######## design 1 ########
### Placed standard cells, design 1

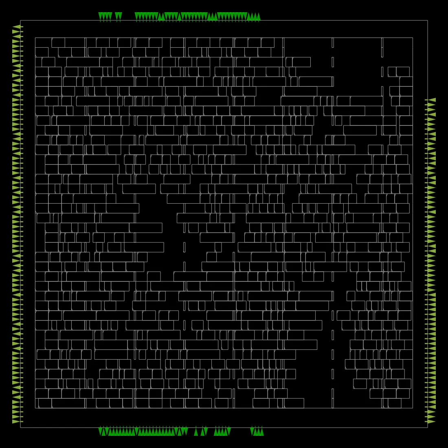

File: src/rtl/w5500_pkg.sv
// Shared definitions for the W5500 SPI arbiter: FSM encoding, control-byte fields, defaults.
package w5500_pkg;

    typedef enum logic [1:0] {
        ST_IDLE = 2'd0,
        ST_LOAD = 2'd1,
        ST_RUN  = 2'd2,
        ST_DONE = 2'd3
    } arb_state_e;

    // W5500 control byte: [7:3] block select, [2] RWB, [1:0] operation mode
    localparam int unsigned CTRL_BSB_LSB   = 3;
    localparam int unsigned CTRL_BSB_W     = 5;
    localparam int unsigned CTRL_RWB_BIT   = 2;
    localparam logic        CTRL_RWB_WRITE = 1'b1;
    localparam logic [1:0]  CTRL_OM_VDM    = 2'b00;

    // Watchdog budget from engine start to spi_wr_end
    localparam logic [19:0] TMO_CYC_DEF = 20'd1000000;

    // Build a variable-length-data-mode control byte
    function automatic logic [7:0] w5500_ctrl(input logic [4:0] bsb, input logic rwb);
        logic [7:0] ctrl;
        ctrl                                = '0;
        ctrl[CTRL_BSB_LSB +: CTRL_BSB_W]    = bsb;
        ctrl[CTRL_RWB_BIT]                  = rwb;
        ctrl[1:0]                           = CTRL_OM_VDM;
        return ctrl;
    endfunction

endpackage

File: src/rtl/spi_arb_rr_pick.sv
// Combinational round-robin selector: first requester at or after the pointer, wrapping.
module rr_pick #(
    parameter int unsigned N_REQ = 3,
    parameter int unsigned IW    = 2
) (
    input  logic [N_REQ-1:0] req_i,
    input  logic [IW-1:0]    ptr_i,
    output logic [N_REQ-1:0] gnt_o,
    output logic [IW-1:0]    idx_o
);

    logic [N_REQ-1:0] rot;
    logic [IW-1:0]    off;
    logic [IW:0]      sum;
    logic             found;

    // Rotate the pointer to bit 0, take the first set bit, then undo the rotation
    always_comb begin
        rot   = N_REQ'({req_i, req_i} >> ptr_i);
        found = 1'b0;
        off   = '0;
        for (int unsigned k = 0; k < N_REQ; k++) begin
            if (!found && rot[k]) begin
                found = 1'b1;
                off   = IW'(k);
            end
        end
        sum = {1'b0, ptr_i} + {1'b0, off};
        if (sum >= (IW+1)'(N_REQ)) begin
            sum = sum - (IW+1)'(N_REQ);
        end
        idx_o = sum[IW-1:0];
        gnt_o = '0;
        for (int unsigned i = 0; i < N_REQ; i++) begin
            gnt_o[i] = found && (sum == (IW+1)'(i));
        end
    end

endmodule

File: src/rtl/spi_arb.sv
// Round-robin arbiter sharing one spi_drv engine among N_REQ requesters.
module spi_arb
    import w5500_pkg::*;
#(
    parameter int unsigned      N_REQ   = 3,
    parameter int unsigned      TMO_W   = 20,
    parameter logic [TMO_W-1:0] TMO_CYC = TMO_W'(TMO_CYC_DEF)
) (
    input  logic                  clk,
    input  logic                  rst_n,
    input  logic [N_REQ-1:0]      req,
    input  logic [8*N_REQ-1:0]    req_cmd,
    input  logic [16*N_REQ-1:0]   req_addr,
    input  logic [16*N_REQ-1:0]   req_len,
    input  logic [8*N_REQ-1:0]    req_dat,
    output logic [N_REQ-1:0]      o_gnt,
    output logic [N_REQ-1:0]      o_rdreq,
    output logic [N_REQ-1:0]      o_rd_vld,
    output logic [7:0]            o_rd_dat,
    output logic [N_REQ-1:0]      o_done,
    output logic [N_REQ-1:0]      o_err,
    output logic                  o_spi_start,
    output logic [7:0]            o_spi_cmd,
    output logic [15:0]           o_spi_addr,
    output logic [15:0]           o_spi_len,
    output logic [7:0]            o_spi_dat,
    input  logic                  spi_dat_req,
    input  logic                  spi_dat_vld,
    input  logic [7:0]            spi_dat,
    input  logic                  spi_wr_end
);

    localparam int unsigned IW = (N_REQ > 1) ? $clog2(N_REQ) : 1;

    arb_state_e        state_q, state_d;
    logic [N_REQ-1:0]  gnt_q, gnt_d;
    logic [IW-1:0]     gidx_q, gidx_d;
    logic [IW-1:0]     rr_q, rr_d;
    logic [TMO_W-1:0]  wdog_q, wdog_d;
    logic [7:0]        cmd_q, cmd_d;
    logic [15:0]       addr_q, addr_d;
    logic [15:0]       len_q, len_d;
    logic              start_q, start_d;
    logic [N_REQ-1:0]  done_q, done_d;
    logic [N_REQ-1:0]  err_q, err_d;

    logic [N_REQ-1:0]  pick_gnt;
    logic [IW-1:0]     pick_idx;
    logic [7:0]        sel_cmd;
    logic [15:0]       sel_addr;
    logic [15:0]       sel_len;
    logic [7:0]        sel_dat;
    logic              run;

    rr_pick #(
        .N_REQ (N_REQ),
        .IW    (IW)
    ) u_pick (
        .req_i (req),
        .ptr_i (rr_q),
        .gnt_o (pick_gnt),
        .idx_o (pick_idx)
    );

    // Command fields of the arbitration winner
    always_comb begin
        sel_cmd  = '0;
        sel_addr = '0;
        sel_len  = '0;
        for (int unsigned i = 0; i < N_REQ; i++) begin
            if (pick_gnt[i]) begin
                sel_cmd  = req_cmd[8*i +: 8];
                sel_addr = req_addr[16*i +: 16];
                sel_len  = req_len[16*i +: 16];
            end
        end
    end

    // Write byte of the current grant holder
    always_comb begin
        sel_dat = '0;
        for (int unsigned i = 0; i < N_REQ; i++) begin
            if (gnt_q[i]) begin
                sel_dat = req_dat[8*i +: 8];
            end
        end
    end

    // Next-state and registered-output logic
    always_comb begin
        state_d = state_q;
        gnt_d   = gnt_q;
        gidx_d  = gidx_q;
        rr_d    = rr_q;
        wdog_d  = wdog_q;
        cmd_d   = cmd_q;
        addr_d  = addr_q;
        len_d   = len_q;
        start_d = 1'b0;
        done_d  = '0;
        err_d   = '0;
        case (state_q)
            ST_IDLE: begin
                if (|req) begin
                    gnt_d   = pick_gnt;
                    gidx_d  = pick_idx;
                    cmd_d   = sel_cmd;
                    addr_d  = sel_addr;
                    len_d   = sel_len;
                    state_d = ST_LOAD;
                end
            end
            ST_LOAD: begin
                if (len_q == 16'd0) begin
                    done_d  = gnt_q;
                    err_d   = gnt_q;
                    state_d = ST_DONE;
                end else begin
                    start_d = 1'b1;
                    wdog_d  = '0;
                    state_d = ST_RUN;
                end
            end
            ST_RUN: begin
                wdog_d = wdog_q + TMO_W'(1);
                // A real end strobe wins over a watchdog expiry in the same cycle
                if (spi_wr_end) begin
                    done_d  = gnt_q;
                    state_d = ST_DONE;
                end else if (wdog_q == TMO_CYC - TMO_W'(1)) begin
                    done_d  = gnt_q;
                    err_d   = gnt_q;
                    state_d = ST_DONE;
                end
            end
            ST_DONE: begin
                gnt_d   = '0;
                rr_d    = (gidx_q == IW'(N_REQ - 1)) ? '0 : gidx_q + IW'(1);
                state_d = ST_IDLE;
            end
            default: begin
                state_d = ST_IDLE;
            end
        endcase
    end

    // State and registered outputs
    always_ff @(posedge clk or negedge rst_n) begin
        if (!rst_n) begin
            state_q <= ST_IDLE;
            gnt_q   <= '0;
            gidx_q  <= '0;
            rr_q    <= '0;
            wdog_q  <= '0;
            cmd_q   <= '0;
            addr_q  <= '0;
            len_q   <= '0;
            start_q <= 1'b0;
            done_q  <= '0;
            err_q   <= '0;
        end else begin
            state_q <= state_d;
            gnt_q   <= gnt_d;
            gidx_q  <= gidx_d;
            rr_q    <= rr_d;
            wdog_q  <= wdog_d;
            cmd_q   <= cmd_d;
            addr_q  <= addr_d;
            len_q   <= len_d;
            start_q <= start_d;
            done_q  <= done_d;
            err_q   <= err_d;
        end
    end

    // Engine strobes reach only the grant holder, and only while the engine runs
    assign run         = (state_q == ST_RUN);
    assign o_rdreq     = run ? (gnt_q & {N_REQ{spi_dat_req}}) : '0;
    assign o_rd_vld    = run ? (gnt_q & {N_REQ{spi_dat_vld}}) : '0;
    assign o_rd_dat    = run ? spi_dat : '0;
    assign o_spi_dat   = run ? sel_dat : '0;
    assign o_gnt       = gnt_q;
    assign o_done      = done_q;
    assign o_err       = err_q;
    assign o_spi_start = start_q;
    assign o_spi_cmd   = cmd_q;
    assign o_spi_addr  = addr_q;
    assign o_spi_len   = len_q;

endmodule

File: config.mk
export PLATFORM = sky130hd
export DESIGN_NAME = spi_arb
export DESIGN_NICKNAME = d
export VERILOG_FILES = /design/src/rtl/w5500_pkg.sv /design/src/rtl/spi_arb_rr_pick.sv /design/src/rtl/spi_arb.sv
export SDC_FILE = /design/constraint.sdc
export NUM_CORES = 1
export LEC_CHECK = 0
export ABC_AREA = 0
export CORE_MARGIN = 4
export CORE_UTILIZATION = 41
export CTS_CLUSTER_DIAMETER = 120
export DETAILED_ROUTE_END_ITERATION = 7
export PLACE_DENSITY = 0.82
export SLEW_MARGIN = 20
export SYNTH_ARGS = -nofsm -noshare
export SYNTH_HDL_FRONTEND = slang
export SYNTH_SLANG_ARGS = --single-unit
File: constraint.sdc
create_clock -name clk -period 4.7 [get_ports clk]
set_clock_uncertainty 0.05 [all_clocks]
set_input_delay 1.175 -clock clk [delete_from_list [all_inputs] [get_ports clk]]
set_output_delay 1.175 -clock clk [all_outputs]
set_load 0.01 [all_outputs]
######## design 2 ########
[config.mk]
export PLATFORM = sky130hd
export DESIGN_NAME = sixtyfour_bit_result_queue
export DESIGN_NICKNAME = d
export VERILOG_FILES = /design/src/rtl/sixtyfour_bit_result_queue.sv
export SDC_FILE = /design/constraint.sdc
export NUM_CORES = 1
export LEC_CHECK = 0
export ABC_CLOCK_PERIOD_IN_PS = 6000
export CELL_PAD_IN_SITES_DETAIL_PLACEMENT = 1
export CELL_PAD_IN_SITES_GLOBAL_PLACEMENT = 1
export CORE_MARGIN = 2
export CORE_UTILIZATION = 46
export CTS_BUF_LIST = sky130_fd_sc_hd__clkbuf_8
export DETAILED_ROUTE_END_ITERATION = 16
export PLACE_DENSITY_LB_ADDON = 0.3
export SETUP_SLACK_MARGIN = 0.05
export SYNTH_ARGS = -nofsm -noshare
export SYNTH_HDL_FRONTEND = slang
export SYNTH_SLANG_ARGS = --single-unit
[constraint.sdc]
create_clock -name clk -period 6 [get_ports clk]
set_clock_uncertainty 0.15 [all_clocks]
set_input_delay 0.9 -clock clk [delete_from_list [all_inputs] [get_ports clk]]
set_output_delay 0.9 -clock clk [all_outputs]
set_load 0.02 [all_outputs]
[src/rtl/sixtyfour_bit_result_queue.sv]
// sixtyfour_bit_result_queue
// Registered result stage behind sixtyfour_bit_adder. It captures the sum,
// the carry-out, a signed-overflow flag and a zero flag into a small FIFO,
// and hands entries to the consumer over a valid/ready handshake.
// Optional feature macro: SUM_PARITY_EN. When it is defined, each entry also
// stores the even parity of the sum, presented on out_par.
module sixtyfour_bit_result_queue #(
    parameter int WIDTH = 64,
    parameter int DEPTH = 4
) (
    input  logic             clk,
    input  logic             rst_n,
    input  logic             in_valid,
    output logic             in_ready,
    input  logic [WIDTH-1:0] A,
    input  logic [WIDTH-1:0] B,
    input  logic [WIDTH-1:0] S,
    input  logic             Cout,
    output logic             out_valid,
    input  logic             out_ready,
    output logic [WIDTH-1:0] out_sum,
    output logic             out_cout,
    output logic             out_ovf,
    output logic             out_zero,
    output logic [15:0]      result_cnt
`ifdef SUM_PARITY_EN
    ,
    output logic             out_par
`endif
);

    localparam int AW = $clog2(DEPTH);

    localparam logic [AW-1:0] PTR_ONE  = AW'(1);
    localparam logic [AW:0]   OCC_ONE  = (AW + 1)'(1);
    localparam logic [AW:0]   OCC_FULL = (AW + 1)'(DEPTH);
    localparam logic [AW:0]   OCC_NONE = '0;
    localparam logic [15:0]   CNT_ONE  = 16'd1;

    // Signed overflow of a two's-complement add: both operands share a sign
    // and the sum's sign differs from it.
    function automatic logic signed_ovf(input logic a_msb,
                                        input logic b_msb,
                                        input logic s_msb);
        return (a_msb == b_msb) && (s_msb != a_msb);
    endfunction

    // Even parity of the sum (XOR reduction).
    function automatic logic sum_parity(input logic [WIDTH-1:0] sum);
        return ^sum;
    endfunction

    // Control state: pointers wrap naturally because DEPTH is a power of two.
    logic [AW-1:0] wr_ptr;
    logic [AW-1:0] rd_ptr;
    logic [AW:0]   occ;

    // Entry storage, deliberately not reset; outputs are masked while empty.
    logic [WIDTH-1:0] sum_mem  [DEPTH];
    logic             cout_mem [DEPTH];
    logic             ovf_mem  [DEPTH];
    logic             zero_mem [DEPTH];
`ifdef SUM_PARITY_EN
    logic             par_mem  [DEPTH];
`endif

    logic push;
    logic pop;
    logic new_ovf;
    logic new_zero;

    // Only the operand sign bits feed the flags; the rest of A and B is
    // intentionally ignored.
    logic unused_operand_bits;
    assign unused_operand_bits = ^{A[WIDTH-2:0], B[WIDTH-2:0]};

    // Handshake status comes from registered occupancy only, so there is no
    // combinational path from any input to in_ready or out_valid. A full
    // queue refuses a push even while it is being popped.
    assign in_ready  = (occ != OCC_FULL);
    assign out_valid = (occ != OCC_NONE);

    assign push = in_valid && in_ready;
    assign pop  = out_valid && out_ready;

    assign new_ovf  = signed_ovf(A[WIDTH-1], B[WIDTH-1], S[WIDTH-1]);
    assign new_zero = (S == '0);

    // Pointer, occupancy and result-count update; reset discards all entries
    // and ignores any push or pop presented in the same cycle.
    always_ff @(posedge clk) begin
        if (!rst_n) begin
            wr_ptr     <= '0;
            rd_ptr     <= '0;
            occ        <= '0;
            result_cnt <= '0;
        end else begin
            if (push) begin
                wr_ptr     <= wr_ptr + PTR_ONE;
                result_cnt <= result_cnt + CNT_ONE;
            end
            if (pop) begin
                rd_ptr <= rd_ptr + PTR_ONE;
            end
            case ({push, pop})
                2'b10:   occ <= occ + OCC_ONE;
                2'b01:   occ <= occ - OCC_ONE;
                default: occ <= occ;
            endcase
        end
    end

    // Write the accepted entry at wr_ptr; values are stored unmodified.
    always_ff @(posedge clk) begin
        if (rst_n && push) begin
            sum_mem[wr_ptr]  <= S;
            cout_mem[wr_ptr] <= Cout;
            ovf_mem[wr_ptr]  <= new_ovf;
            zero_mem[wr_ptr] <= new_zero;
`ifdef SUM_PARITY_EN
            par_mem[wr_ptr]  <= sum_parity(S);
`endif
        end
    end

    // Present the head entry straight from storage, forced to zero when empty.
    always_comb begin
        out_sum  = '0;
        out_cout = 1'b0;
        out_ovf  = 1'b0;
        out_zero = 1'b0;
`ifdef SUM_PARITY_EN
        out_par  = 1'b0;
`endif
        if (out_valid) begin
            out_sum  = sum_mem[rd_ptr];
            out_cout = cout_mem[rd_ptr];
            out_ovf  = ovf_mem[rd_ptr];
            out_zero = zero_mem[rd_ptr];
`ifdef SUM_PARITY_EN
            out_par  = par_mem[rd_ptr];
`endif
        end
    end

`ifndef SUM_PARITY_EN
    // Parity helper is only consumed by the optional parity storage.
    logic unused_parity;
    assign unused_parity = sum_parity('0);
`endif

endmodule

######## design 3 ########
[src/rtl/audio_pkg.sv]
// audio_pkg: register map, FIFOSPACE field layout and feeder FSM states shared by audio blocks
package audio_pkg;
    localparam logic [1:0] ADDR_CTRL      = 2'd0;
    localparam logic [1:0] ADDR_FIFOSPACE = 2'd1;
    localparam logic [1:0] ADDR_LEFTDATA  = 2'd2;
    localparam logic [1:0] ADDR_RIGHTDATA = 2'd3;
    localparam int FS_WSLC_LSB = 24;
    localparam int FS_WSRC_LSB = 16;
    localparam int FS_W        = 8;
    typedef enum logic [2:0] {IDLE, POLL_RD, POLL_WAIT, WR_L, WR_R, GAP} feeder_state_e;
    // Writable space is limited by whichever channel FIFO in the core is fuller.
    function automatic logic [FS_W-1:0] credit_min(input logic [31:0] space);
        logic [FS_W-1:0] l;
        logic [FS_W-1:0] r;
        l = space[FS_WSLC_LSB +: FS_W];
        r = space[FS_WSRC_LSB +: FS_W];
        return (l < r) ? l : r;
    endfunction
endpackage

[src/rtl/audio_sample_fifo.sv]
// audio_sample_fifo: synchronous first-word-fall-through FIFO with registered occupancy count
module audio_sample_fifo #(
    parameter int DEPTH = 16,
    parameter int W     = 64
) (
    input  logic                     clk,
    input  logic                     reset_n,
    input  logic                     i_push,
    input  logic                     i_pop,
    input  logic [W-1:0]             i_wdata,
    output logic [W-1:0]             o_rdata,
    output logic [$clog2(DEPTH):0]   o_count,
    output logic                     o_full
);
    localparam int AW = $clog2(DEPTH);
    localparam int CW = AW + 1;
    logic [W-1:0]  r_mem [DEPTH];
    logic [AW-1:0] r_wp;
    logic [AW-1:0] r_rp;
    logic [CW-1:0] r_count;
    logic          w_push;
    logic          w_pop;
    assign o_count = r_count;
    assign o_full  = r_count == CW'(DEPTH);
    assign w_push  = i_push && !o_full;
    assign w_pop   = i_pop && r_count != '0;
    assign o_rdata = r_mem[r_rp];
    always_ff @(posedge clk or negedge reset_n) begin
        if (!reset_n) begin
            r_wp    <= '0;
            r_rp    <= '0;
            r_count <= '0;
        end else begin
            if (w_push) r_wp <= r_wp + AW'(1);
            if (w_pop)  r_rp <= r_rp + AW'(1);
            r_count <= r_count + CW'(w_push) - CW'(w_pop);
        end
    end
    always_ff @(posedge clk) begin
        if (w_push) r_mem[r_wp] <= i_wdata;
    end
endmodule

[src/rtl/audio_dac_feeder.sv]
// audio_dac_feeder: buffers stereo pairs and streams them into the audio core as FIFOSPACE credit allows
module audio_dac_feeder
    import audio_pkg::*;
#(
    parameter int FIFO_DEPTH = 16,
    parameter int POLL_GAP   = 8
) (
    input  logic                          clk,
    input  logic                          reset_n,
    input  logic                          enable,
    input  logic                          snk_valid,
    output logic                          snk_ready,
    input  logic [31:0]                   snk_left,
    input  logic [31:0]                   snk_right,
    output logic [1:0]                    av_address,
    output logic                          av_chipselect,
    output logic                          av_read,
    output logic                          av_write,
    output logic [31:0]                   av_writedata,
    input  logic [31:0]                   av_readdata,
    output logic [$clog2(FIFO_DEPTH):0]   fifo_level,
    output logic [15:0]                   underrun_cnt
);
    localparam int LW = $clog2(FIFO_DEPTH) + 1;
    localparam int GW = $clog2(POLL_GAP) + 1;
    feeder_state_e r_state;
    feeder_state_e w_next;
    logic [7:0]    r_credit;
    logic [7:0]    w_credit_dec;
    logic [GW-1:0] r_gap;
    logic          r_ready_en;
    logic          r_cs;
    logic          r_rd;
    logic          r_wr;
    logic [15:0]   r_under;
    logic          w_full;
    logic          w_push;
    logic          w_pop;
    logic [63:0]   w_head;
    logic [LW-1:0] w_level;
    logic [LW-1:0] w_level_after;

    audio_sample_fifo #(.DEPTH(FIFO_DEPTH), .W(64)) u_fifo (
        .clk     (clk),
        .reset_n (reset_n),
        .i_push  (w_push),
        .i_pop   (w_pop),
        .i_wdata ({snk_left, snk_right}),
        .o_rdata (w_head),
        .o_count (w_level),
        .o_full  (w_full)
    );

    assign snk_ready     = r_ready_en && !w_full;
    assign w_push        = snk_valid && snk_ready;
    assign w_pop         = r_state == WR_R;
    assign w_credit_dec  = r_credit - 8'd1;
    // Occupancy as it will be after this edge, counting a concurrent push.
    assign w_level_after = w_level - LW'(1) + LW'(w_push);
    assign fifo_level    = w_level;
    assign underrun_cnt  = r_under;
    assign av_chipselect = r_cs;
    assign av_read       = r_rd;
    assign av_write      = r_wr;
    assign av_address    = r_state == POLL_RD ? ADDR_FIFOSPACE :
                           r_state == WR_L    ? ADDR_LEFTDATA  :
                           r_state == WR_R    ? ADDR_RIGHTDATA : ADDR_CTRL;
    assign av_writedata  = r_state == WR_L ? w_head[63:32] :
                           r_state == WR_R ? w_head[31:0]  : '0;

    always_ff @(posedge clk or negedge reset_n) begin
        if (!reset_n) r_state <= IDLE;
        else          r_state <= w_next;
    end

    always_comb begin
        w_next = r_state;
        case (r_state)
            IDLE:      if (enable && w_level != '0) w_next = POLL_RD;
            POLL_RD:   w_next = POLL_WAIT;
            POLL_WAIT: w_next = credit_min(av_readdata) == 8'd0 ? GAP : WR_L;
            WR_L:      w_next = WR_R;
            WR_R:      w_next = (enable && w_credit_dec != 8'd0 && w_level_after != '0) ? WR_L : IDLE;
            GAP:       if (r_gap == GW'(POLL_GAP - 1)) w_next = IDLE;
            default:   w_next = IDLE;
        endcase
    end

    // Strobes are registered from the next state so they line up with r_state.
    always_ff @(posedge clk or negedge reset_n) begin
        if (!reset_n) begin
            r_ready_en <= 1'b0;
            r_cs       <= 1'b0;
            r_rd       <= 1'b0;
            r_wr       <= 1'b0;
            r_credit   <= '0;
            r_gap      <= '0;
            r_under    <= '0;
        end else begin
            r_ready_en <= 1'b1;
            r_cs       <= w_next == POLL_RD || w_next == WR_L || w_next == WR_R;
            r_rd       <= w_next == POLL_RD;
            r_wr       <= w_next == WR_L || w_next == WR_R;
            r_credit   <= r_state == POLL_WAIT ? credit_min(av_readdata) :
                          r_state == WR_R      ? w_credit_dec : r_credit;
            r_gap      <= r_state == GAP ? r_gap + GW'(1) : '0;
            if (r_state == WR_R && w_credit_dec != 8'd0 && w_level_after == '0 && r_under != 16'hFFFF)
                r_under <= r_under + 16'd1;
        end
    end
endmodule

[config.mk]
export PLATFORM = sky130hd
export DESIGN_NAME = audio_dac_feeder
export DESIGN_NICKNAME = d
export VERILOG_FILES = /design/src/rtl/audio_pkg.sv /design/src/rtl/audio_sample_fifo.sv /design/src/rtl/audio_dac_feeder.sv
export SDC_FILE = /design/constraint.sdc
export NUM_CORES = 1
export LEC_CHECK = 0
export ABC_CLOCK_PERIOD_IN_PS = 7350
export CAP_MARGIN = 30
export CORE_MARGIN = 2
export CORE_UTILIZATION = 35
export CTS_CLUSTER_SIZE = 24
export DETAILED_ROUTE_END_ITERATION = 8
export SYNTH_ARGS = -nofsm -noshare
export SYNTH_HDL_FRONTEND = slang
export SYNTH_SLANG_ARGS = --single-unit
[constraint.sdc]
create_clock -name clk -period 7.35 [get_ports clk]
set_input_delay 2.205 -clock clk [delete_from_list [all_inputs] [get_ports clk]]
set_output_delay 2.205 -clock clk [all_outputs]
set_load 0.02 [all_outputs]
######## design 4 ########
===== src/rtl/col_ctrl.sv =====
// col_ctrl: column controller for a small bit-cell column with four rows.
// Sequences one access at a time: IDLE (precharging, ready for a request),
// ACCESS (word line(s) active for ACC_CYC cycles), PRECH (PRE_CYC cycles of
// precharge) and back to IDLE. All array-control outputs are registered.
//
// Ports:
//   clk, rst_n          clock, synchronous active-low reset
//   req_valid/req_ready request handshake; a request transfers on a rising
//                       edge where both are 1. req_ready is 1 only in IDLE
//                       and only while rst_n=1; requests seen in any other
//                       state are ignored, nothing is queued.
//   req_op              00 read true (WL), 01 write, 10 read complement (WLB),
//                       11 illegal (err pulse, no array activity)
//   req_addr            row select, decoded one-hot onto WL/WLB
//   req_wdata           write data, captured at acceptance
//   sa_out              sense-amplifier output, sampled at the end of a read
//   preb                precharge enable, active-low
//   w_en, write_bit     write driver enable and data
//   SAE                 sense-amplifier enable, last ACCESS cycle of a read
//   WL, WLB             true / complement word lines
//   rd_valid, rd_data   one-cycle read result
//   err                 one-cycle pulse on acceptance of op 11
//   fsm_state           current FSM state for observation
module col_ctrl #(
    parameter int unsigned PRE_CYC = 2,
    parameter int unsigned ACC_CYC = 2
) (
    input  logic       clk,
    input  logic       rst_n,
    input  logic       req_valid,
    output logic       req_ready,
    input  logic [1:0] req_op,
    input  logic [1:0] req_addr,
    input  logic       req_wdata,
    input  logic       sa_out,
    output logic       preb,
    output logic       w_en,
    output logic       write_bit,
    output logic       SAE,
    output logic [3:0] WL,
    output logic [3:0] WLB,
    output logic       rd_valid,
    output logic       rd_data,
    output logic       err,
    output logic [1:0] fsm_state
);

    typedef enum logic [1:0] {
        IDLE   = 2'd0,
        ACCESS = 2'd1,
        PRECH  = 2'd2
    } state_t;

    localparam logic [1:0] OP_RDT = 2'b00;
    localparam logic [1:0] OP_WR  = 2'b01;
    localparam logic [1:0] OP_RDC = 2'b10;
    localparam logic [1:0] OP_ILL = 2'b11;

    localparam logic [3:0] ACC_LOAD = 4'(ACC_CYC - 1);
    localparam logic [3:0] PRE_LOAD = 4'(PRE_CYC - 1);

    state_t     state, state_n;
    logic [3:0] cnt, cnt_n;
    logic [1:0] op_q, op_n;
    logic [1:0] addr_q, addr_n;

    logic       preb_n, w_en_n, wbit_n, sae_n, rdv_n, rdd_n, err_n;
    logic [3:0] wl_n, wlb_n;

    // Word-line drive for the coming cycle, chosen from either the incoming
    // request (on acceptance) or the captured one (while in ACCESS).
    logic       drive;
    logic       last;
    logic [1:0] line_op;
    logic [1:0] line_addr;
    logic [3:0] line_oh;

    assign req_ready = rst_n && (state == IDLE);
    assign fsm_state = state;

    always_comb begin
        state_n   = state;
        cnt_n     = cnt;
        op_n      = op_q;
        addr_n    = addr_q;
        preb_n    = 1'b0;
        w_en_n    = 1'b0;
        sae_n     = 1'b0;
        wl_n      = 4'd0;
        wlb_n     = 4'd0;
        rdv_n     = 1'b0;
        err_n     = 1'b0;
        wbit_n    = write_bit;
        rdd_n     = rd_data;
        drive     = 1'b0;
        last      = 1'b0;
        line_op   = op_q;
        line_addr = addr_q;
        line_oh   = 4'd0;

        case (state)
            IDLE: begin
                if (req_valid) begin
                    if (req_op == OP_ILL) begin
                        err_n = 1'b1;
                    end else begin
                        state_n   = ACCESS;
                        cnt_n     = ACC_LOAD;
                        op_n      = req_op;
                        addr_n    = req_addr;
                        line_op   = req_op;
                        line_addr = req_addr;
                        drive     = 1'b1;
                        // With a single ACCESS cycle the first cycle is also the last.
                        last      = (ACC_CYC == 1);
                        if (req_op == OP_WR) begin
                            wbit_n = req_wdata;
                        end
                    end
                end
            end
            ACCESS: begin
                if (cnt == 4'd0) begin
                    // This edge ends the last ACCESS cycle: sample the sense amp.
                    state_n = PRECH;
                    cnt_n   = PRE_LOAD;
                    if (op_q != OP_WR) begin
                        rdv_n = 1'b1;
                        rdd_n = (op_q == OP_RDC) ? ~sa_out : sa_out;
                    end
                end else begin
                    cnt_n = cnt - 4'd1;
                    drive = 1'b1;
                    last  = (cnt == 4'd1);
                end
            end
            PRECH: begin
                if (cnt == 4'd0) begin
                    state_n = IDLE;
                end else begin
                    cnt_n = cnt - 4'd1;
                end
            end
            default: begin
                state_n = IDLE;
            end
        endcase

        if (drive) begin
            line_oh = 4'b0001 << line_addr;
            preb_n  = 1'b1;
            case (line_op)
                OP_WR: begin
                    w_en_n = 1'b1;
                    wl_n   = line_oh;
                    wlb_n  = line_oh;
                end
                OP_RDT: begin
                    wl_n  = line_oh;
                    sae_n = last;
                end
                OP_RDC: begin
                    wlb_n = line_oh;
                    sae_n = last;
                end
                default: begin
                    preb_n = 1'b0;
                end
            endcase
        end
    end

    always_ff @(posedge clk) begin
        if (!rst_n) begin
            state     <= IDLE;
            cnt       <= 4'd0;
            op_q      <= OP_RDT;
            addr_q    <= 2'd0;
            preb      <= 1'b0;
            w_en      <= 1'b0;
            write_bit <= 1'b0;
            SAE       <= 1'b0;
            WL        <= 4'd0;
            WLB       <= 4'd0;
            rd_valid  <= 1'b0;
            rd_data   <= 1'b0;
            err       <= 1'b0;
        end else begin
            state     <= state_n;
            cnt       <= cnt_n;
            op_q      <= op_n;
            addr_q    <= addr_n;
            preb      <= preb_n;
            w_en      <= w_en_n;
            write_bit <= wbit_n;
            SAE       <= sae_n;
            WL        <= wl_n;
            WLB       <= wlb_n;
            rd_valid  <= rdv_n;
            rd_data   <= rdd_n;
            err       <= err_n;
        end
    end

endmodule


===== config.mk =====
export PLATFORM = sky130hd
export DESIGN_NAME = col_ctrl
export DESIGN_NICKNAME = d
export VERILOG_FILES = /design/src/rtl/col_ctrl.sv
export SDC_FILE = /design/constraint.sdc
export NUM_CORES = 1
export LEC_CHECK = 0
export ABC_CLOCK_PERIOD_IN_PS = 2400
export CORE_MARGIN = 4
export CORE_UTILIZATION = 48
export CTS_CLUSTER_SIZE = 30
export DETAILED_ROUTE_END_ITERATION = 8
export PLACE_DENSITY = 0.77
export REMOVE_ABC_BUFFERS = 1
export SETUP_SLACK_MARGIN = 0.02
export SYNTH_ARGS = -nofsm -noshare
export SYNTH_HDL_FRONTEND = slang
export SYNTH_SLANG_ARGS = --single-unit

===== constraint.sdc =====
create_clock -name clk -period 2.4 [get_ports clk]
set_input_delay 0.24 -clock clk [delete_from_list [all_inputs] [get_ports clk]]
set_output_delay 0.24 -clock clk [all_outputs]
set_load 0.05 [all_outputs]


==> screenshots <==
Placed standard cells.
picture 1
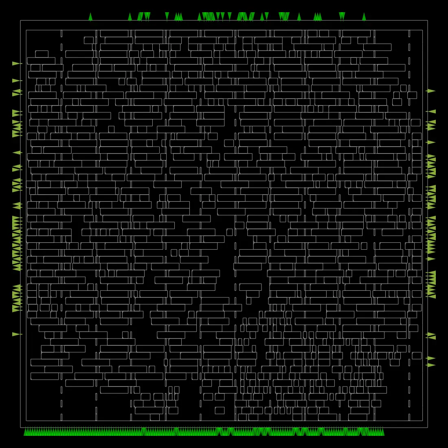
picture 2
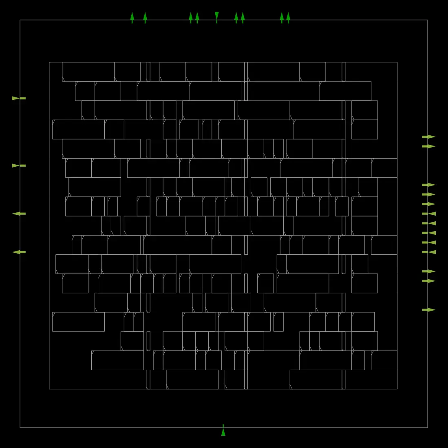
picture 3
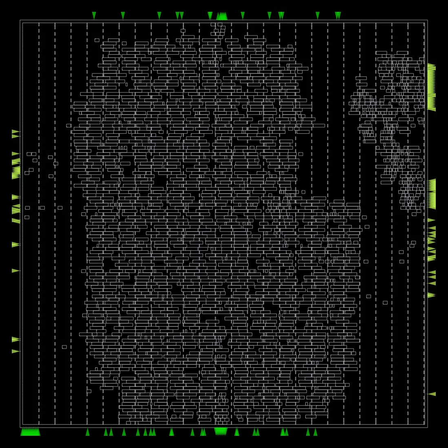
For design 3, see picture 3.
For design 4, see picture 2.
For design 2, see picture 1.
Of these, most sequential cells: picture 3
Of these, fewest cells: picture 2

### Supply network, design 3

Bar = 100 um. Pins as bars on the die edge.
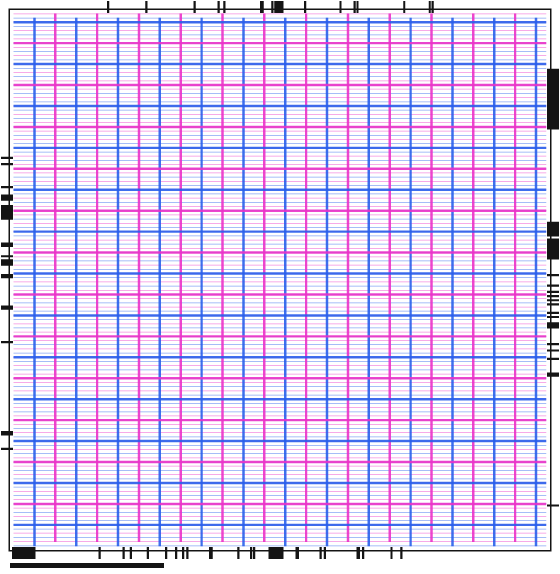
[blue] VSS
[magenta] VDD
met1 rails: 128
signal pins: 159
met5 straps: 25
rows: 127
met4 straps: 25

==> metrics.yaml, design 3 <==
numCtsBuffers: 106
p_sw_mw: 4.99
slew-limit-headroom_pct: 33.8
place_hpwl_mm: 51.0
fill_cells: 10400
regToRegEndpoint: "underrun_cnt[1]"
seq_share_pct: 65.0
worst_path_largest_cell_delay_ns: 0.77
netlist.area_leader.share_pct: 73.1
swShare_pct: 28.9
route.detailed.drc: 0
worst_pin_slew_ns: 0.990
largest_area_cell: "edfxtp_1"
rows: 127
outcome: "complete, no violations"
cpMaxStageDelayCell: "dfrtp_4"
syn2layout_area_growth_pct: 16.9
n_all_buffers: 195
worst_setup_path_end_kind: "output port"
buf_share_pct: 4.28
ys_sh_mux_pct: 17.4
via_per_inst: 5.19
grt_max_degree: 65
wire_per_inst_um: 25.2
fa_ha_area_share_pct: 0.851
ant_nets: 0
tritoncts: "built"
common_cells: "1024 x edfxtp_1, 288 x mux4_2, 69 x nor2_1"
## design 3: stage by stage
step | hold WS [ns] | setup WS [ns]
3_3_place_gp | 0.446 | 1.69
3_5_place_dp | 0.465 | 1.67
2_1_floorplan | 0.433 | 1.37
4_1_cts | 0.473 | 0.907
6_report | 0.471 | 0.961
5_1_grt | 0.496 | 0.797
## design 3: logic make-up after synthesis
kind of cell,Yosys count
compound gates,102
xor+xnor,33
fa+ha+maj,28
buf+inv,157
flops,1072
mux,365
other cells,1
simple gates,167
## design 3: worst register-to-register path, cell delays in order (launching register included)
cell       delay (ns)
dfrtp_1          0.41
inv_1            0.13
ha_1             0.26
nand2_1          0.09
o21a_1           0.15
and2_1           0.48
inv_1            0.10
ha_1             0.21
ha_1             0.20
xnor2_1          0.16
o2111ai_1        0.15
a211oi_1         0.28
nand2_1          0.49
nor3_2           0.35
mux2_4           0.33
## design 3: routing by layer
layer | wire length (um) | share of wire (%) | track usage (%)
met5 | 132 | 0.14 | 0
met4 | 1910 | 2.0 | 4.15
met3 | 6560 | 6.8 | 3.56
met2 | 46100 | 48 | 24.9
met1 | 41700 | 43 | 21.7
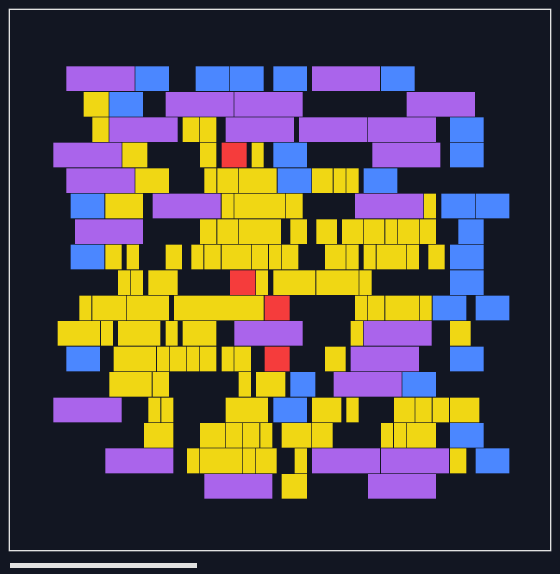
*Placement by cell class, design 4*
Bar = 20 um.
[blue] other buffers and delay cells | cells: 27 | share of their area: 18%
[red] clock drivers and dummy loads | cells: 4 | share of their area: 2.0%
[purple] flops | cells: 25 | share of their area: 34%
[yellow] combinational and other logic | cells: 104 | share of their area: 46%

==> metrics.yaml, design 4 <==
outcome: "complete, no violations"
vias: 997
regToRegEndpoint: "WL[3]"
fin_nets: 180
cts.clk_slew.worst_paths_ns: 0.13
worst_setup_path_end_kind: "flop"
synth_top_cell_by_count: "dfxtp_1"
grt_max_degree: 16
synth_sequential_area_ratio_pct: 42.3
setup_slack_ns: 0.246
mi_logic_area_sq_um: 633
synthTopCellsByArea: "dfxtp_1 42%, ha_1 11%, nor2_1 4.1%"
dp_cells: 184
seqCellArea_sq_um: 500
wl_met1_mm: 1.12
die_x_um: 57.7
ant_nets: 0
powerDensity_nw_per_um2: 606
synthFlopType: "dfxtp_1"
ctsHoldBuffers: 0
hold_depth: 2
drive_above_1_share_pct: 6.88
route.detailed.drc: 0
antenna_found_initial: 0
setup_viol: 0
finalCriticalPeriod_ns: 2.15
path_max_fanout: 7
final_cells: 188
clock_area_share_pct: 2.00
min_to: "write_bit"
design 4: cell families (layout without fill, tap and decap cells):
kind of cell / count (synthesis) / after routing / share of synthesized area, %
AND-OR/OR-AND: 26 / 26 / 16.8
XOR/XNOR: 1 / 1 / 0.740
adder cells (fa/ha/maj): 10 / 10 / 10.6
buffers and inverters: 13 / 42 / 4.23
flip-flops: 25 / 25 / 42.3
multiplexers: 3 / 3 / 2.64
AND/OR/NAND/NOR: 53 / 53 / 22.7
design 4: critical path: stages (launching register included):
cell and delay, ns:
dfxtp_1 0.45, inv_1 0.09, ha_1 0.31, nand2_1 0.20
nor2_1 0.09, nor2_1 0.26, inv_1 0.08, ha_1 0.21
nor2_1 0.27, nor3b_1 0.09
design 4: worst max-delay path by stage:
stage | endpoint | slack (ns) | depth (start not counted)
4_1_cts | WL[3] | 0.27 | 9
5_1_grt | WL[3] | 0.03 | 9
6_report | WL[3] | 0.25 | 9
3_5_place_dp | WL[3] | 0.30 | 9
3_3_place_gp | WL[3] | 0.35 | 9
2_1_floorplan | WL[3] | 0.22 | 9
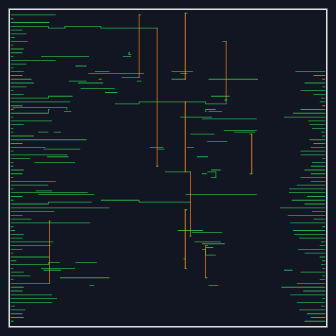
*Wiring by layer, design 1*
Only two layers are drawn.
[orange] metal 4 | wire length: 235 um
[green] metal 3 | wire length: 1640 um

## Picture notes: 'Placed standard cells' of design 1
flop count: 76
Site Rows: 38
fraction of area in registers: 25.6%
Core Region: 10900 sq um

==> metrics.yaml, design 1 <==
slew_violations: 0
startpoint_type: "input port"
hold_path.startpoint: "gidx_q[0]"
cap_violations: 0
wire_per_inst_um: 19.3
vias: 5273
r2r_slack_ns: 0.91
xor_share_pct: 0
yosys_area_sq_um: 4580
first_iter_violations: 306
worst_setup_path_end_kind: "flop"
die_x_um: 114
fin_area_sq_um: 7420
p_leak_nw: 2.91
outcome: "complete, no violations"
setup_viol: 0
r2r_start: "rr_q[0]"
## design 1: worst max-delay path, stage by stage
cell,delay [ns]
clkdlybuf4s50_1,0.54
o21ai_0,0.22
nor2_1,0.07
a21oi_1,0.16
ha_1,0.16
inv_1,0.05
fa_1,0.50
inv_1,0.05
ha_1,0.19
ha_1,0.33
or4_1,0.55
a21oi_4,0.17
buf_12,0.15
buf_6,0.13
a22oi_1,0.09
a21oi_1,0.20
## design 1: state kept, by name, summed over array words and instances, names as in the netlist
register / cells
gidx_q: 2
o_done: 3
o_err: 3
o_gnt: 3
o_spi_addr: 16
o_spi_cmd: 8
o_spi_len: 16
o_spi_start: 1
rr_q: 2
state_q: 2
wdog_q: 20
## design 1: final cells by class
class	count	area (sq um)	share of cell area, %
clock buffers	11	131	1.77
clock inverters	5	100	1.35
inverters	10	37.5	0.506
multi-input cells	393	2510	33.9
flip-flops and latches	76	1900	25.6
well taps	140	175	2.36
repair buffers	252	2560	34.5
## design 1: power by group
part           total, mW  switching, mW  internal (mW)
Combinational       3.10           1.65           1.45
Clock              0.608          0.256          0.352
Sequential          1.11          0.218          0.895
Total               4.82           2.13           2.70
### Placement by cell class, design 2

Bar = 50 um.
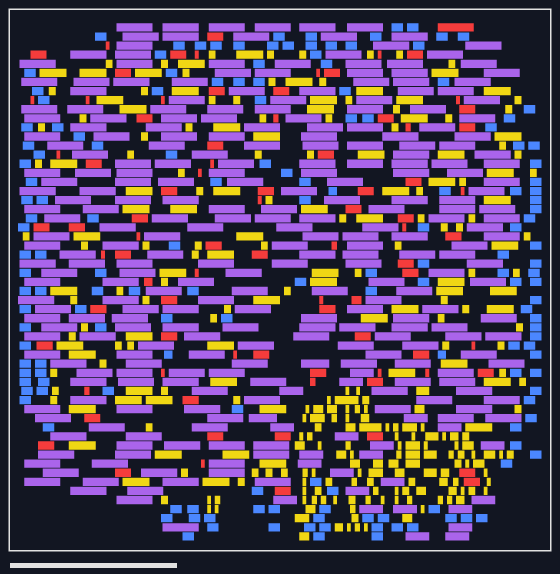
[purple] flops | cells: 293 | share of their area: 62%
[yellow] combinational and other logic | cells: 267 | share of their area: 20%
[blue] other buffers and delay cells | cells: 158 | share of their area: 11%
[red] clock drivers and dummy loads | cells: 83 | share of their area: 6.3%

==> metrics.yaml, design 2 <==
synth-edff-count: 268
clk_latency_ns: 0.54
simple_gate_area_share_pct: 7.87
die-height_um: 162
fin_area_sq_um: 14200
ys_sh_mux_pct: 13.5
slew_violations: 0
grt_pass1_vias: 6834
synthTopCellsByArea: "edfxtp_1 70%, mux4_2 13%, dfxtp_1 4.4%"
ys_cells: 587
peakVddDrop_mv: 0.312
hold_depth: 2
crit_family: "buffers and inverters"
hold_viol: 0
root_buffer: "clkbuf_8"
antennaDiodeCount: 0
ys_warn_count: 0
ys.flops: 293
cp_data_arrival_time_ns: 3.22
die_area_sq_um: 26100
outcome: "complete, no violations"
wire_per_inst_um: 22.6
yosys_area_sq_um: 11400
## design 2: layout make-up
type                            instances  area [sq um]  share of cell area, %
Clock buffer                           51           702                   4.95
Clock inverter                         32           161                   1.14
Inverter                                9          33.8                  0.238
Multi-Input combinational cell        258          2740                   19.4
Sequential cell                       293          8560                   60.4
Tap cell                              324           405                   2.86
Timing Repair Buffer                  158          1570                   11.1
## design 2: sequential cells by signal (all words and copies together) (netlist names), named ones only
name,flops
ovf_mem,4
rd_ptr,2
zero_mem,4
result_cnt,16
wr_ptr,2
cout_mem,4
occ,3
sum_mem,256
## design 2: per-layer routing
metal	track usage (%)	vias up	part of all wire, %
li1	-	2702	-
met3	5.06	42	6.7
met2	34.4	186	50
met5	0	-	0
met4	5.07	0	1.5
met1	26.0	3123	42
## design 2: worst reg2reg max path, stage by stage (launching register included)
cell,delay [ns]
dfxtp_1,0.36
nor3b_4,0.43
inv_2,0.10
and2_1,0.32
inv_2,0.14
ha_1,0.18
inv_1,0.06
fa_1,0.37
xor2_1,0.17
or3_1,0.33
a21oi_1,0.15
## design 2: power breakdown
group	total [mW]	switching (mW)	internal [mW]
clock	1.58	0.756	0.824
sequential	2.51	0.150	2.36
combinational	1.92	0.951	0.969

######## design 5 ########
### Supply network, design 5

Bar = 20 um. Pins as bars on the die edge.
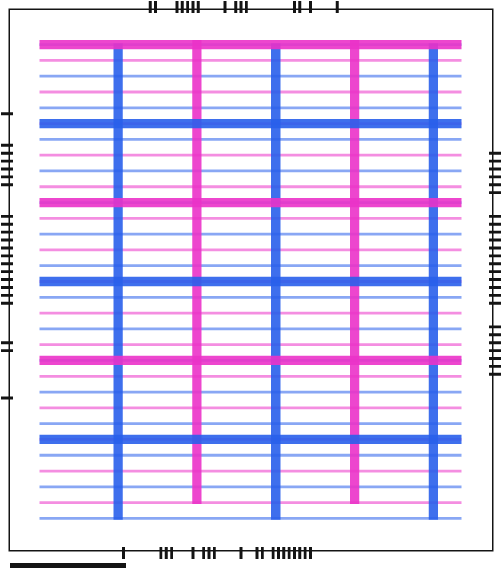

**config.mk**
```make
export PLATFORM = sky130hd
export DESIGN_NAME = psram_arb
export DESIGN_NICKNAME = d
export VERILOG_FILES = /design/src/rtl/psram_pkg.sv /design/src/rtl/psram_arb.sv
export SDC_FILE = /design/constraint.sdc
export NUM_CORES = 1
export LEC_CHECK = 0
export CAP_MARGIN = 20
export CELL_PAD_IN_SITES_DETAIL_PLACEMENT = 1
export CELL_PAD_IN_SITES_GLOBAL_PLACEMENT = 1
export CORE_AREA = 5 5 78 88
export CTS_BUF_LIST = sky130_fd_sc_hd__clkbuf_16
export DETAILED_ROUTE_END_ITERATION = 16
export DIE_AREA = 0 0 83 93
export PLACE_DENSITY_LB_ADDON = 0.1
export SLEW_MARGIN = 0
export SYNTH_ARGS = -nofsm -noshare
export SYNTH_HDL_FRONTEND = slang
export SYNTH_SLANG_ARGS = --single-unit
```
**constraint.sdc**
```tcl
create_clock -name clk -period 1.49 [get_ports clk]
set_input_delay 0.3725 -clock clk [delete_from_list [all_inputs] [get_ports clk]]
set_output_delay 0.3725 -clock clk [all_outputs]
set_load 0.01 [all_outputs]
```
**src/rtl/psram_pkg.sv**
```systemverilog
// Shared definitions for the PSRAM arbiter: state encoding and default address width.
package psram_pkg;

    localparam int ADDR_W_DEFAULT = 22;

    typedef enum logic [1:0] {
        IDLE  = 2'd0,
        ISSUE = 2'd1,
        WAIT  = 2'd2
    } state_t;

endpackage

```
**src/rtl/psram_arb.sv**
```systemverilog
// Two-port burst arbiter in front of a PSRAM controller; port 0 (display refill) has priority.
// Optional starvation guard for port 1 is enabled with the PSRAM_ARB_STARVE_EN macro.
module psram_arb
    import psram_pkg::*;
#(
    parameter int ADDR_W     = ADDR_W_DEFAULT,
    parameter int STARVE_MAX = 8
) (
    input  logic              clk,
    input  logic              reset,
    input  logic              p0_req,
    input  logic [ADDR_W-1:0] p0_addr,
    input  logic              p0_wr,
    output logic              p0_gnt,
    output logic              p0_done,
    input  logic              p1_req,
    input  logic [ADDR_W-1:0] p1_addr,
    input  logic              p1_wr,
    output logic              p1_gnt,
    output logic              p1_done,
    output logic              ctl_valid,
    input  logic              ctl_ready,
    output logic [ADDR_W-1:0] ctl_addr,
    output logic              ctl_wr,
    input  logic              ctl_done,
    output logic              busy
);

    state_t state_reg, state_next;
    logic   winner_reg;
    logic   pick_p1;
    logic   any_req;
    logic   accept;
    logic   finish;

    assign any_req   = p0_req | p1_req;
    assign accept    = (state_reg == ISSUE) & ctl_ready;
    assign finish    = (state_reg == WAIT) & ctl_done;
    assign ctl_valid = (state_reg == ISSUE);
    assign busy      = (state_reg != IDLE);

    // A zero limit would make the guard meaningless; kept as a named block for elaboration visibility.
    if (STARVE_MAX < 1) begin : g_starve_max_invalid
    end

`ifdef PSRAM_ARB_STARVE_EN
    localparam int CNT_W = $clog2(STARVE_MAX + 1);
    logic [CNT_W-1:0] starve_reg;

    assign pick_p1 = p1_req & (~p0_req | (starve_reg == CNT_W'(STARVE_MAX)));

    // Counts port-0 grants taken while port 1 is kept waiting.
    always_ff @(posedge clk or posedge reset) begin
        if (reset) begin
            starve_reg <= '0;
        end else if ((accept & winner_reg) | ~p1_req) begin
            starve_reg <= '0;
        end else if (accept & ~winner_reg & (starve_reg != CNT_W'(STARVE_MAX))) begin
            starve_reg <= starve_reg + 1'b1;
        end
    end
`else
    assign pick_p1 = p1_req & ~p0_req;
`endif

    always_comb begin
        state_next = state_reg;
        case (state_reg)
            IDLE:    if (any_req)   state_next = ISSUE;
            ISSUE:   if (ctl_ready) state_next = WAIT;
            WAIT:    if (ctl_done)  state_next = IDLE;
            default:                state_next = IDLE;
        endcase
    end

    always_ff @(posedge clk or posedge reset) begin
        if (reset) begin
            state_reg  <= IDLE;
            winner_reg <= 1'b0;
            ctl_addr   <= '0;
            ctl_wr     <= 1'b0;
            p0_gnt     <= 1'b0;
            p1_gnt     <= 1'b0;
            p0_done    <= 1'b0;
            p1_done    <= 1'b0;
        end else begin
            state_reg <= state_next;
            p0_gnt    <= accept & ~winner_reg;
            p1_gnt    <= accept & winner_reg;
            p0_done   <= finish & ~winner_reg;
            p1_done   <= finish & winner_reg;
            if ((state_reg == IDLE) && any_req) begin
                winner_reg <= pick_p1;
                ctl_addr   <= pick_p1 ? p1_addr : p0_addr;
                ctl_wr     <= pick_p1 ? p1_wr : p0_wr;
            end
        end
    end

endmodule

```
######## design 6 ########
--- src/rtl/wb_pkg.sv ---
// Shared definitions for the write-back stage: source and load-size encodings,
// plus elaboration-time helpers for the datapath width.
package wb_pkg;

  typedef enum logic [1:0] {
    WB_SEL_EXE  = 2'd0,
    WB_SEL_LOAD = 2'd1,
    WB_SEL_PC   = 2'd2,
    WB_SEL_IMM  = 2'd3
  } wb_sel_e;

  typedef enum logic [1:0] {
    LD_BYTE  = 2'd0,
    LD_HALF  = 2'd1,
    LD_WORD  = 2'd2,
    LD_DWORD = 2'd3
  } ld_size_e;

  localparam int unsigned WB_NUM_SRC = 4;

  function automatic bit width_legal(input int unsigned w);
    return (w == 32) || (w == 64);
  endfunction

  // Number of exe_out bits that address a byte within one memory word.
  function automatic int unsigned off_bits(input int unsigned w);
    return (w == 64) ? 3 : 2;
  endfunction

endpackage

--- src/rtl/ld_align.sv ---
// Combinational load aligner: picks the addressed bytes out of an aligned
// memory word, sign/zero-extends them and flags misaligned accesses.
module ld_align
  import wb_pkg::*;
#(
  parameter int WIDTH = 32
) (
  input  logic [WIDTH-1:0]             mem_word_i,
  input  logic [$clog2(WIDTH/8)-1:0]   offset_i,
  input  logic [1:0]                   size_i,
  input  logic                         unsigned_i,
  output logic [WIDTH-1:0]             data_o,
  output logic                         misalign_o
);

  localparam int OFFW = $clog2(WIDTH/8);
  localparam logic [WIDTH-1:0] ONES = '1;

  logic [OFFW+2:0]  shift_amt;
  logic [WIDTH-1:0] shifted;
  logic [WIDTH-1:0] mask;
  logic [OFFW-1:0]  align_mask;
  logic             sign_bit;
  logic             ext_bit;
  int               nbits;

  // NOTE: every signal driven here gets a value before any branch, so no
  // path leaves it unassigned and no latch is inferred.
  always_comb begin
    shift_amt  = {offset_i, 3'b000};
    shifted    = mem_word_i >> shift_amt;
    nbits      = 8 << size_i;
    if (nbits > WIDTH) nbits = WIDTH;
    mask       = ONES >> (WIDTH - nbits);
    // Top bit of the extracted field is the only bit set in mask & ~(mask >> 1).
    sign_bit   = |(shifted & mask & ~(mask >> 1));
    ext_bit    = ~unsigned_i & sign_bit;
    data_o     = (shifted & mask) | ({WIDTH{ext_bit}} & ~mask);
    align_mask = OFFW'((32'd1 << size_i) - 32'd1);
    misalign_o = (|(offset_i & align_mask)) ||
                 ((size_i == LD_DWORD) && (WIDTH == 32));
  end

endmodule

--- src/rtl/param_mux.sv ---
// Generic N-input, WIDTH-bit multiplexer shared across the pipeline.
module param_mux #(
  parameter int WIDTH = 32,
  parameter int N     = 4
) (
  input  logic [N-1:0][WIDTH-1:0] in_i,
  input  logic [$clog2(N)-1:0]    sel_i,
  output logic [WIDTH-1:0]        out_o
);

  assign out_o = in_i[sel_i];

endmodule

--- src/rtl/wb_stage.sv ---
// Write-back pipeline stage: selects the result source, aligns load data and
// registers the register-file write with one cycle of latency.
module wb_stage
  import wb_pkg::*;
#(
  parameter int WIDTH = 32,
  parameter int RIDX  = 5
) (
  input  logic             clk,
  input  logic             rst_n,
  input  logic             in_valid,
  output logic             in_ready,
  input  logic             stall,
  input  logic             flush,
  input  logic [WIDTH-1:0] exe_out,
  input  logic [WIDTH-1:0] mem_out,
  input  logic [WIDTH-1:0] pc_plus,
  input  logic [WIDTH-1:0] imm,
  input  logic [1:0]       wb_sel,
  input  logic [1:0]       ld_size,
  input  logic             ld_unsigned,
  input  logic [RIDX-1:0]  rd_in,
  input  logic             we_in,
  output logic [WIDTH-1:0] wb_data,
  output logic [RIDX-1:0]  wb_rd,
  output logic             wb_we,
  output logic             wb_valid,
  output logic             misalign
);

  localparam int OFFW = off_bits(WIDTH);

  if (!width_legal(WIDTH)) begin : g_bad_width
    $error("wb_stage: WIDTH must be 32 or 64");
  end

  logic [WIDTH-1:0]                    ld_data;
  logic                                ld_mis;
  logic [WB_NUM_SRC-1:0][WIDTH-1:0]    src;
  logic [WIDTH-1:0]                    sel_data;
  logic                                is_load;
  logic                                mis_now;
  logic                                we_now;

  logic [WIDTH-1:0] data_q,  data_d;
  logic [RIDX-1:0]  rd_q,    rd_d;
  logic             we_q,    we_d;
  logic             valid_q, valid_d;
  logic             mis_q,   mis_d;

  ld_align #(.WIDTH(WIDTH)) u_ld_align (
    .mem_word_i (mem_out),
    .offset_i   (exe_out[OFFW-1:0]),
    .size_i     (ld_size),
    .unsigned_i (ld_unsigned),
    .data_o     (ld_data),
    .misalign_o (ld_mis)
  );

  assign src[WB_SEL_EXE]  = exe_out;
  assign src[WB_SEL_LOAD] = ld_data;
  assign src[WB_SEL_PC]   = pc_plus;
  assign src[WB_SEL_IMM]  = imm;

  param_mux #(.WIDTH(WIDTH), .N(WB_NUM_SRC)) u_src_mux (
    .in_i  (src),
    .sel_i (wb_sel),
    .out_o (sel_data)
  );

  assign is_load  = (wb_sel == WB_SEL_LOAD);
  assign mis_now  = is_load & ld_mis;
  assign we_now   = in_valid & we_in & (|rd_in) & ~mis_now;
  assign in_ready = ~stall;

  // Flush beats stall; data and rd simply hold on a flush since they are
  // meaningless once valid is cleared.
  always_comb begin
    data_d  = data_q;
    rd_d    = rd_q;
    we_d    = we_q;
    valid_d = valid_q;
    mis_d   = mis_q;
    if (flush) begin
      we_d    = 1'b0;
      valid_d = 1'b0;
      mis_d   = 1'b0;
    end else if (!stall) begin
      data_d  = sel_data;
      rd_d    = rd_in;
      we_d    = we_now;
      valid_d = in_valid;
      mis_d   = mis_now;
    end
  end

  // NOTE: state registers use non-blocking assignments so every flop samples
  // the pre-edge values of its neighbours.
  always_ff @(posedge clk or negedge rst_n) begin
    if (!rst_n) begin
      data_q  <= '0;
      rd_q    <= '0;
      we_q    <= 1'b0;
      valid_q <= 1'b0;
      mis_q   <= 1'b0;
    end else begin
      data_q  <= data_d;
      rd_q    <= rd_d;
      we_q    <= we_d;
      valid_q <= valid_d;
      mis_q   <= mis_d;
    end
  end

  assign wb_data  = data_q;
  assign wb_rd    = rd_q;
  assign wb_we    = we_q;
  assign wb_valid = valid_q;
  assign misalign = mis_q;

endmodule

--- config.mk ---
export PLATFORM = sky130hd
export DESIGN_NAME = wb_stage
export DESIGN_NICKNAME = d
export VERILOG_FILES = /design/src/rtl/wb_pkg.sv /design/src/rtl/ld_align.sv /design/src/rtl/param_mux.sv /design/src/rtl/wb_stage.sv
export SDC_FILE = /design/constraint.sdc
export NUM_CORES = 1
export LEC_CHECK = 0
export CAP_MARGIN = 20
export CORE_MARGIN = 2
export CORE_UTILIZATION = 43
export CTS_CLUSTER_SIZE = 30
export DETAILED_ROUTE_END_ITERATION = 12
export HOLD_SLACK_MARGIN = 0.02
export PLACE_DENSITY = 0.94
export SLEW_MARGIN = 20
export SYNTH_ARGS = -nofsm -noshare
export SYNTH_HDL_FRONTEND = slang
export SYNTH_SLANG_ARGS = --single-unit
--- constraint.sdc ---
create_clock -name clk -period 2.1 [get_ports clk]
set_input_delay 0.315 -clock clk [delete_from_list [all_inputs] [get_ports clk]]
set_output_delay 0.315 -clock clk [all_outputs]
set_load 0.01 [all_outputs]
######## design 7 ########
<file path="src/rtl/muldiv_pkg.sv">
// muldiv_pkg: shared types and constants for the iterative multiply/divide
// sequencer.
//   state_t      - sequencer states (IDLE, RUN, FIX, DONE)
//   OP_MUL/DIV   - encoding of the op_i request bit
//   WIDTH_DEF    - default operand width
//   CNT_W_DEF    - default iteration counter width (2**CNT_W_DEF > WIDTH_DEF)
//   DIV_ZERO_LO  - LO half reported for a divide by zero at the default width
package muldiv_pkg;

  localparam int WIDTH_DEF = 32;
  localparam int CNT_W_DEF = 6;

  localparam logic OP_MUL = 1'b0;
  localparam logic OP_DIV = 1'b1;

  localparam logic [WIDTH_DEF-1:0] DIV_ZERO_LO = '1;

  typedef enum logic [1:0] {
    IDLE = 2'd0,
    RUN  = 2'd1,
    FIX  = 2'd2,
    DONE = 2'd3
  } state_t;

endpackage

</file>
<file path="src/rtl/div_step.sv">
// div_step: one iteration of unsigned restoring division (combinational).
//   rem_i  - partial remainder, always < dvs_i
//   quo_i  - dividend bits not yet consumed (MSB first), collecting quotient
//            bits at the LSB end
//   dvs_i  - divisor magnitude (non-zero)
//   rem_o  - next partial remainder
//   quo_o  - quotient/dividend register shifted left with the new bit
module div_step #(
  parameter int WIDTH = 32
) (
  input  logic [WIDTH-1:0] rem_i,
  input  logic [WIDTH-1:0] quo_i,
  input  logic [WIDTH-1:0] dvs_i,
  output logic [WIDTH-1:0] rem_o,
  output logic [WIDTH-1:0] quo_o
);

  logic [WIDTH:0] shifted;
  logic [WIDTH:0] diff;
  logic           fits;

  always_comb begin
    shifted = {rem_i, quo_i[WIDTH-1]};
    diff    = shifted - {1'b0, dvs_i};
    // Because rem_i < dvs_i, shifted < 2*dvs_i: a non-negative difference is
    // below 2**WIDTH, a negative one wraps above it, so the top bit is the
    // borrow.
    fits    = ~diff[WIDTH];
    if (fits) begin
      rem_o = diff[WIDTH-1:0];
      quo_o = {quo_i[WIDTH-2:0], 1'b1};
    end else begin
      rem_o = shifted[WIDTH-1:0];
      quo_o = {quo_i[WIDTH-2:0], 1'b0};
    end
  end

endmodule

</file>
<file path="src/rtl/muldiv_sequencer.sv">
// muldiv_sequencer: iterative signed multiply (radix-2 Booth) / divide
// (restoring, truncating toward zero) producing a 2*WIDTH {HI,LO} result.
//   clk_i        - clock, rising edge
//   rst_ni       - asynchronous active-low reset
//   start_i      - request, sampled only in IDLE
//   op_i         - 0 = MUL, 1 = DIV, captured with start_i
//   abort_i      - synchronous cancel, returns to IDLE, keeps result/div_zero
//   operand_a_i  - multiplicand / dividend, captured with start_i
//   operand_b_i  - multiplier / divisor, captured with start_i
//   busy_o       - high in RUN and FIX
//   done_o       - one-cycle pulse in DONE
//   div_zero_o   - DIV with divisor 0; cleared by the next accepted start
//   result_o     - [2W-1:W] HI (product high / remainder),
//                  [W-1:0]  LO (product low / quotient)
//   dbg_state_o  - current sequencer state
//
// Handshake: start_i is a request accepted only when the block is in IDLE
// and abort_i is low; there is no ready output, the requester watches busy_o
// and done_o. Requests while busy or in DONE are dropped, not queued.
module muldiv_sequencer
  import muldiv_pkg::*;
#(
  parameter int WIDTH = WIDTH_DEF,
  parameter int CNT_W = CNT_W_DEF
) (
  input  logic               clk_i,
  input  logic               rst_ni,
  input  logic               start_i,
  input  logic               op_i,
  input  logic               abort_i,
  input  logic [WIDTH-1:0]   operand_a_i,
  input  logic [WIDTH-1:0]   operand_b_i,
  output logic               busy_o,
  output logic               done_o,
  output logic               div_zero_o,
  output logic [2*WIDTH-1:0] result_o,
  output state_t             dbg_state_o
);

  localparam logic [WIDTH-1:0] LO_ONES = '1;

  state_t               state_q, state_d;
  logic [CNT_W-1:0]     cnt_q, cnt_d;
  logic                 op_q, op_d;
  // Multiplicand for MUL, divisor magnitude for DIV.
  logic [WIDTH-1:0]     opnd_q, opnd_d;
  // Booth register: {accumulator, multiplier, q(-1)}.
  logic [2*WIDTH:0]     booth_q, booth_d;
  logic [WIDTH-1:0]     rem_q, rem_d;
  logic [WIDTH-1:0]     quo_q, quo_d;
  logic                 neg_quo_q, neg_quo_d;
  logic                 neg_rem_q, neg_rem_d;
  logic [2*WIDTH-1:0]   result_q, result_d;
  logic                 div_zero_q, div_zero_d;

  logic [WIDTH-1:0]     a_mag, b_mag;
  logic [WIDTH-1:0]     acc, mplr;
  logic [WIDTH:0]       booth_sum;
  logic [2*WIDTH:0]     booth_next;
  logic [WIDTH-1:0]     rem_step, quo_step;

  div_step #(.WIDTH(WIDTH)) u_div_step (
    .rem_i (rem_q),
    .quo_i (quo_q),
    .dvs_i (opnd_q),
    .rem_o (rem_step),
    .quo_o (quo_step)
  );

  always_comb begin
    a_mag = operand_a_i[WIDTH-1] ? -operand_a_i : operand_a_i;
    b_mag = operand_b_i[WIDTH-1] ? -operand_b_i : operand_b_i;
  end

  // Booth step. The add/subtract is done one bit wider than the accumulator
  // so that the most negative multiplicand cannot overflow; that extra bit
  // becomes the new accumulator sign after the arithmetic shift.
  always_comb begin
    acc  = booth_q[2*WIDTH:WIDTH+1];
    mplr = booth_q[WIDTH:1];
    unique case ({mplr[0], booth_q[0]})
      2'b01:   booth_sum = {acc[WIDTH-1], acc} + {opnd_q[WIDTH-1], opnd_q};
      2'b10:   booth_sum = {acc[WIDTH-1], acc} - {opnd_q[WIDTH-1], opnd_q};
      default: booth_sum = {acc[WIDTH-1], acc};
    endcase
    booth_next = {booth_sum, mplr};
  end

  always_comb begin
    state_d    = state_q;
    cnt_d      = cnt_q;
    op_d       = op_q;
    opnd_d     = opnd_q;
    booth_d    = booth_q;
    rem_d      = rem_q;
    quo_d      = quo_q;
    neg_quo_d  = neg_quo_q;
    neg_rem_d  = neg_rem_q;
    result_d   = result_q;
    div_zero_d = div_zero_q;

    if (abort_i) begin
      state_d = IDLE;
    end else begin
      unique case (state_q)
        IDLE: begin
          if (start_i) begin
            op_d       = op_i;
            div_zero_d = 1'b0;
            if (op_i == OP_DIV && operand_b_i == '0) begin
              result_d   = {operand_a_i, LO_ONES};
              div_zero_d = 1'b1;
              state_d    = DONE;
            end else begin
              cnt_d     = CNT_W'(WIDTH);
              opnd_d    = (op_i == OP_DIV) ? b_mag : operand_a_i;
              booth_d   = {{WIDTH{1'b0}}, operand_b_i, 1'b0};
              rem_d     = '0;
              quo_d     = a_mag;
              neg_quo_d = operand_a_i[WIDTH-1] ^ operand_b_i[WIDTH-1];
              neg_rem_d = operand_a_i[WIDTH-1];
              state_d   = RUN;
            end
          end
        end
        RUN: begin
          if (op_q == OP_MUL) begin
            booth_d = booth_next;
          end else begin
            rem_d = rem_step;
            quo_d = quo_step;
          end
          cnt_d = cnt_q - CNT_W'(1);
          if (cnt_q == CNT_W'(1)) begin
            state_d = FIX;
          end
        end
        FIX: begin
          if (op_q == OP_MUL) begin
            result_d = booth_q[2*WIDTH:1];
          end else begin
            result_d = {neg_rem_q ? -rem_q : rem_q,
                        neg_quo_q ? -quo_q : quo_q};
          end
          state_d = DONE;
        end
        DONE: begin
          state_d = IDLE;
        end
        default: begin
          state_d = IDLE;
        end
      endcase
    end
  end

  always_ff @(posedge clk_i or negedge rst_ni) begin
    if (!rst_ni) begin
      state_q    <= IDLE;
      cnt_q      <= '0;
      op_q       <= 1'b0;
      opnd_q     <= '0;
      booth_q    <= '0;
      rem_q      <= '0;
      quo_q      <= '0;
      neg_quo_q  <= 1'b0;
      neg_rem_q  <= 1'b0;
      result_q   <= '0;
      div_zero_q <= 1'b0;
    end else begin
      state_q    <= state_d;
      cnt_q      <= cnt_d;
      op_q       <= op_d;
      opnd_q     <= opnd_d;
      booth_q    <= booth_d;
      rem_q      <= rem_d;
      quo_q      <= quo_d;
      neg_quo_q  <= neg_quo_d;
      neg_rem_q  <= neg_rem_d;
      result_q   <= result_d;
      div_zero_q <= div_zero_d;
    end
  end

  assign busy_o      = (state_q == RUN) || (state_q == FIX);
  assign done_o      = (state_q == DONE);
  assign div_zero_o  = div_zero_q;
  assign result_o    = result_q;
  assign dbg_state_o = state_q;

endmodule
</file>
<file path="config.mk">
export PLATFORM = sky130hd
export DESIGN_NAME = muldiv_sequencer
export DESIGN_NICKNAME = d
export VERILOG_FILES = /design/src/rtl/muldiv_pkg.sv /design/src/rtl/div_step.sv /design/src/rtl/muldiv_sequencer.sv
export SDC_FILE = /design/constraint.sdc
export NUM_CORES = 1
export LEC_CHECK = 0
export ABC_AREA = 1
export CAP_MARGIN = 15
export CORE_MARGIN = 2
export CORE_UTILIZATION = 35
export DETAILED_ROUTE_END_ITERATION = 10
export GPL_ROUTABILITY_DRIVEN = 0
export GPL_TIMING_DRIVEN = 0
export PLACE_DENSITY_LB_ADDON = 0.05
export SYNTH_ARGS = -nofsm -noshare
export SYNTH_HDL_FRONTEND = slang
export SYNTH_HIERARCHICAL = 1
export SYNTH_SLANG_ARGS = --single-unit
</file>
<file path="constraint.sdc">
create_clock -name clk_i -period 7.3 [get_ports clk_i]
set_input_delay 0.73 -clock clk_i [delete_from_list [all_inputs] [get_ports clk_i]]
set_output_delay 0.73 -clock clk_i [all_outputs]
set_load 0.1 [all_outputs]
</file>
######## design 8 ########
[src/rtl/instr_hdr_pkg.sv]
// Shared instruction header: op_type class codes used by decode and
// sequencing logic.
package instr_hdr_pkg;

  localparam int OP_W = 5;

  localparam logic [OP_W-1:0] OP_NULL = 5'd0;
  localparam logic [OP_W-1:0] OP_ADD  = 5'd1;
  localparam logic [OP_W-1:0] OP_ADDI = 5'd2;
  localparam logic [OP_W-1:0] OP_ADDW = 5'd3;
  localparam logic [OP_W-1:0] OP_JAL  = 5'd4;
  localparam logic [OP_W-1:0] OP_BEQ  = 5'd5;
  localparam logic [OP_W-1:0] OP_BNE  = 5'd6;
  localparam logic [OP_W-1:0] OP_BLT  = 5'd7;
  localparam logic [OP_W-1:0] OP_LW   = 5'd8;
  localparam logic [OP_W-1:0] OP_SW   = 5'd9;

endpackage

[src/rtl/phase_pkg.sv]
// Phase sequencer shared definitions: one-hot phase encoding and the
// bit positions of the per-instruction route mask.
package phase_pkg;

  localparam int PH_FETCH      = 0;
  localparam int PH_DECODE     = 1;
  localparam int PH_EXECUTE    = 2;
  localparam int PH_VISIT_MEM  = 3;
  localparam int PH_WRITE_BACK = 4;

  typedef enum logic [4:0] {
    ST_IDLE       = 5'b00000,
    ST_FETCH      = 5'b00001,
    ST_DECODE     = 5'b00010,
    ST_EXECUTE    = 5'b00100,
    ST_VISIT_MEM  = 5'b01000,
    ST_WRITE_BACK = 5'b10000
  } phase_e;

  localparam int RT_E  = 0;
  localparam int RT_M  = 1;
  localparam int RT_WB = 2;
  localparam int RT_W  = 3;

endpackage

[src/rtl/phase_route.sv]
// Combinational op_type to route-mask table (which of E, M, WB an
// instruction visits after DECODE).
module phase_route
  import phase_pkg::*;
  import instr_hdr_pkg::*;
#(
  parameter int OPW = 5
) (
  input  logic [OPW-1:0]  op_type,
  output logic [RT_W-1:0] route
);

  // Route lookup; unknown and NULL classes visit no phase
  always_comb begin
    route = {RT_W{1'b0}};
    case (op_type)
      OPW'(OP_ADD), OPW'(OP_ADDI), OPW'(OP_ADDW), OPW'(OP_JAL): begin
        route[RT_E]  = 1'b1;
        route[RT_WB] = 1'b1;
      end
      OPW'(OP_BEQ), OPW'(OP_BNE), OPW'(OP_BLT): begin
        route[RT_E] = 1'b1;
      end
      OPW'(OP_LW): begin
        route[RT_E]  = 1'b1;
        route[RT_M]  = 1'b1;
        route[RT_WB] = 1'b1;
      end
      OPW'(OP_SW): begin
        route[RT_E] = 1'b1;
        route[RT_M] = 1'b1;
      end
      default: route = {RT_W{1'b0}};
    endcase
  end

endmodule

[src/rtl/phase_seq.sv]
// Instruction phase sequencer: walks FETCH..WRITE_BACK per the decoded
// route, bounds memory waits with a timeout, and counts retirements.
module phase_seq
  import phase_pkg::*;
#(
  parameter int OPW   = 5,
  parameter int CNT_W = 32,
  parameter int TMO_W = 4
) (
  input  logic             clk,
  input  logic             rst,
  input  logic             en,
  input  logic             stall,
  input  logic [OPW-1:0]   op_type,
  input  logic             imem_ready,
  input  logic             dmem_ready,
  output logic             fetch,
  output logic             decode,
  output logic             execute,
  output logic             visit_mem,
  output logic             write_back,
  output logic             cyc_done,
  output logic             timeout_err,
  output logic [CNT_W-1:0] instret
);

  // The wait that sees the counter one below the limit is the limit-th waiting cycle
  localparam logic [TMO_W-1:0] WAIT_LAST = {{(TMO_W-1){1'b1}}, 1'b0};

  phase_e                state_r;
  logic [RT_WB:RT_M]     route_r;
  logic [RT_W-1:0]       route_s;
  logic [TMO_W-1:0]      wait_r;
  logic [CNT_W-1:0]      instret_r;
  logic                  cyc_done_r;
  logic                  timeout_r;

  phase_route #(.OPW(OPW)) u_route (
    .op_type (op_type),
    .route   (route_s)
  );

  // Sequencer FSM with wait counter, retirement pulse and counter
  always_ff @(posedge clk) begin
    if (!rst) begin
      state_r    <= ST_IDLE;
      route_r    <= 2'b00;
      wait_r     <= {TMO_W{1'b0}};
      instret_r  <= {CNT_W{1'b0}};
      cyc_done_r <= 1'b0;
      timeout_r  <= 1'b0;
    end else if (stall) begin
      cyc_done_r <= 1'b0;
    end else begin
      cyc_done_r <= 1'b0;
      case (state_r)
        ST_IDLE: begin
          if (en) begin
            state_r <= ST_FETCH;
            wait_r  <= {TMO_W{1'b0}};
          end
        end
        ST_FETCH: begin
          if (imem_ready) begin
            state_r <= ST_DECODE;
            wait_r  <= {TMO_W{1'b0}};
          end else if (wait_r == WAIT_LAST) begin
            state_r   <= ST_IDLE;
            wait_r    <= {TMO_W{1'b0}};
            timeout_r <= 1'b1;
          end else begin
            wait_r <= wait_r + TMO_W'(1);
          end
        end
        ST_DECODE: begin
          route_r <= route_s[RT_WB:RT_M];
          wait_r  <= {TMO_W{1'b0}};
          state_r <= route_s[RT_E] ? ST_EXECUTE : ST_IDLE;
        end
        ST_EXECUTE: begin
          wait_r <= {TMO_W{1'b0}};
          if (route_r[RT_M]) begin
            state_r <= ST_VISIT_MEM;
          end else if (route_r[RT_WB]) begin
            state_r <= ST_WRITE_BACK;
          end else begin
            state_r    <= ST_IDLE;
            cyc_done_r <= 1'b1;
            instret_r  <= instret_r + CNT_W'(1);
          end
        end
        ST_VISIT_MEM: begin
          if (dmem_ready) begin
            wait_r <= {TMO_W{1'b0}};
            if (route_r[RT_WB]) begin
              state_r <= ST_WRITE_BACK;
            end else begin
              state_r    <= ST_IDLE;
              cyc_done_r <= 1'b1;
              instret_r  <= instret_r + CNT_W'(1);
            end
          end else if (wait_r == WAIT_LAST) begin
            state_r   <= ST_IDLE;
            wait_r    <= {TMO_W{1'b0}};
            timeout_r <= 1'b1;
          end else begin
            wait_r <= wait_r + TMO_W'(1);
          end
        end
        ST_WRITE_BACK: begin
          state_r    <= ST_IDLE;
          wait_r     <= {TMO_W{1'b0}};
          cyc_done_r <= 1'b1;
          instret_r  <= instret_r + CNT_W'(1);
        end
        default: begin
          state_r <= ST_IDLE;
          wait_r  <= {TMO_W{1'b0}};
        end
      endcase
    end
  end

  assign fetch       = state_r[PH_FETCH];
  assign decode      = state_r[PH_DECODE];
  assign execute     = state_r[PH_EXECUTE];
  assign visit_mem   = state_r[PH_VISIT_MEM];
  assign write_back  = state_r[PH_WRITE_BACK];
  assign cyc_done    = cyc_done_r;
  assign timeout_err = timeout_r;
  assign instret     = instret_r;

endmodule

[config.mk]
export PLATFORM = sky130hd
export DESIGN_NAME = phase_seq
export DESIGN_NICKNAME = d
export VERILOG_FILES = /design/src/rtl/instr_hdr_pkg.sv /design/src/rtl/phase_pkg.sv /design/src/rtl/phase_route.sv /design/src/rtl/phase_seq.sv
export SDC_FILE = /design/constraint.sdc
export NUM_CORES = 1
export LEC_CHECK = 0
export CAP_MARGIN = 40
export CORE_UTILIZATION = 55
export CTS_CLUSTER_SIZE = 28
export DETAILED_ROUTE_END_ITERATION = 7
export PLACE_DENSITY = 0.85
export SETUP_SLACK_MARGIN = 0.02
export SYNTH_ARGS = -nofsm -noshare
export SYNTH_HDL_FRONTEND = slang
export SYNTH_HIERARCHICAL = 1
export SYNTH_SLANG_ARGS = --single-unit
[constraint.sdc]
create_clock -name clk -period 5 [get_ports clk]
set_input_delay 1.25 -clock clk [delete_from_list [all_inputs] [get_ports clk]]
set_output_delay 1.25 -clock clk [all_outputs]
set_load 0.005 [all_outputs]

==> notes/layouts.md <==
Pictures saved along the way, in no particular order.

Clock wires, drivers and flops.
(a)
Bar = 20 um.
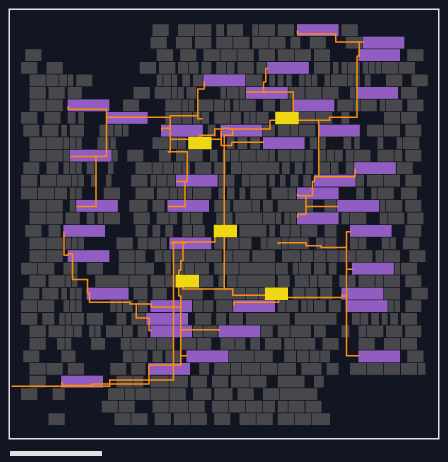
(b)
Bar = 20 um.
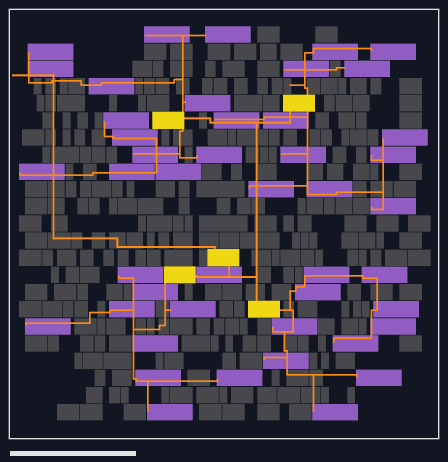
(c)
Bar = 20 um.
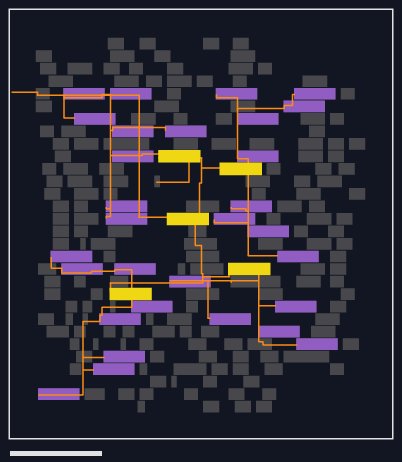
(d)
Bar = 100 um.
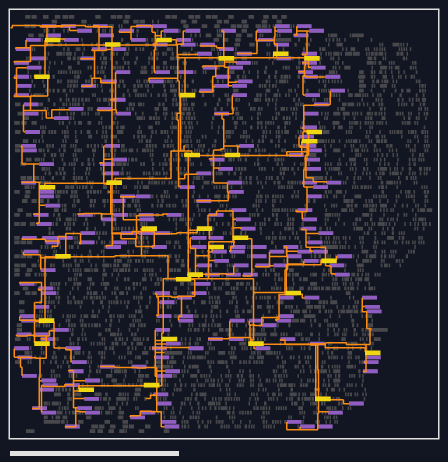
- design 6 = (a)
- design 7 = (d)
- design 5 = (c)
- design 8 = (b)
Of these, most sequential cells: (d)

### Placement by cell class, design 5

Bar = 20 um.
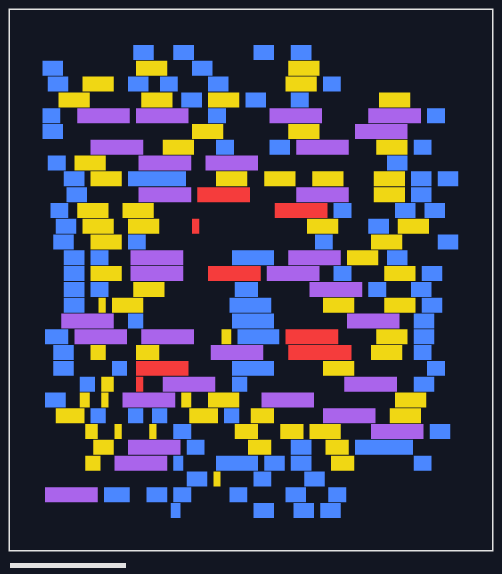
[yellow] combinational and other logic | cells: 63 | share of their area: 29%
[red] clock drivers and dummy loads | cells: 8 | share of their area: 6.0%
[purple] flops | cells: 30 | share of their area: 28%
[blue] other buffers and delay cells | cells: 97 | share of their area: 37%

About 'Supply network' of design 5:
[blue] VSS
[magenta] VDD
met4 straps: 5
met5 straps: 6

==> metrics.yaml, design 5 <==
ys_sh_mux_pct: 41.9
endpoint: "busy"
grt_busiest_layer: "met2"
hold_viol: 0
outcome: "complete, no violations"
synth-edff-count: 0
gp_congestion: 0.758
power_frac_comb_pct: 48.0
worst_hold_slack_ns: 0.351
via_per_inst: 4.17
ctsHoldBuffers: 0
fin_area_sq_um: 2820
cp_data_arrival_time_ns: 1.08
grt_util_met3_pct: 4.49
setup_slack_ns: 0.0359
syn2layout_area_growth_pct: 76.5
[design 5: placed cells by master (no fill, tap or decap)]
cell type / synthesis / layout
mux2_2: 6 / 6
inv_1: 3 / 5
nor2_1: 2 / 1
buf_2: 0 / 2
a21oi_1: 2 / 2
o21a_4: 0 / 1
nand2_1: 1 / 1
mux2_4: 40 / 40
dlymetal6s2s_1: 0 / 1
nor3b_1: 1 / 1
bufinv_16: 0 / 1
nand2b_1: 1 / 1
buf_6: 3 / 2
clkdlybuf4s15_1: 0 / 1
and3_1: 1 / 1
buf_16: 0 / 2
buf_4: 1 / 8
and4b_1: 1 / 1
clkbuf_16: 0 / 5
buf_12: 2 / 6
o21ai_0: 1 / 1
a21o_1: 1 / 1
nor2b_4: 0 / 2
clkdlybuf4s50_1: 0 / 49
dlygate4sd2_1: 0 / 26
dfrtp_1: 30 / 30
nor2_4: 0 / 1
[design 5: cell type report]
type	count	area [sq um]	share of cell area [%]
timing repair buffer	97	1010	35.8
multi-input combinational	60	782	27.8
sequential	30	751	26.7
clock buffer	5	125	4.44
tap	80	100	3.56
clock inverter	3	37.5	1.33
inverter	3	11.3	0.400
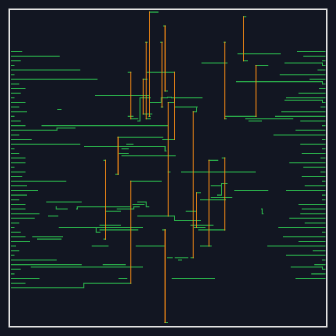
*Wiring by layer, design 6*
Only two layers are drawn.
[green] metal 3 | wire length: 1200 um
[orange] metal 4 | wire length: 409 um

==> metrics.yaml, design 6 <==
outcome: "complete, no violations"
peakVddDrop_mv: 0.339
crit_type: "in -> reg"
ys.flops: 40
vias: 4076
synth-edff-count: 0
startpoint_type: "input port"
wire_per_inst_um: 18.4
setup_viol: 0
ys_cells: 413
grt_max_degree: 41
cts_sinks: 40
worst_path_largest_cell_delay_ns: 0.52
r2r_slack_ns: 1.04
simple_gate_area_share_pct: 18.5
path_depth: 7
antenna_found_initial: 0
cap_violations: 0
setup_slack_ns: 0.0653
worst_pin_slew_ns: 0.968
topCombFamilyByArea: "AND-OR/OR-AND gates"
## design 6: power breakdown
part	switching [mW]	internal (mW)	leakage, nW	total (mW)
sequential	0.0668	0.876	0.511	0.942
combinational	0.550	0.707	1.75	1.26
clock	0.315	0.269	0.0516	0.584
total	0.931	1.85	2.31	2.78
## design 6: layout by cell type (no fill, tap or decap), types with 2 or more instances in the layout
cell,Yosys,final
or2_1,3,3
a21oi_1,34,34
a211oi_1,5,5
clkbuf_8,0,6
dfrtp_1,40,40
nor2b_1,9,9
o21ai_0,25,25
a21oi_2,8,8
o21ai_4,2,2
nor2_2,1,2
or2_2,6,6
a31oi_1,13,13
nand2_1,55,55
inv_1,3,3
mux2_2,13,14
mux2i_1,31,31
mux2_1,3,2
buf_4,3,32
nor2_1,44,43
clkdlybuf4s50_1,0,180
a221oi_1,16,14
mux4_2,3,3
o21ai_1,17,17
buf_12,0,2
and2_1,9,9
o22ai_1,7,7
a22oi_1,7,7
o21a_1,9,9
a221oi_2,0,2
## design 6: final cells by class
class	count	area [sq um]
Fill cell	588	2060
Clock buffer	6	82.6
Multi-Input combinational cell	338	2270
Timing Repair Buffer	218	2120
Inverter	4	15.0
Sequential cell	40	1000
Clock inverter	2	13.8
Tap cell	102	128
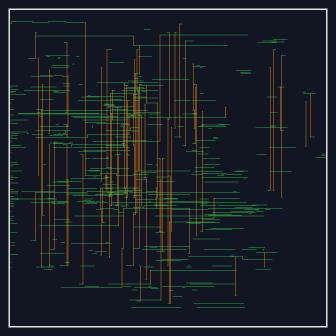
*Wiring by layer, design 7*
Only two layers are drawn.
[green] metal 3 | wire length: 5760 um
[orange] metal 4 | wire length: 4970 um

### Placement by cell class, design 7

Bar = 100 um.
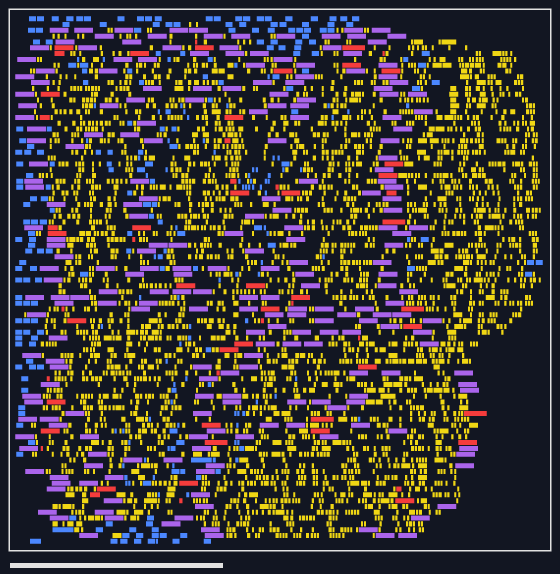
[red] clock drivers and dummy loads | cells: 57 | share of their area: 4.6%
[blue] other buffers and delay cells | cells: 291 | share of their area: 9.6%
[purple] flops | cells: 237 | share of their area: 24%
[yellow] combinational and other logic | cells: 3250 | share of their area: 61%

==> metrics.yaml, design 7 <==
antennaDiodeCount: 1
synth_area_sq_um: 21700
rsz0062_at_grt: "no"
final_cell_mix: "1321 x nand2_1, 456 x inv_1, 400 x nor2_1, 255 x nand3_1, 237 x dfrtp_1"
ys_warn_count: 6
swShare_pct: 58.4
critPathBufInv: 1
finalCriticalPeriod_ns: 3.98
ys_sh_aoi_pct: 12.8
clk-power_mw: 1.69
placed_area_sq_um: 24100
num_io_pins: 138
clk_latency_ns: 0.61
syn2layout_area_growth_pct: 16.2
path_cells: "inv_1 > ha_1 > nand2_1 > nor2_1 > nand3_1 > o21ai_0 > o21ai_0 > xor2_1 > ha_1 > nand2_1 > nor2_1 > nand2_1 > nor3_1 > nand2_1 > nand3_1 > nand3_1 > nand2_1 > nand2_1"
crit_type: "reg -> reg"
yosys_area_sq_um: 21700
postSynthCellCount: 3640
dp_cells: 4568
die_area_sq_um: 64000
outcome: "complete, no violations"
powerDensity_nw_per_um2: 489
post-cts-setup-buffers: 0
startpoint_type: "flop"
critPathRequiredTime_ns: 7.79
cts.clk_slew.worst_paths_ns: 0.06
slew-limit-headroom_pct: 26.3
fin_area_sq_um: 25200
tapcell.inserted: 790
-- design 7: synth_stat cells (13+ instances only) --
master    number  share of area, %
nand4_1       37               1.1
buf_6         21               1.1
nor2_1       400               6.9
clkbuf_1      67               1.2
ha_1          77               4.4
inv_1        456               7.9
o21ai_0      222               5.1
o21bai_1      13              0.45
xnor2_1       13              0.52
buf_2         15              0.35
nand2_1     1321                23
o211ai_1      16              0.55
dfrtp_1      237                27
o21ai_1       71               1.6
a21oi_1      148               3.4
xor2_1        77               3.1
nor3_1        32              0.74
buf_4         41               1.4
nand3_1      255               5.9
-- design 7: worst paths after layout --
path                       slack, ns   startpoint  cells past startpoint           to
min in group clk_i              0.48  result_o[6]                      2  result_o[6]
min reg2reg                     0.48  result_o[6]                      2  result_o[6]
max in group asynchronous       6.34       rst_ni                      2     rem_q[3]
max                             3.32    opnd_q[0]                     18  booth_q[61]
max reg2reg                     3.32    opnd_q[0]                     18  booth_q[61]
min                             0.02       rst_ni                      1     cnt_q[3]
-- design 7: layer usage --
layer  share of wire (%)  vias up  track usage [%]
li1                    -    11800                -
met1                  45    11100             42.1
met2                  45      842             49.9
met3                 5.7      169             3.31
met4                 4.9        0             13.6
met5                   0        -                0
### Placed standard cells, design 8

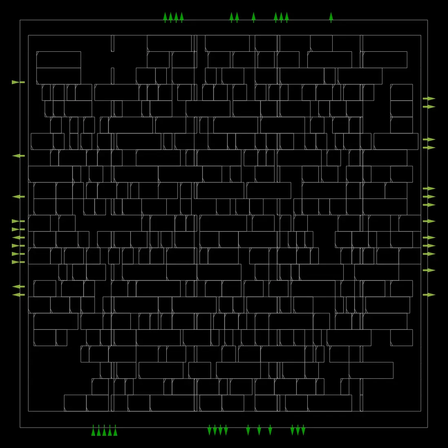
fin cells: 373
Site Rows: 23
TAP cells: 50
Core Region: 4090 sq um
utilization after layout: 71.4%

### Placement by cell class, design 8

Bar = 20 um.
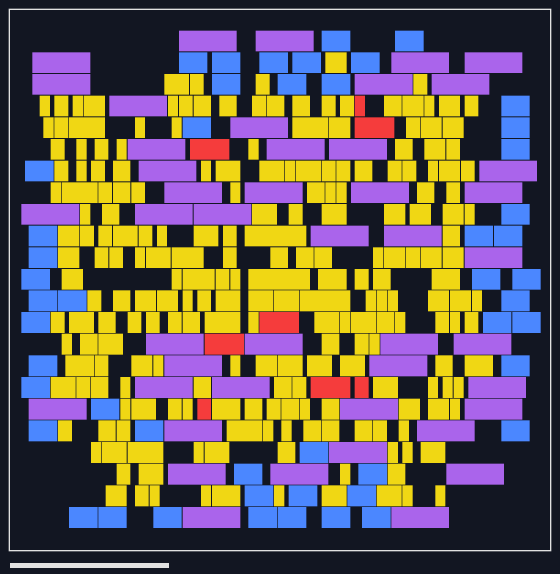
[blue] other buffers and delay cells | cells: 49 | share of their area: 17%
[purple] flops | cells: 45 | share of their area: 32%
[yellow] combinational and other logic | cells: 221 | share of their area: 48%
[red] clock drivers and dummy loads | cells: 8 | share of their area: 2.9%

==> metrics.yaml, design 8 <==
clk_latency_ns: 0.29
xor_share_pct: 4.78
buf_share_pct: 16.8
synth_area_sq_um: 2380
common_cells: "45 x dfxtp_1, 25 x nand2_1, 25 x nor2_1"
peakVddDrop_mv: 0.124
mi_logic_area_sq_um: 1350
ys_sh_aoi_pct: 16.1
worst_hold_slack_ns: 0.493
warnings: 27
finalPower_mw: 0.618
inv_count: 9
antenna_found_initial: 0
hold_viol: 0
path_cells: "clkdlybuf4s50_1 > or3_4 > nor4_4 > nand3_4 > or4_1 > a21oi_1"
grt_pass1_vias: 2063
combinationalPower_mw: 0.0403
critPathRequiredTime_ns: 5.22
outcome: "complete, no violations"
cpMaxStageDelayCell: "clkdlybuf4s50_1"
largest_class: "logic gates"
## design 8: per-layer routing
layer | part of all wire, % | GRT usage, % | vias to the layer above
met5 | 0 | 0 | -
met4 | 1.0 | 10.4 | 0
met3 | 4.4 | 4.67 | 5
met2 | 51 | 43.8 | 64
met1 | 44 | 29.2 | 1057
li1 | - | - | 1117
## design 8: metrics by stage
| step | utilization (%) | area [sq um] | setup slack, ns |
|---|---|---|---|
| after global placement | 69.4 | 2840 | 1.42 |
| after global routing | 71.4 | 2920 | 1.52 |
| after detailed placement | 69.4 | 2840 | 1.34 |
| after CTS | 71.4 | 2920 | 1.65 |
| after floorplan | - | 2380 | 2.02 |
| final | 71.4 | 2920 | 1.63 |
## design 8: critical path: cells and delay by family
| family | cells | cell delay [ns] |
|---|---|---|
| buffers and inverters | 1 | 0.56 |
| AOI/OAI and AO/OA | 1 | 0.17 |
| and+or+nand+nor | 4 | 1.60 |
## design 8: path summary, 6_finish.rpt
check	start	to	cells past startpoint
min	timeout_err	timeout_err	2
max reg2reg	state_r[2]	instret[26]	5
max	stall	instret[17]	6
min reg2reg	timeout_err	timeout_err	2

######## design 9 ########
### Supply network, design 9

Bar = 20 um. Pins as bars on the die edge.
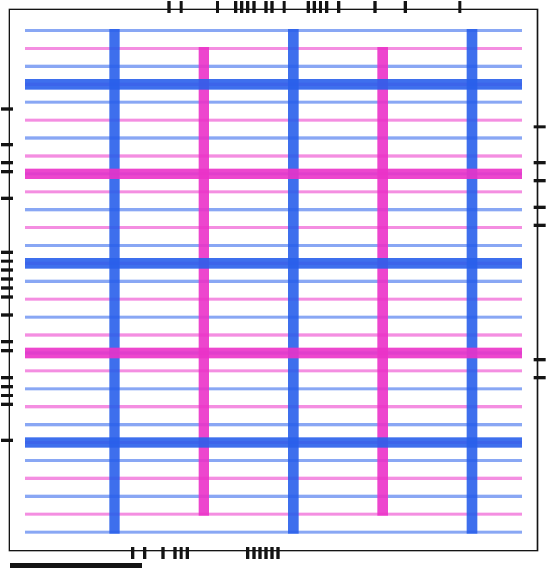

**src/rtl/ola_pkg.sv**
```systemverilog
// Shared constants and sizing helpers for the overlap-add address manager.
// Frame length is 2^ADDRWIDTH samples; frames overlap by half (HOP).
package ola_pkg;

    localparam int ADDRWIDTH_DEFAULT = 12;

    // Frame length for a given address width.
    function automatic int window_len(input int addr_width);
        return 1 << addr_width;
    endfunction

    // Hop (half frame) for a given address width.
    function automatic int hop_len(input int addr_width);
        return window_len(addr_width) / 2;
    endfunction

    // The availability count must hold 0..N inclusive, so it needs one extra bit.
    function automatic int avail_width(input int addr_width);
        return addr_width + 1;
    endfunction

    localparam int WINDOW_LEN = window_len(ADDRWIDTH_DEFAULT);
    localparam int HOP        = WINDOW_LEN / 2;

endpackage

```
**src/rtl/overlap_add_address_manager_if.sv**
```systemverilog
// Sample handshake and RAM address bus of the overlap-add address manager.
// The manager is the slave; the surrounding datapath is the master.
interface overlap_add_address_manager_if #(
    parameter int ADDRWIDTH = ola_pkg::ADDRWIDTH_DEFAULT
);

    logic                 enqueue;
    logic                 full;
    logic                 dequeue;
    logic                 empty;
    logic [ADDRWIDTH-1:0] acc_read_addr;
    logic [ADDRWIDTH-1:0] write_addr;
    logic                 write_en;
    logic                 accumulate;
    logic [ADDRWIDTH-1:0] read_addr;
    logic [ADDRWIDTH-1:0] window_addr;

    modport slave (
        input  enqueue, dequeue,
        output full, empty, acc_read_addr, write_addr, write_en, accumulate,
               read_addr, window_addr
    );

    modport master (
        output enqueue, dequeue,
        input  full, empty, acc_read_addr, write_addr, write_en, accumulate,
               read_addr, window_addr
    );

endinterface

```
**src/rtl/ola_avail_counter.sv**
```systemverilog
// Count of finished output samples: up by HOP when a segment is published,
// down by one per accepted dequeue. Also reports empty and avail > HOP,
// which the top uses to hold off overwriting an undrained segment.
module ola_avail_counter
    import ola_pkg::*;
#(
    parameter int ADDRWIDTH = ADDRWIDTH_DEFAULT,
    parameter int DEPTH     = WINDOW_LEN,
    parameter int HOP_LEN   = HOP
) (
    input  logic clock,
    input  logic reset,
    input  logic publish,
    input  logic dequeue,
    output logic empty,
    output logic above_hop,
    output logic deq_acc
);

    localparam int                 AVAIL_W   = avail_width(ADDRWIDTH);
    localparam logic [AVAIL_W:0]   DEPTH_EXT = (AVAIL_W + 1)'(DEPTH);
    localparam logic [AVAIL_W:0]   HOP_EXT   = (AVAIL_W + 1)'(HOP_LEN);
    localparam logic [AVAIL_W:0]   ONE_EXT   = (AVAIL_W + 1)'(1);

    logic [AVAIL_W-1:0] avail;
    logic [AVAIL_W:0]   sum;

    assign empty     = (avail == '0);
    assign deq_acc   = dequeue & ~empty;
    assign above_hop = ({1'b0, avail} > HOP_EXT);

    // Next count, computed one bit wider so an overshoot is visible.
    always_comb begin
        // NOTE: assign a default first so every path drives sum and no latch is inferred.
        sum = {1'b0, avail};
        if (publish) sum = sum + HOP_EXT;
        if (deq_acc) sum = sum - ONE_EXT;
    end

    // Register the count, clamped at N; the stall rule keeps the clamp inactive.
    always_ff @(posedge clock or posedge reset) begin
        if (reset) begin
            avail <= '0;
        end else if (sum > DEPTH_EXT) begin
            avail <= DEPTH_EXT[AVAIL_W-1:0];
        end else begin
            avail <= sum[AVAIL_W-1:0];
        end
    end

endmodule

```
**src/rtl/overlap_add_address_manager.sv**
```systemverilog
// Address and control generator for the overlap-add accumulation RAM.
// Each frame's first half is accumulated onto the previous frame's tail,
// the second half is written fresh, and every completed HOP-sample segment
// is handed to the output reader.
module overlap_add_address_manager
    import ola_pkg::*;
#(
    parameter int ADDRWIDTH = ADDRWIDTH_DEFAULT
) (
    input  logic                         clock,
    input  logic                         reset,
    overlap_add_address_manager_if.slave bus
);

    localparam logic [ADDRWIDTH-1:0] HOP_IDX  = ADDRWIDTH'(hop_len(ADDRWIDTH));
    localparam logic [ADDRWIDTH-1:0] HOP_LAST = ADDRWIDTH'(hop_len(ADDRWIDTH) - 1);
    localparam logic [ADDRWIDTH-1:0] LAST_IDX = '1;
    localparam logic [ADDRWIDTH-1:0] ONE      = ADDRWIDTH'(1);

    logic [ADDRWIDTH-1:0] win_idx;
    logic [ADDRWIDTH-1:0] base;
    logic [ADDRWIDTH-1:0] rd_ptr;
    logic [ADDRWIDTH-1:0] acc_addr;
    logic [ADDRWIDTH-1:0] write_addr_q;
    logic                 write_en_q;
    logic                 accumulate_q;
    logic                 first_frame;
    logic                 pend_pub;
    logic                 full_int;
    logic                 empty_int;
    logic                 above_hop;
    logic                 deq_acc;
    logic                 enq_acc;

    ola_avail_counter #(
        .ADDRWIDTH (ADDRWIDTH),
        .DEPTH     (window_len(ADDRWIDTH)),
        .HOP_LEN   (hop_len(ADDRWIDTH))
    ) u_avail (
        .clock     (clock),
        .reset     (reset),
        .publish   (pend_pub),
        .dequeue   (bus.dequeue),
        .empty     (empty_int),
        .above_hop (above_hop),
        .deq_acc   (deq_acc)
    );

    // Stall only at the start of the second half, until the segment it will
    // overwrite has been published and drained to at most one HOP.
    assign full_int = (win_idx == HOP_IDX) & (pend_pub | above_hop);
    assign enq_acc  = bus.enqueue & ~full_int;
    assign acc_addr = base + win_idx;

    assign bus.full          = full_int;
    assign bus.empty         = empty_int;
    assign bus.acc_read_addr = acc_addr;
    assign bus.write_addr    = write_addr_q;
    assign bus.write_en      = write_en_q;
    assign bus.accumulate    = accumulate_q;
    assign bus.read_addr     = rd_ptr;
    assign bus.window_addr   = win_idx;

    // Frame position: advance per accepted sample, step base by HOP per frame.
    always_ff @(posedge clock or posedge reset) begin
        // NOTE: sequential state uses non-blocking assignments so every register samples pre-edge values.
        if (reset) begin
            win_idx     <= '0;
            base        <= '0;
            first_frame <= 1'b1;
        end else if (enq_acc) begin
            if (win_idx == LAST_IDX) begin
                win_idx     <= '0;
                base        <= base + HOP_IDX;
                first_frame <= 1'b0;
            end else begin
                win_idx <= win_idx + ONE;
            end
        end
    end

    // RAM write strobe, address and mode, one cycle after accept; flag the
    // cycle in which the last write of a segment lands.
    always_ff @(posedge clock or posedge reset) begin
        if (reset) begin
            write_en_q   <= 1'b0;
            accumulate_q <= 1'b0;
            write_addr_q <= '0;
            pend_pub     <= 1'b0;
        end else begin
            write_en_q   <= enq_acc;
            accumulate_q <= enq_acc & (win_idx < HOP_IDX) & ~first_frame;
            pend_pub     <= enq_acc & (win_idx == HOP_LAST);
            if (enq_acc) begin
                write_addr_q <= acc_addr;
            end
        end
    end

    // Output read pointer, wrapping naturally at N.
    always_ff @(posedge clock or posedge reset) begin
        if (reset) begin
            rd_ptr <= '0;
        end else if (deq_acc) begin
            rd_ptr <= rd_ptr + ONE;
        end
    end

endmodule
```
**src/flat_wrapper.sv**
```systemverilog
// flat-port wrapper written by rule: the top's interface ports become plain ports
module overlap_add_address_manager_flat import ola_pkg::*;
#(
    parameter int ADDRWIDTH = ADDRWIDTH_DEFAULT
)
  (clock, reset, bus_enqueue, bus_dequeue, bus_full, bus_empty, bus_acc_read_addr, bus_write_addr, bus_write_en, bus_accumulate, bus_read_addr, bus_window_addr);
  overlap_add_address_manager_if #(.ADDRWIDTH(ADDRWIDTH)) bus_i ();
  input  logic clock;
  input  logic reset;
  input wire logic [$bits(bus_i.enqueue)-1:0] bus_enqueue;
  input wire logic [$bits(bus_i.dequeue)-1:0] bus_dequeue;
  output wire logic [$bits(bus_i.full)-1:0] bus_full;
  output wire logic [$bits(bus_i.empty)-1:0] bus_empty;
  output wire logic [$bits(bus_i.acc_read_addr)-1:0] bus_acc_read_addr;
  output wire logic [$bits(bus_i.write_addr)-1:0] bus_write_addr;
  output wire logic [$bits(bus_i.write_en)-1:0] bus_write_en;
  output wire logic [$bits(bus_i.accumulate)-1:0] bus_accumulate;
  output wire logic [$bits(bus_i.read_addr)-1:0] bus_read_addr;
  output wire logic [$bits(bus_i.window_addr)-1:0] bus_window_addr;
  assign bus_i.enqueue = bus_enqueue;
  assign bus_i.dequeue = bus_dequeue;
  assign bus_full = bus_i.full;
  assign bus_empty = bus_i.empty;
  assign bus_acc_read_addr = bus_i.acc_read_addr;
  assign bus_write_addr = bus_i.write_addr;
  assign bus_write_en = bus_i.write_en;
  assign bus_accumulate = bus_i.accumulate;
  assign bus_read_addr = bus_i.read_addr;
  assign bus_window_addr = bus_i.window_addr;
  overlap_add_address_manager #(.ADDRWIDTH(ADDRWIDTH)) u_core (.clock(clock), .reset(reset), .bus(bus_i));
endmodule
```
**config.mk**
```make
export PLATFORM = sky130hd
export DESIGN_NAME = overlap_add_address_manager_flat
export DESIGN_NICKNAME = d
export VERILOG_FILES = /design/src/rtl/ola_pkg.sv /design/src/rtl/overlap_add_address_manager_if.sv /design/src/rtl/ola_avail_counter.sv /design/src/rtl/overlap_add_address_manager.sv /design/src/flat_wrapper.sv
export SDC_FILE = /design/constraint.sdc
export NUM_CORES = 1
export LEC_CHECK = 0
export CORE_AREA = 2 2 78 80
export DETAILED_ROUTE_END_ITERATION = 10
export DIE_AREA = 0 0 80 82
export PLACE_DENSITY = 0.8
export SYNTH_ARGS = -nofsm -noshare
export SYNTH_HDL_FRONTEND = slang
export SYNTH_SLANG_ARGS = --single-unit
```
**constraint.sdc**
```tcl
create_clock -name clock -period 2.22 [get_ports clock]
set_input_delay 0.444 -clock clock [delete_from_list [all_inputs] [get_ports clock]]
set_output_delay 0.444 -clock clock [all_outputs]
set_load 0.02 [all_outputs]
```
######## design 10 ########
### src/rtl/dda_link_ctrl.sv
// UART command controller for the Lorenz DDA tile: decodes W/R/S/H/D commands,
// owns the parameter register file and DDA enable, and sends replies half-duplex.
//
// state        | meaning
// IDLE         | waiting for an opcode byte
// GET_ADDR     | waiting for the address byte of W/R
// GET_DATA     | waiting for the data byte of W
// EXEC         | apply command, load reply buffer (one cycle)
// TX_LOAD      | tx_start pulse for buffer[idx]
// TX_WAIT_BUSY | waiting for the UART to accept the byte
// TX_WAIT_IDLE | waiting for the UART to finish the byte
module dda_link_ctrl #(
    parameter int REG_SIZE = 14,
    parameter int OUT_SIZE = 6,
    parameter int TIMEOUT  = 120000
) (
    input  logic                  clk,
    input  logic                  rst,
    input  logic                  rx_valid,
    input  logic [7:0]            rx_byte,
    input  logic                  rx_error,
    output logic                  tx_start,
    output logic [7:0]            tx_byte,
    input  logic                  tx_busy,
    input  logic [8*OUT_SIZE-1:0] state_in,
    output logic [8*REG_SIZE-1:0] params,
    output logic                  dda_en,
    output logic                  busy
);

    localparam int AW = $clog2(REG_SIZE);
    localparam int BW = $clog2(OUT_SIZE + 2);
    localparam int TW = $clog2(TIMEOUT);

    localparam logic [7:0] OP_W = 8'h57;
    localparam logic [7:0] OP_R = 8'h52;
    localparam logic [7:0] OP_S = 8'h53;
    localparam logic [7:0] OP_H = 8'h48;
    localparam logic [7:0] OP_D = 8'h44;
    localparam logic [7:0] ACK  = 8'h06;
    localparam logic [7:0] NAK  = 8'h15;
    localparam logic [7:0] HDR  = 8'hA5;

    typedef enum logic [2:0] {
        IDLE, GET_ADDR, GET_DATA, EXEC, TX_LOAD, TX_WAIT_BUSY, TX_WAIT_IDLE
    } state_t;

    state_t          state;
    logic [7:0]      opcode;
    logic [7:0]      addr;
    logic [7:0]      data;
    logic [TW-1:0]   tmo_cnt;
    logic [BW-1:0]   idx;
    logic [BW-1:0]   len;
    logic [BW-1:0]   idx_nxt;
    logic [7:0]      regs [REG_SIZE];
    logic [7:0]      rbuf [OUT_SIZE+1];
    logic            addr_ok;
    logic [AW-1:0]   addr_idx;
    logic [7:0]      exec_first;
    logic [BW-1:0]   exec_len;

    function automatic logic [7:0] reg_default(input int i);
        case (i)
            0:       return 8'hC0;
            2:       return 8'h14;
            3:       return 8'hCD;
            4:       return 8'h72;
            5:       return 8'h40;
            6:       return 8'h6A;
            8:       return 8'h55;
            9:       return 8'h55;
            10:      return 8'h73;
            12:      return 8'h04;
            default: return 8'h00;
        endcase
    endfunction

    for (genvar g = 0; g < REG_SIZE; g++) begin : g_params
        assign params[8*(REG_SIZE-g)-1 -: 8] = regs[g];
    end

    assign addr_ok  = int'(addr) < REG_SIZE;
    assign addr_idx = addr[AW-1:0];
    assign idx_nxt  = idx + 1'b1;
    assign busy     = (state != IDLE);

    always_comb begin
        exec_first = NAK;
        exec_len   = BW'(1);
        case (opcode)
            OP_W: exec_first = addr_ok ? ACK : NAK;
            OP_R: exec_first = addr_ok ? regs[addr_idx] : NAK;
            OP_S, OP_H: exec_first = ACK;
            OP_D: begin
                exec_first = HDR;
                exec_len   = BW'(OUT_SIZE + 1);
            end
            default: exec_first = NAK;
        endcase
    end

    always_ff @(posedge clk) begin
        if (rst) begin
            state    <= IDLE;
            opcode   <= '0;
            addr     <= '0;
            data     <= '0;
            tmo_cnt  <= '0;
            idx      <= '0;
            len      <= '0;
            tx_start <= 1'b0;
            tx_byte  <= '0;
            dda_en   <= 1'b1;
            for (int i = 0; i < REG_SIZE; i++) regs[i] <= reg_default(i);
            for (int i = 0; i <= OUT_SIZE; i++) rbuf[i] <= '0;
        end else begin
            tx_start <= 1'b0;
            case (state)
                IDLE: begin
                    // a byte that arrives together with a framing error is discarded
                    if (rx_valid && !rx_error) begin
                        opcode  <= rx_byte;
                        tmo_cnt <= '0;
                        state   <= (rx_byte == OP_W || rx_byte == OP_R) ? GET_ADDR : EXEC;
                    end
                end
                GET_ADDR: begin
                    if (rx_error) begin
                        state <= IDLE;
                    end else if (rx_valid) begin
                        addr    <= rx_byte;
                        tmo_cnt <= '0;
                        state   <= (opcode == OP_W) ? GET_DATA : EXEC;
                    end else if (tmo_cnt == TW'(TIMEOUT - 1)) begin
                        state <= IDLE;
                    end else begin
                        tmo_cnt <= tmo_cnt + 1'b1;
                    end
                end
                GET_DATA: begin
                    if (rx_error) begin
                        state <= IDLE;
                    end else if (rx_valid) begin
                        data    <= rx_byte;
                        tmo_cnt <= '0;
                        state   <= EXEC;
                    end else if (tmo_cnt == TW'(TIMEOUT - 1)) begin
                        state <= IDLE;
                    end else begin
                        tmo_cnt <= tmo_cnt + 1'b1;
                    end
                end
                EXEC: begin
                    case (opcode)
                        OP_W: if (addr_ok) regs[addr_idx] <= data;
                        OP_S: dda_en <= 1'b1;
                        OP_H: dda_en <= 1'b0;
                        OP_D: for (int j = 0; j < OUT_SIZE; j++)
                                  rbuf[j+1] <= state_in[8*(OUT_SIZE-j)-1 -: 8];
                        default: ;
                    endcase
                    rbuf[0]  <= exec_first;
                    len      <= exec_len;
                    idx      <= '0;
                    tx_byte  <= exec_first;
                    tx_start <= 1'b1;
                    state    <= TX_LOAD;
                end
                TX_LOAD: state <= TX_WAIT_BUSY;
                TX_WAIT_BUSY: if (tx_busy) state <= TX_WAIT_IDLE;
                TX_WAIT_IDLE: begin
                    if (!tx_busy) begin
                        idx <= idx_nxt;
                        if (idx_nxt == len) begin
                            state <= IDLE;
                        end else begin
                            tx_byte  <= rbuf[idx_nxt];
                            tx_start <= 1'b1;
                            state    <= TX_LOAD;
                        end
                    end
                end
                default: state <= IDLE;
            endcase
        end
    end

endmodule
### config.mk
export PLATFORM = sky130hd
export DESIGN_NAME = dda_link_ctrl
export DESIGN_NICKNAME = d
export VERILOG_FILES = /design/src/rtl/dda_link_ctrl.sv
export SDC_FILE = /design/constraint.sdc
export NUM_CORES = 1
export LEC_CHECK = 0
export CAP_MARGIN = 10
export CORE_UTILIZATION = 40
export CTS_CLUSTER_DIAMETER = 80
export CTS_CLUSTER_SIZE = 20
export DETAILED_ROUTE_END_ITERATION = 8
export PLACE_DENSITY = 0.74
export RECOVER_POWER = 50
export SLEW_MARGIN = 20
export SYNTH_ARGS = -nofsm -noshare
export SYNTH_HDL_FRONTEND = slang
export SYNTH_SLANG_ARGS = --single-unit
### constraint.sdc
create_clock -name clk -period 5.7 [get_ports clk]
set_input_delay 0.855 -clock clk [delete_from_list [all_inputs] [get_ports clk]]
set_output_delay 0.855 -clock clk [all_outputs]
set_load 0.01 [all_outputs]
######## design 11 ########
===== src/rtl/wb_load_decode.sv =====
// Wishbone classic read initiator for the load path: issues one read cycle with
// byte selects, then extracts and sign/zero-extends the addressed lane.
module wb_load_decode #(
   parameter int unsigned XLEN    = 32,
   parameter int unsigned TIMEOUT = 255,
   parameter int unsigned CNT_W   = 8
) (
   input  logic              clk_i,
   input  logic              rst_i,
   input  logic              req_i,
   input  logic [31:0]       addr_i,
   input  logic [2:0]        funct3_i,
   output logic              busy_o,
   output logic              done_o,
   output logic              fault_o,
   output logic [XLEN-1:0]   data_o,
   output logic [29:0]       adr_o,
   output logic [3:0]        sel_o,
   output logic              cyc_o,
   output logic              stb_o,
   output logic              we_o,
   input  logic [XLEN-1:0]   dat_i,
   input  logic              ack_i,
   input  logic              err_i
);

   localparam int unsigned ADR_W  = 30;
   localparam int unsigned SEL_W  = 4;
   localparam int unsigned LANE_W = 2;

   localparam logic [2:0] F3_LB  = 3'b000;
   localparam logic [2:0] F3_LH  = 3'b001;
   localparam logic [2:0] F3_LW  = 3'b010;
   localparam logic [2:0] F3_LBU = 3'b100;
   localparam logic [2:0] F3_LHU = 3'b101;

   typedef enum logic [1:0] {
      IDLE       = 2'd0,
      BUS        = 2'd1,
      RESP_OK    = 2'd2,
      RESP_FAULT = 2'd3
   } state_t;

   state_t              state_q, state_d;
   logic [LANE_W-1:0]   lane_q, lane_d;
   logic [2:0]          funct3_q, funct3_d;
   logic [CNT_W-1:0]    cnt_q, cnt_d;
   logic [ADR_W-1:0]    adr_q, adr_d;
   logic [SEL_W-1:0]    sel_q, sel_d;
   logic [XLEN-1:0]     data_q, data_d;
   logic                cyc_q, cyc_d;
   logic                busy_q, busy_d;
   logic                done_q, done_d;
   logic                fault_q, fault_d;

   logic                req_legal;
   logic                req_aligned;
   logic [SEL_W-1:0]    req_sel;
   logic                timeout_hit;
   logic [XLEN-1:0]     shifted;
   logic [XLEN-1:0]     load_val;

   // Legality, alignment and lane selects of the incoming request
   always_comb begin : req_classify
      req_legal   = 1'b0;
      req_aligned = 1'b0;
      req_sel     = '0;
      case (funct3_i)
         F3_LB, F3_LBU: begin
            req_legal   = 1'b1;
            req_aligned = 1'b1;
            req_sel     = 4'b0001 << addr_i[1:0];
         end
         F3_LH, F3_LHU: begin
            req_legal   = 1'b1;
            req_aligned = ~addr_i[0];
            req_sel     = addr_i[1] ? 4'b1100 : 4'b0011;
         end
         F3_LW: begin
            req_legal   = 1'b1;
            req_aligned = (addr_i[1:0] == 2'b00);
            req_sel     = 4'b1111;
         end
         default: begin
            req_legal   = 1'b0;
         end
      endcase
   end

   // Lane extraction and extension of the returned bus word
   always_comb begin : load_decode
      shifted  = dat_i >> {lane_q, 3'b000};
      load_val = dat_i;
      case (funct3_q)
         F3_LB:   load_val = {{(XLEN-8){shifted[7]}}, shifted[7:0]};
         F3_LBU:  load_val = {{(XLEN-8){1'b0}}, shifted[7:0]};
         F3_LH:   load_val = {{(XLEN-16){shifted[15]}}, shifted[15:0]};
         F3_LHU:  load_val = {{(XLEN-16){1'b0}}, shifted[15:0]};
         default: load_val = dat_i;
      endcase
   end

   assign timeout_hit = (cnt_q == CNT_W'(TIMEOUT - 1));

   // State and output registers
   always_ff @(posedge clk_i or posedge rst_i) begin : state_reg
      if (rst_i) begin
         state_q  <= IDLE;
         lane_q   <= '0;
         funct3_q <= '0;
         cnt_q    <= '0;
         adr_q    <= '0;
         sel_q    <= '0;
         data_q   <= '0;
         cyc_q    <= 1'b0;
         busy_q   <= 1'b0;
         done_q   <= 1'b0;
         fault_q  <= 1'b0;
      end else begin
         state_q  <= state_d;
         lane_q   <= lane_d;
         funct3_q <= funct3_d;
         cnt_q    <= cnt_d;
         adr_q    <= adr_d;
         sel_q    <= sel_d;
         data_q   <= data_d;
         cyc_q    <= cyc_d;
         busy_q   <= busy_d;
         done_q   <= done_d;
         fault_q  <= fault_d;
      end
   end

   // Next state; err beats ack, ack beats timeout
   always_comb begin : next_state
      state_d = state_q;
      case (state_q)
         IDLE: begin
            if (req_i) begin
               state_d = (req_legal && req_aligned) ? BUS : RESP_FAULT;
            end
         end
         BUS: begin
            if (err_i) begin
               state_d = RESP_FAULT;
            end else if (ack_i) begin
               state_d = RESP_OK;
            end else if (timeout_hit) begin
               state_d = RESP_FAULT;
            end
         end
         RESP_OK:    state_d = IDLE;
         RESP_FAULT: state_d = IDLE;
         default:    state_d = IDLE;
      endcase
   end

   // Next values of the registered datapath and outputs
   always_comb begin : output_logic
      lane_d   = lane_q;
      funct3_d = funct3_q;
      adr_d    = adr_q;
      sel_d    = sel_q;
      cnt_d    = cnt_q;
      data_d   = data_q;

      if ((state_q == IDLE) && req_i) begin
         lane_d   = addr_i[1:0];
         funct3_d = funct3_i;
         adr_d    = addr_i[31:2];
         sel_d    = req_sel;
      end

      if (state_q == BUS) begin
         cnt_d = cnt_q + CNT_W'(1);
      end else if (state_d == BUS) begin
         cnt_d = '0;
      end

      if ((state_q == BUS) && (state_d == RESP_OK)) begin
         data_d = load_val;
      end else if (state_d == RESP_FAULT) begin
         data_d = '0;
      end

      cyc_d   = (state_d == BUS);
      busy_d  = (state_d != IDLE);
      done_d  = (state_d == RESP_OK) || (state_d == RESP_FAULT);
      fault_d = (state_d == RESP_FAULT);
   end

   assign busy_o  = busy_q;
   assign done_o  = done_q;
   assign fault_o = fault_q;
   assign data_o  = data_q;
   assign adr_o   = adr_q;
   assign sel_o   = sel_q;
   assign cyc_o   = cyc_q;
   assign stb_o   = cyc_q;
   assign we_o    = 1'b0;

endmodule


===== config.mk =====
export PLATFORM = sky130hd
export DESIGN_NAME = wb_load_decode
export DESIGN_NICKNAME = d
export VERILOG_FILES = /design/src/rtl/wb_load_decode.sv
export SDC_FILE = /design/constraint.sdc
export NUM_CORES = 1
export LEC_CHECK = 0
export ABC_CLOCK_PERIOD_IN_PS = 6900
export CORE_UTILIZATION = 35
export CTS_BUF_LIST = sky130_fd_sc_hd__clkbuf_16
export DETAILED_ROUTE_END_ITERATION = 7
export PLACE_DENSITY = 0.65
export SLEW_MARGIN = 10
export SYNTH_ARGS = -nofsm -noshare
export SYNTH_HDL_FRONTEND = slang
export SYNTH_SLANG_ARGS = --single-unit
export TNS_END_PERCENT = 30

===== constraint.sdc =====
create_clock -name clk_i -period 6.9 [get_ports clk_i]
set_input_delay 2.07 -clock clk_i [delete_from_list [all_inputs] [get_ports clk_i]]
set_output_delay 2.07 -clock clk_i [all_outputs]
set_load 0.01 [all_outputs]

### Supply network, design 10

Bar = 50 um. Pins as bars on the die edge.
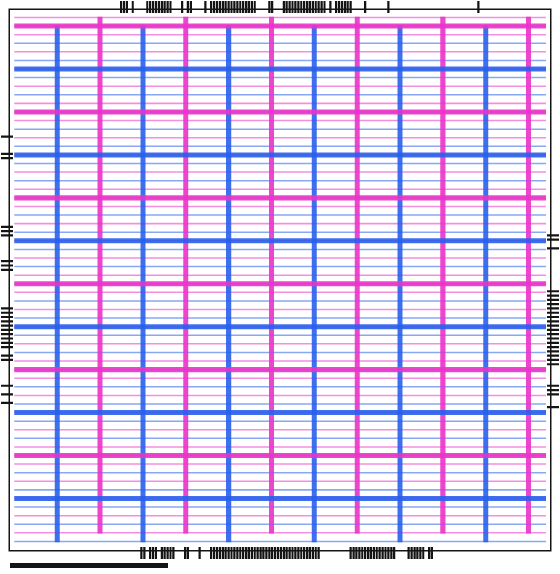
[blue] VSS
[magenta] VDD
met5 straps: 12
rows: 61
signal pins: 184

==> metrics.yaml, design 10 <==
worst_hold_slack_ns: 0.484
slew_violations: 82
cap_violations: 2
place_ws_ns: 2.05
num_io_pins: 184
numCtsBuffers: 16
rows: 61
tapcell.inserted: 378
ys_sh_mux_pct: 13.3
warnings: 26
violations: "max-capacitance violations, max-slew violations"
largest_area_cell: "edfxtp_1"
ctsHoldBuffers: 0
outcome: "finished with violations"
async_flop_share_pct: 0
fin_nets: 1108
inv_count: 11
tritoncts: "built"
cts_resized: 0
powerDensity_nw_per_um2: 269
track_usage_pct: 20.7
flop-count: 247
fin_area_sq_um: 14000
[design 10: registers in the layout, summed over array words and instances, names as in the netlist, named ones only]
register and count:
addr 8, opcode 8, len 2, regs 128, tx_start 1, idx 3
tmo_cnt 17, rbuf 56, data 8, state 3, dda_en 1, tx_byte 8
[design 10: power breakdown]
group	leakage (nW)	total, mW	internal, mW	switching [mW]
sequential	2.28	2.11	2.00	0.108
clock	0.224	1.14	0.539	0.599
combinational	2.27	0.523	0.243	0.280
total	4.77	3.77	2.78	0.986
[design 10: worst paths after layout]
kind,start,to,slack [ns],cells after the start
worst min register to register,tx_byte[4],tx_byte[4],0.48,2
worst min-delay path,tx_byte[4],tx_byte[4],0.48,2
worst max register to register,flop,rbuf[0][1],1.62,5
worst max-delay path,flop,rbuf[0][1],1.62,5
[design 10: Yosys cell counts, drive strengths merged, types with 7 or more instances]
library cell  count
nor4              9
o21ai            13
or3              13
a22o              8
mux2i            47
buf              25
nand2b           17
nor3             27
and2             88
nand4             8
nand2            33
clkbuf           34
edfxtp          176
nor2             67
nand3             8
nor2b             8
inv              11
and3             14
mux4             39
or4               7
a21oi            32
mux2             15
or2              20
dfxtp            71
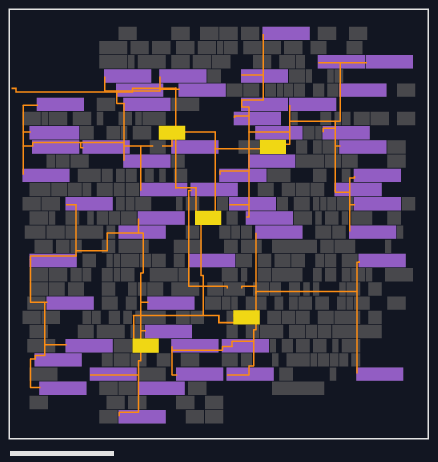
*Clock wires, drivers and flops, design 9*
Bar = 20 um.
[yellow] clock drivers | count: 5
[purple] flip-flops | count: 54
[orange] clock wires | length: 637 um
routed clock nets: 6

### Placement by cell class, design 9

Bar = 20 um.
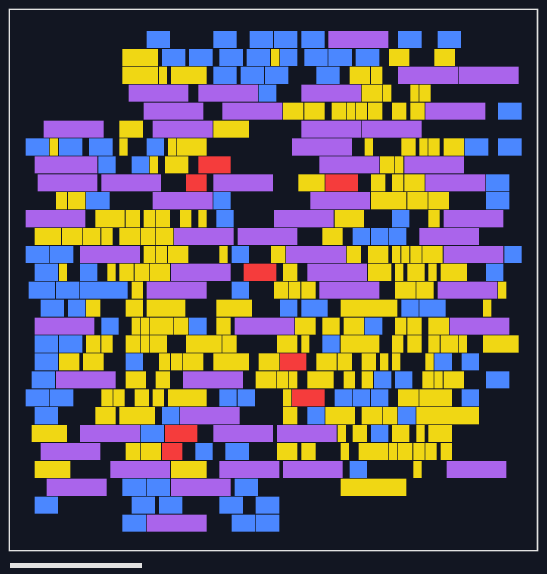
[yellow] combinational and other logic | cells: 183 | share of their area: 37%
[red] clock drivers and dummy loads | cells: 8 | share of their area: 2.6%
[blue] other buffers and delay cells | cells: 97 | share of their area: 24%
[purple] flops | cells: 54 | share of their area: 36%

## Picture notes: 'Supply network' of design 9
[magenta] VDD
[blue] VSS
rows: 28
signal pins: 56

==> metrics.yaml, design 9 <==
cap_violations: 0
vias: 2246
outcome: "finished with violations"
violations: "negative setup slack"
worstSetupStartpoint: "u_core.u_avail.avail[0]"
fmax_mhz: 449
setup_slack_ns: -0.00621
regToRegEndpoint: "u_core.u_avail.avail[4]"
finalCriticalPeriod_ns: 2.23
place_hpwl_mm: 4.68
placed_area_sq_um: 3680
setup_viol: 1
ys_warn_count: 0
antennaDiodeCount: 0
grt_pass1_wl_mm: 10.4
[design 9: layer usage]
metal	routed length (um)	GRT usage, %	vias to the layer above
met5	0	0	-
met4	35	5.76	0
met3	269	3.85	4
met2	3400	36.4	61
met1	2730	25.1	1108
li1	-	-	1073
[design 9: power groups by stage]
stage / combinational (mW) / clock (mW) / sequential (mW)
after floorplan: 1.51 / 0 / 1.81
after global placement: 2.86 / 0 / 1.52
after detailed placement: 2.94 / 0 / 1.54
after CTS: 3.00 / 0.604 / 1.52
after global routing: 3.25 / 0.640 / 1.56
final: 3.03 / 0.586 / 1.52
[design 9: layout make-up]
type / count / area [sq um]
fill: 462 / 1930
sequential: 54 / 1350
multi-input combinational: 171 / 1350
timing repair buffer: 97 / 885
tap: 75 / 93.8
clock buffer: 5 / 68.8
inverter: 12 / 45.0
clock inverter: 3 / 28.8
[design 9: logic make-up (layout without fill, tap and decap cells)]
logic type,Yosys count,after routing,synth area share [%]
adders and majority gates,6,6,2.61
DFF,54,54,47.1
muxes,14,14,6.70
buffers and inverters,35,117,6.97
and+or+nand+nor,96,96,19.5
xor gates and xnor gates,26,26,7.92
AOI/OAI and AO/OA,29,29,9.19
### Supply network, design 11

Bar = 20 um. Pins as bars on the die edge.
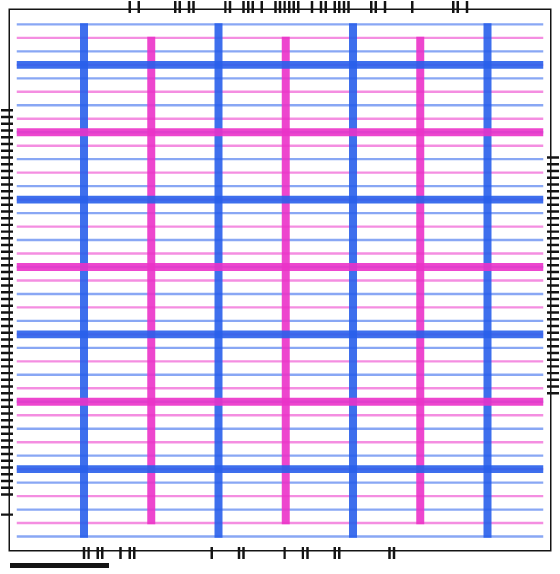
[blue] VSS
[magenta] VDD
met4 straps: 7
signal pins: 144
rows: 38
met1 rails: 39
met5 straps: 7

==> metrics.yaml, design 11 <==
outcome: "complete, no violations"
route.detailed.drc: 0
place_hpwl_mm: 7.71
rows: 38
num_io_pins: 144
initCoreUtil_pct: 36.5
p_sw_mw: 0.921
setup_slack_ns: 2.55
slew-limit-headroom_pct: 30.5
gp_congestion: 0.836
grt_max_degree: 49
via_per_inst: 5.25
synthFlopType: "dfrtp_1"
critPathRequiredTime_ns: 7.14
ys_cells: 357
design 11: sequential cells by signal (all words and copies together) (netlist names):
signal    flops
data_o       32
funct3_q      3
state_q       2
fault_o       1
cyc_o         1
busy_o        1
done_o        1
adr_o        30
cnt_q         8
lane_q        2
sel_o         4
design 11: how the worst min path moves through the flow:
| stage | to | slack (ns) | cells after the start |
|---|---|---|---|
| after detailed placement | cnt_q[5] | 0.47 | 1 |
| after global routing | cnt_q[7] | 0.51 | 1 |
| after CTS | cnt_q[5] | 0.48 | 1 |
| final | cnt_q[5] | 0.48 | 1 |
| after global placement | cnt_q[5] | 0.46 | 1 |
| after floorplan | cnt_q[5] | 0.44 | 1 |
design 11: cell type report:
| class | count | area, sq um | area share, % |
|---|---|---|---|
| inverters | 15 | 57.6 | 0.989 |
| clock inverters | 7 | 104 | 1.78 |
| well taps | 140 | 175 | 3.01 |
| repair buffers | 144 | 1440 | 24.7 |
| clock buffers | 9 | 225 | 3.87 |
| multi-input cells | 230 | 1690 | 29.1 |
| flip-flops and latches | 85 | 2130 | 36.6 |
design 11: routing by layer:
layer,global-route usage (%),vias to the layer above
met2,27.8,130
li1,-,1559
met1,25.6,1605
met4,7.05,0
met5,0,-
met3,5.44,15

## Gallery

Placed standard cells.
shot_01.png
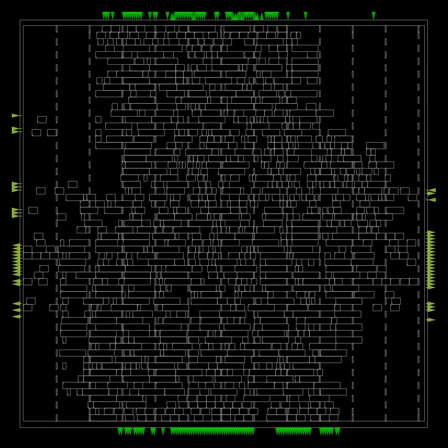
shot_02.png
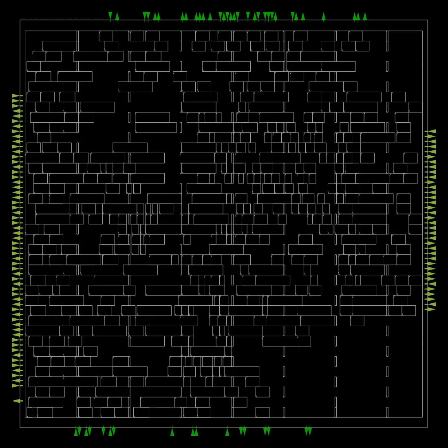
shot_03.png
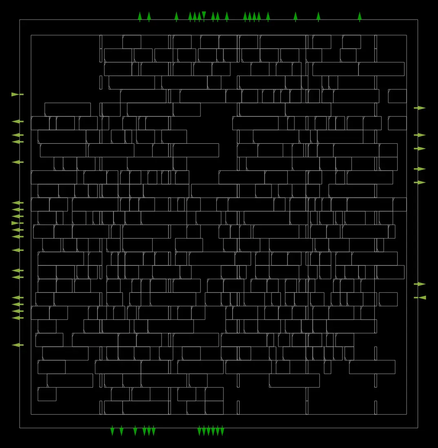
- design 10 = shot_01.png
- design 11 = shot_02.png
- design 9 = shot_03.png
Of these, most cells: shot_01.png
Of these, fewest cells: shot_03.png



==> layout pictures side by side <==
Placement by cell class.
panel A
Bar = 20 um.
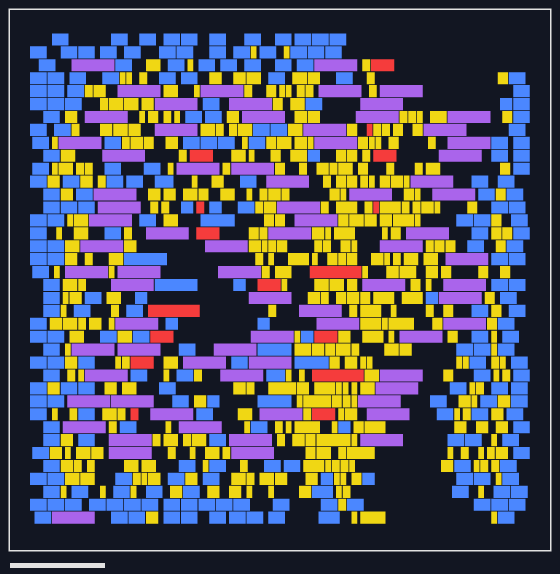
panel B
Bar = 20 um.
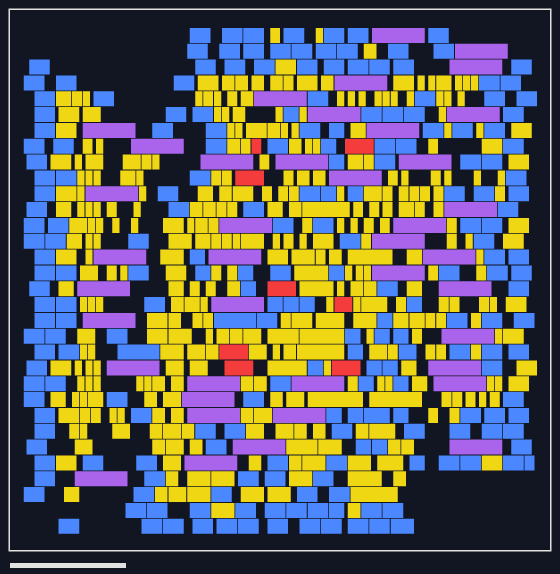
panel C
Bar = 20 um.
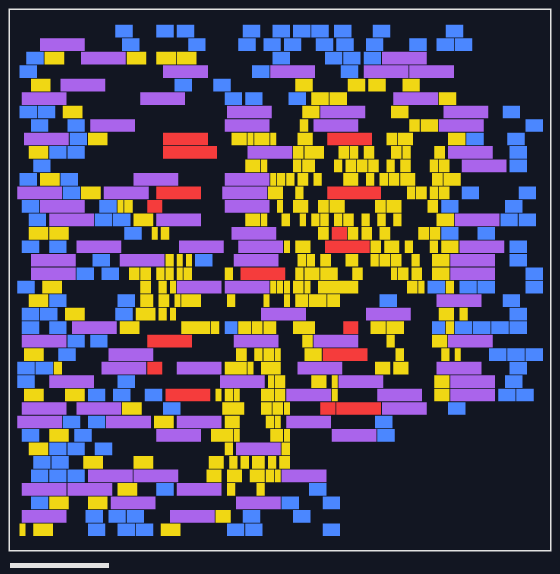
panel D
Bar = 50 um.
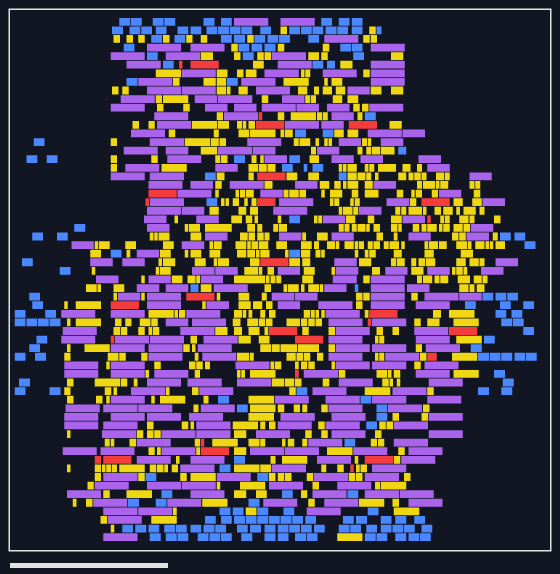
panel E
Bar = 100 um.
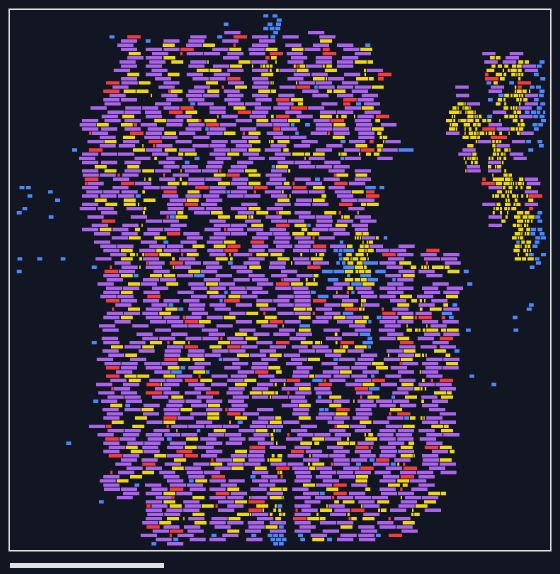
panel D: design 10
panel E: design 3
panel C: design 11
panel A: design 1
panel B: design 6
- smallest die: panel B

Key to panel E:
[purple] flops | cells: 1072 | share of their area: 68%
[red] clock drivers and dummy loads | cells: 195 | share of their area: 7.0%
[yellow] combinational and other logic | cells: 753 | share of their area: 21%
[blue] other buffers and delay cells | cells: 195 | share of their area: 4.5%


## Gallery

Clock wires, drivers and flops.
image #1
Bar = 20 um.
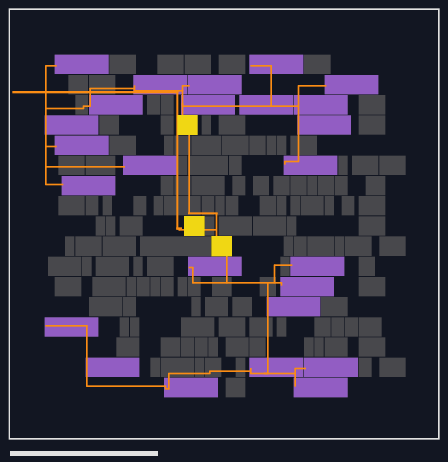
image #2
Bar = 50 um.
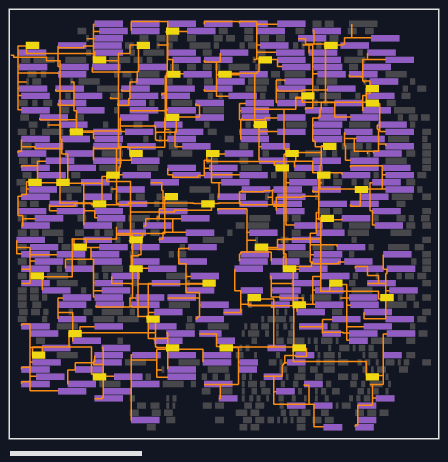
image #3
Bar = 20 um.
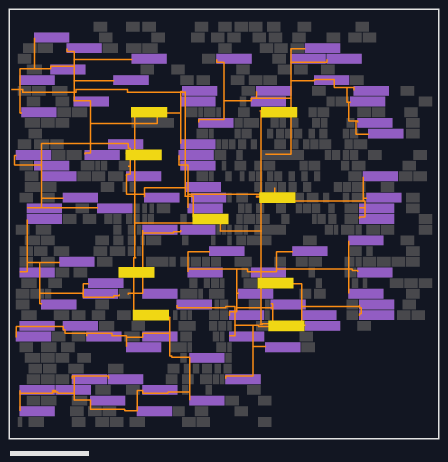
image #4
Bar = 100 um.
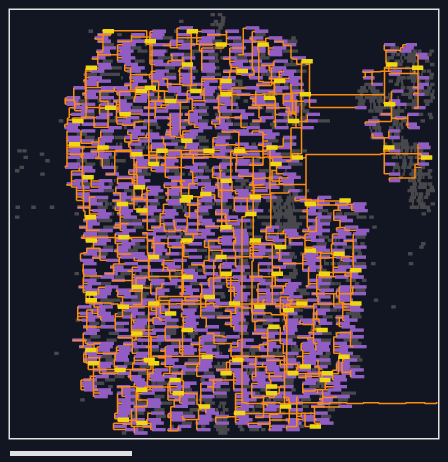
image #5
Bar = 50 um.
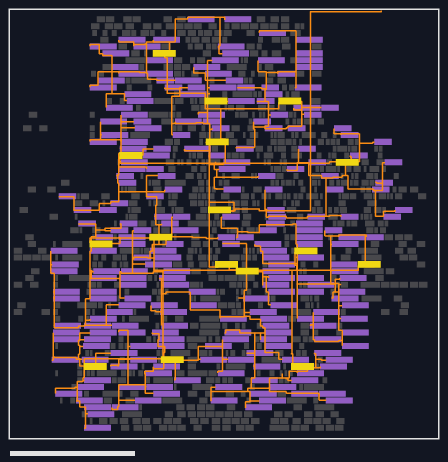
image #6
Bar = 20 um.
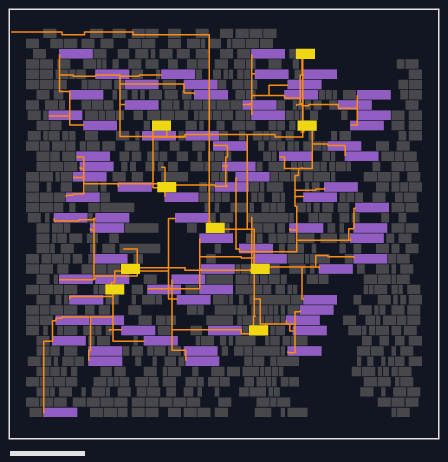
design 3 -> image #4
design 10 -> image #5
design 2 -> image #2
design 4 -> image #1
design 11 -> image #3
design 1 -> image #6
The one with the most sequential cells is image #4.

Power and IR drop assume default switching activity.
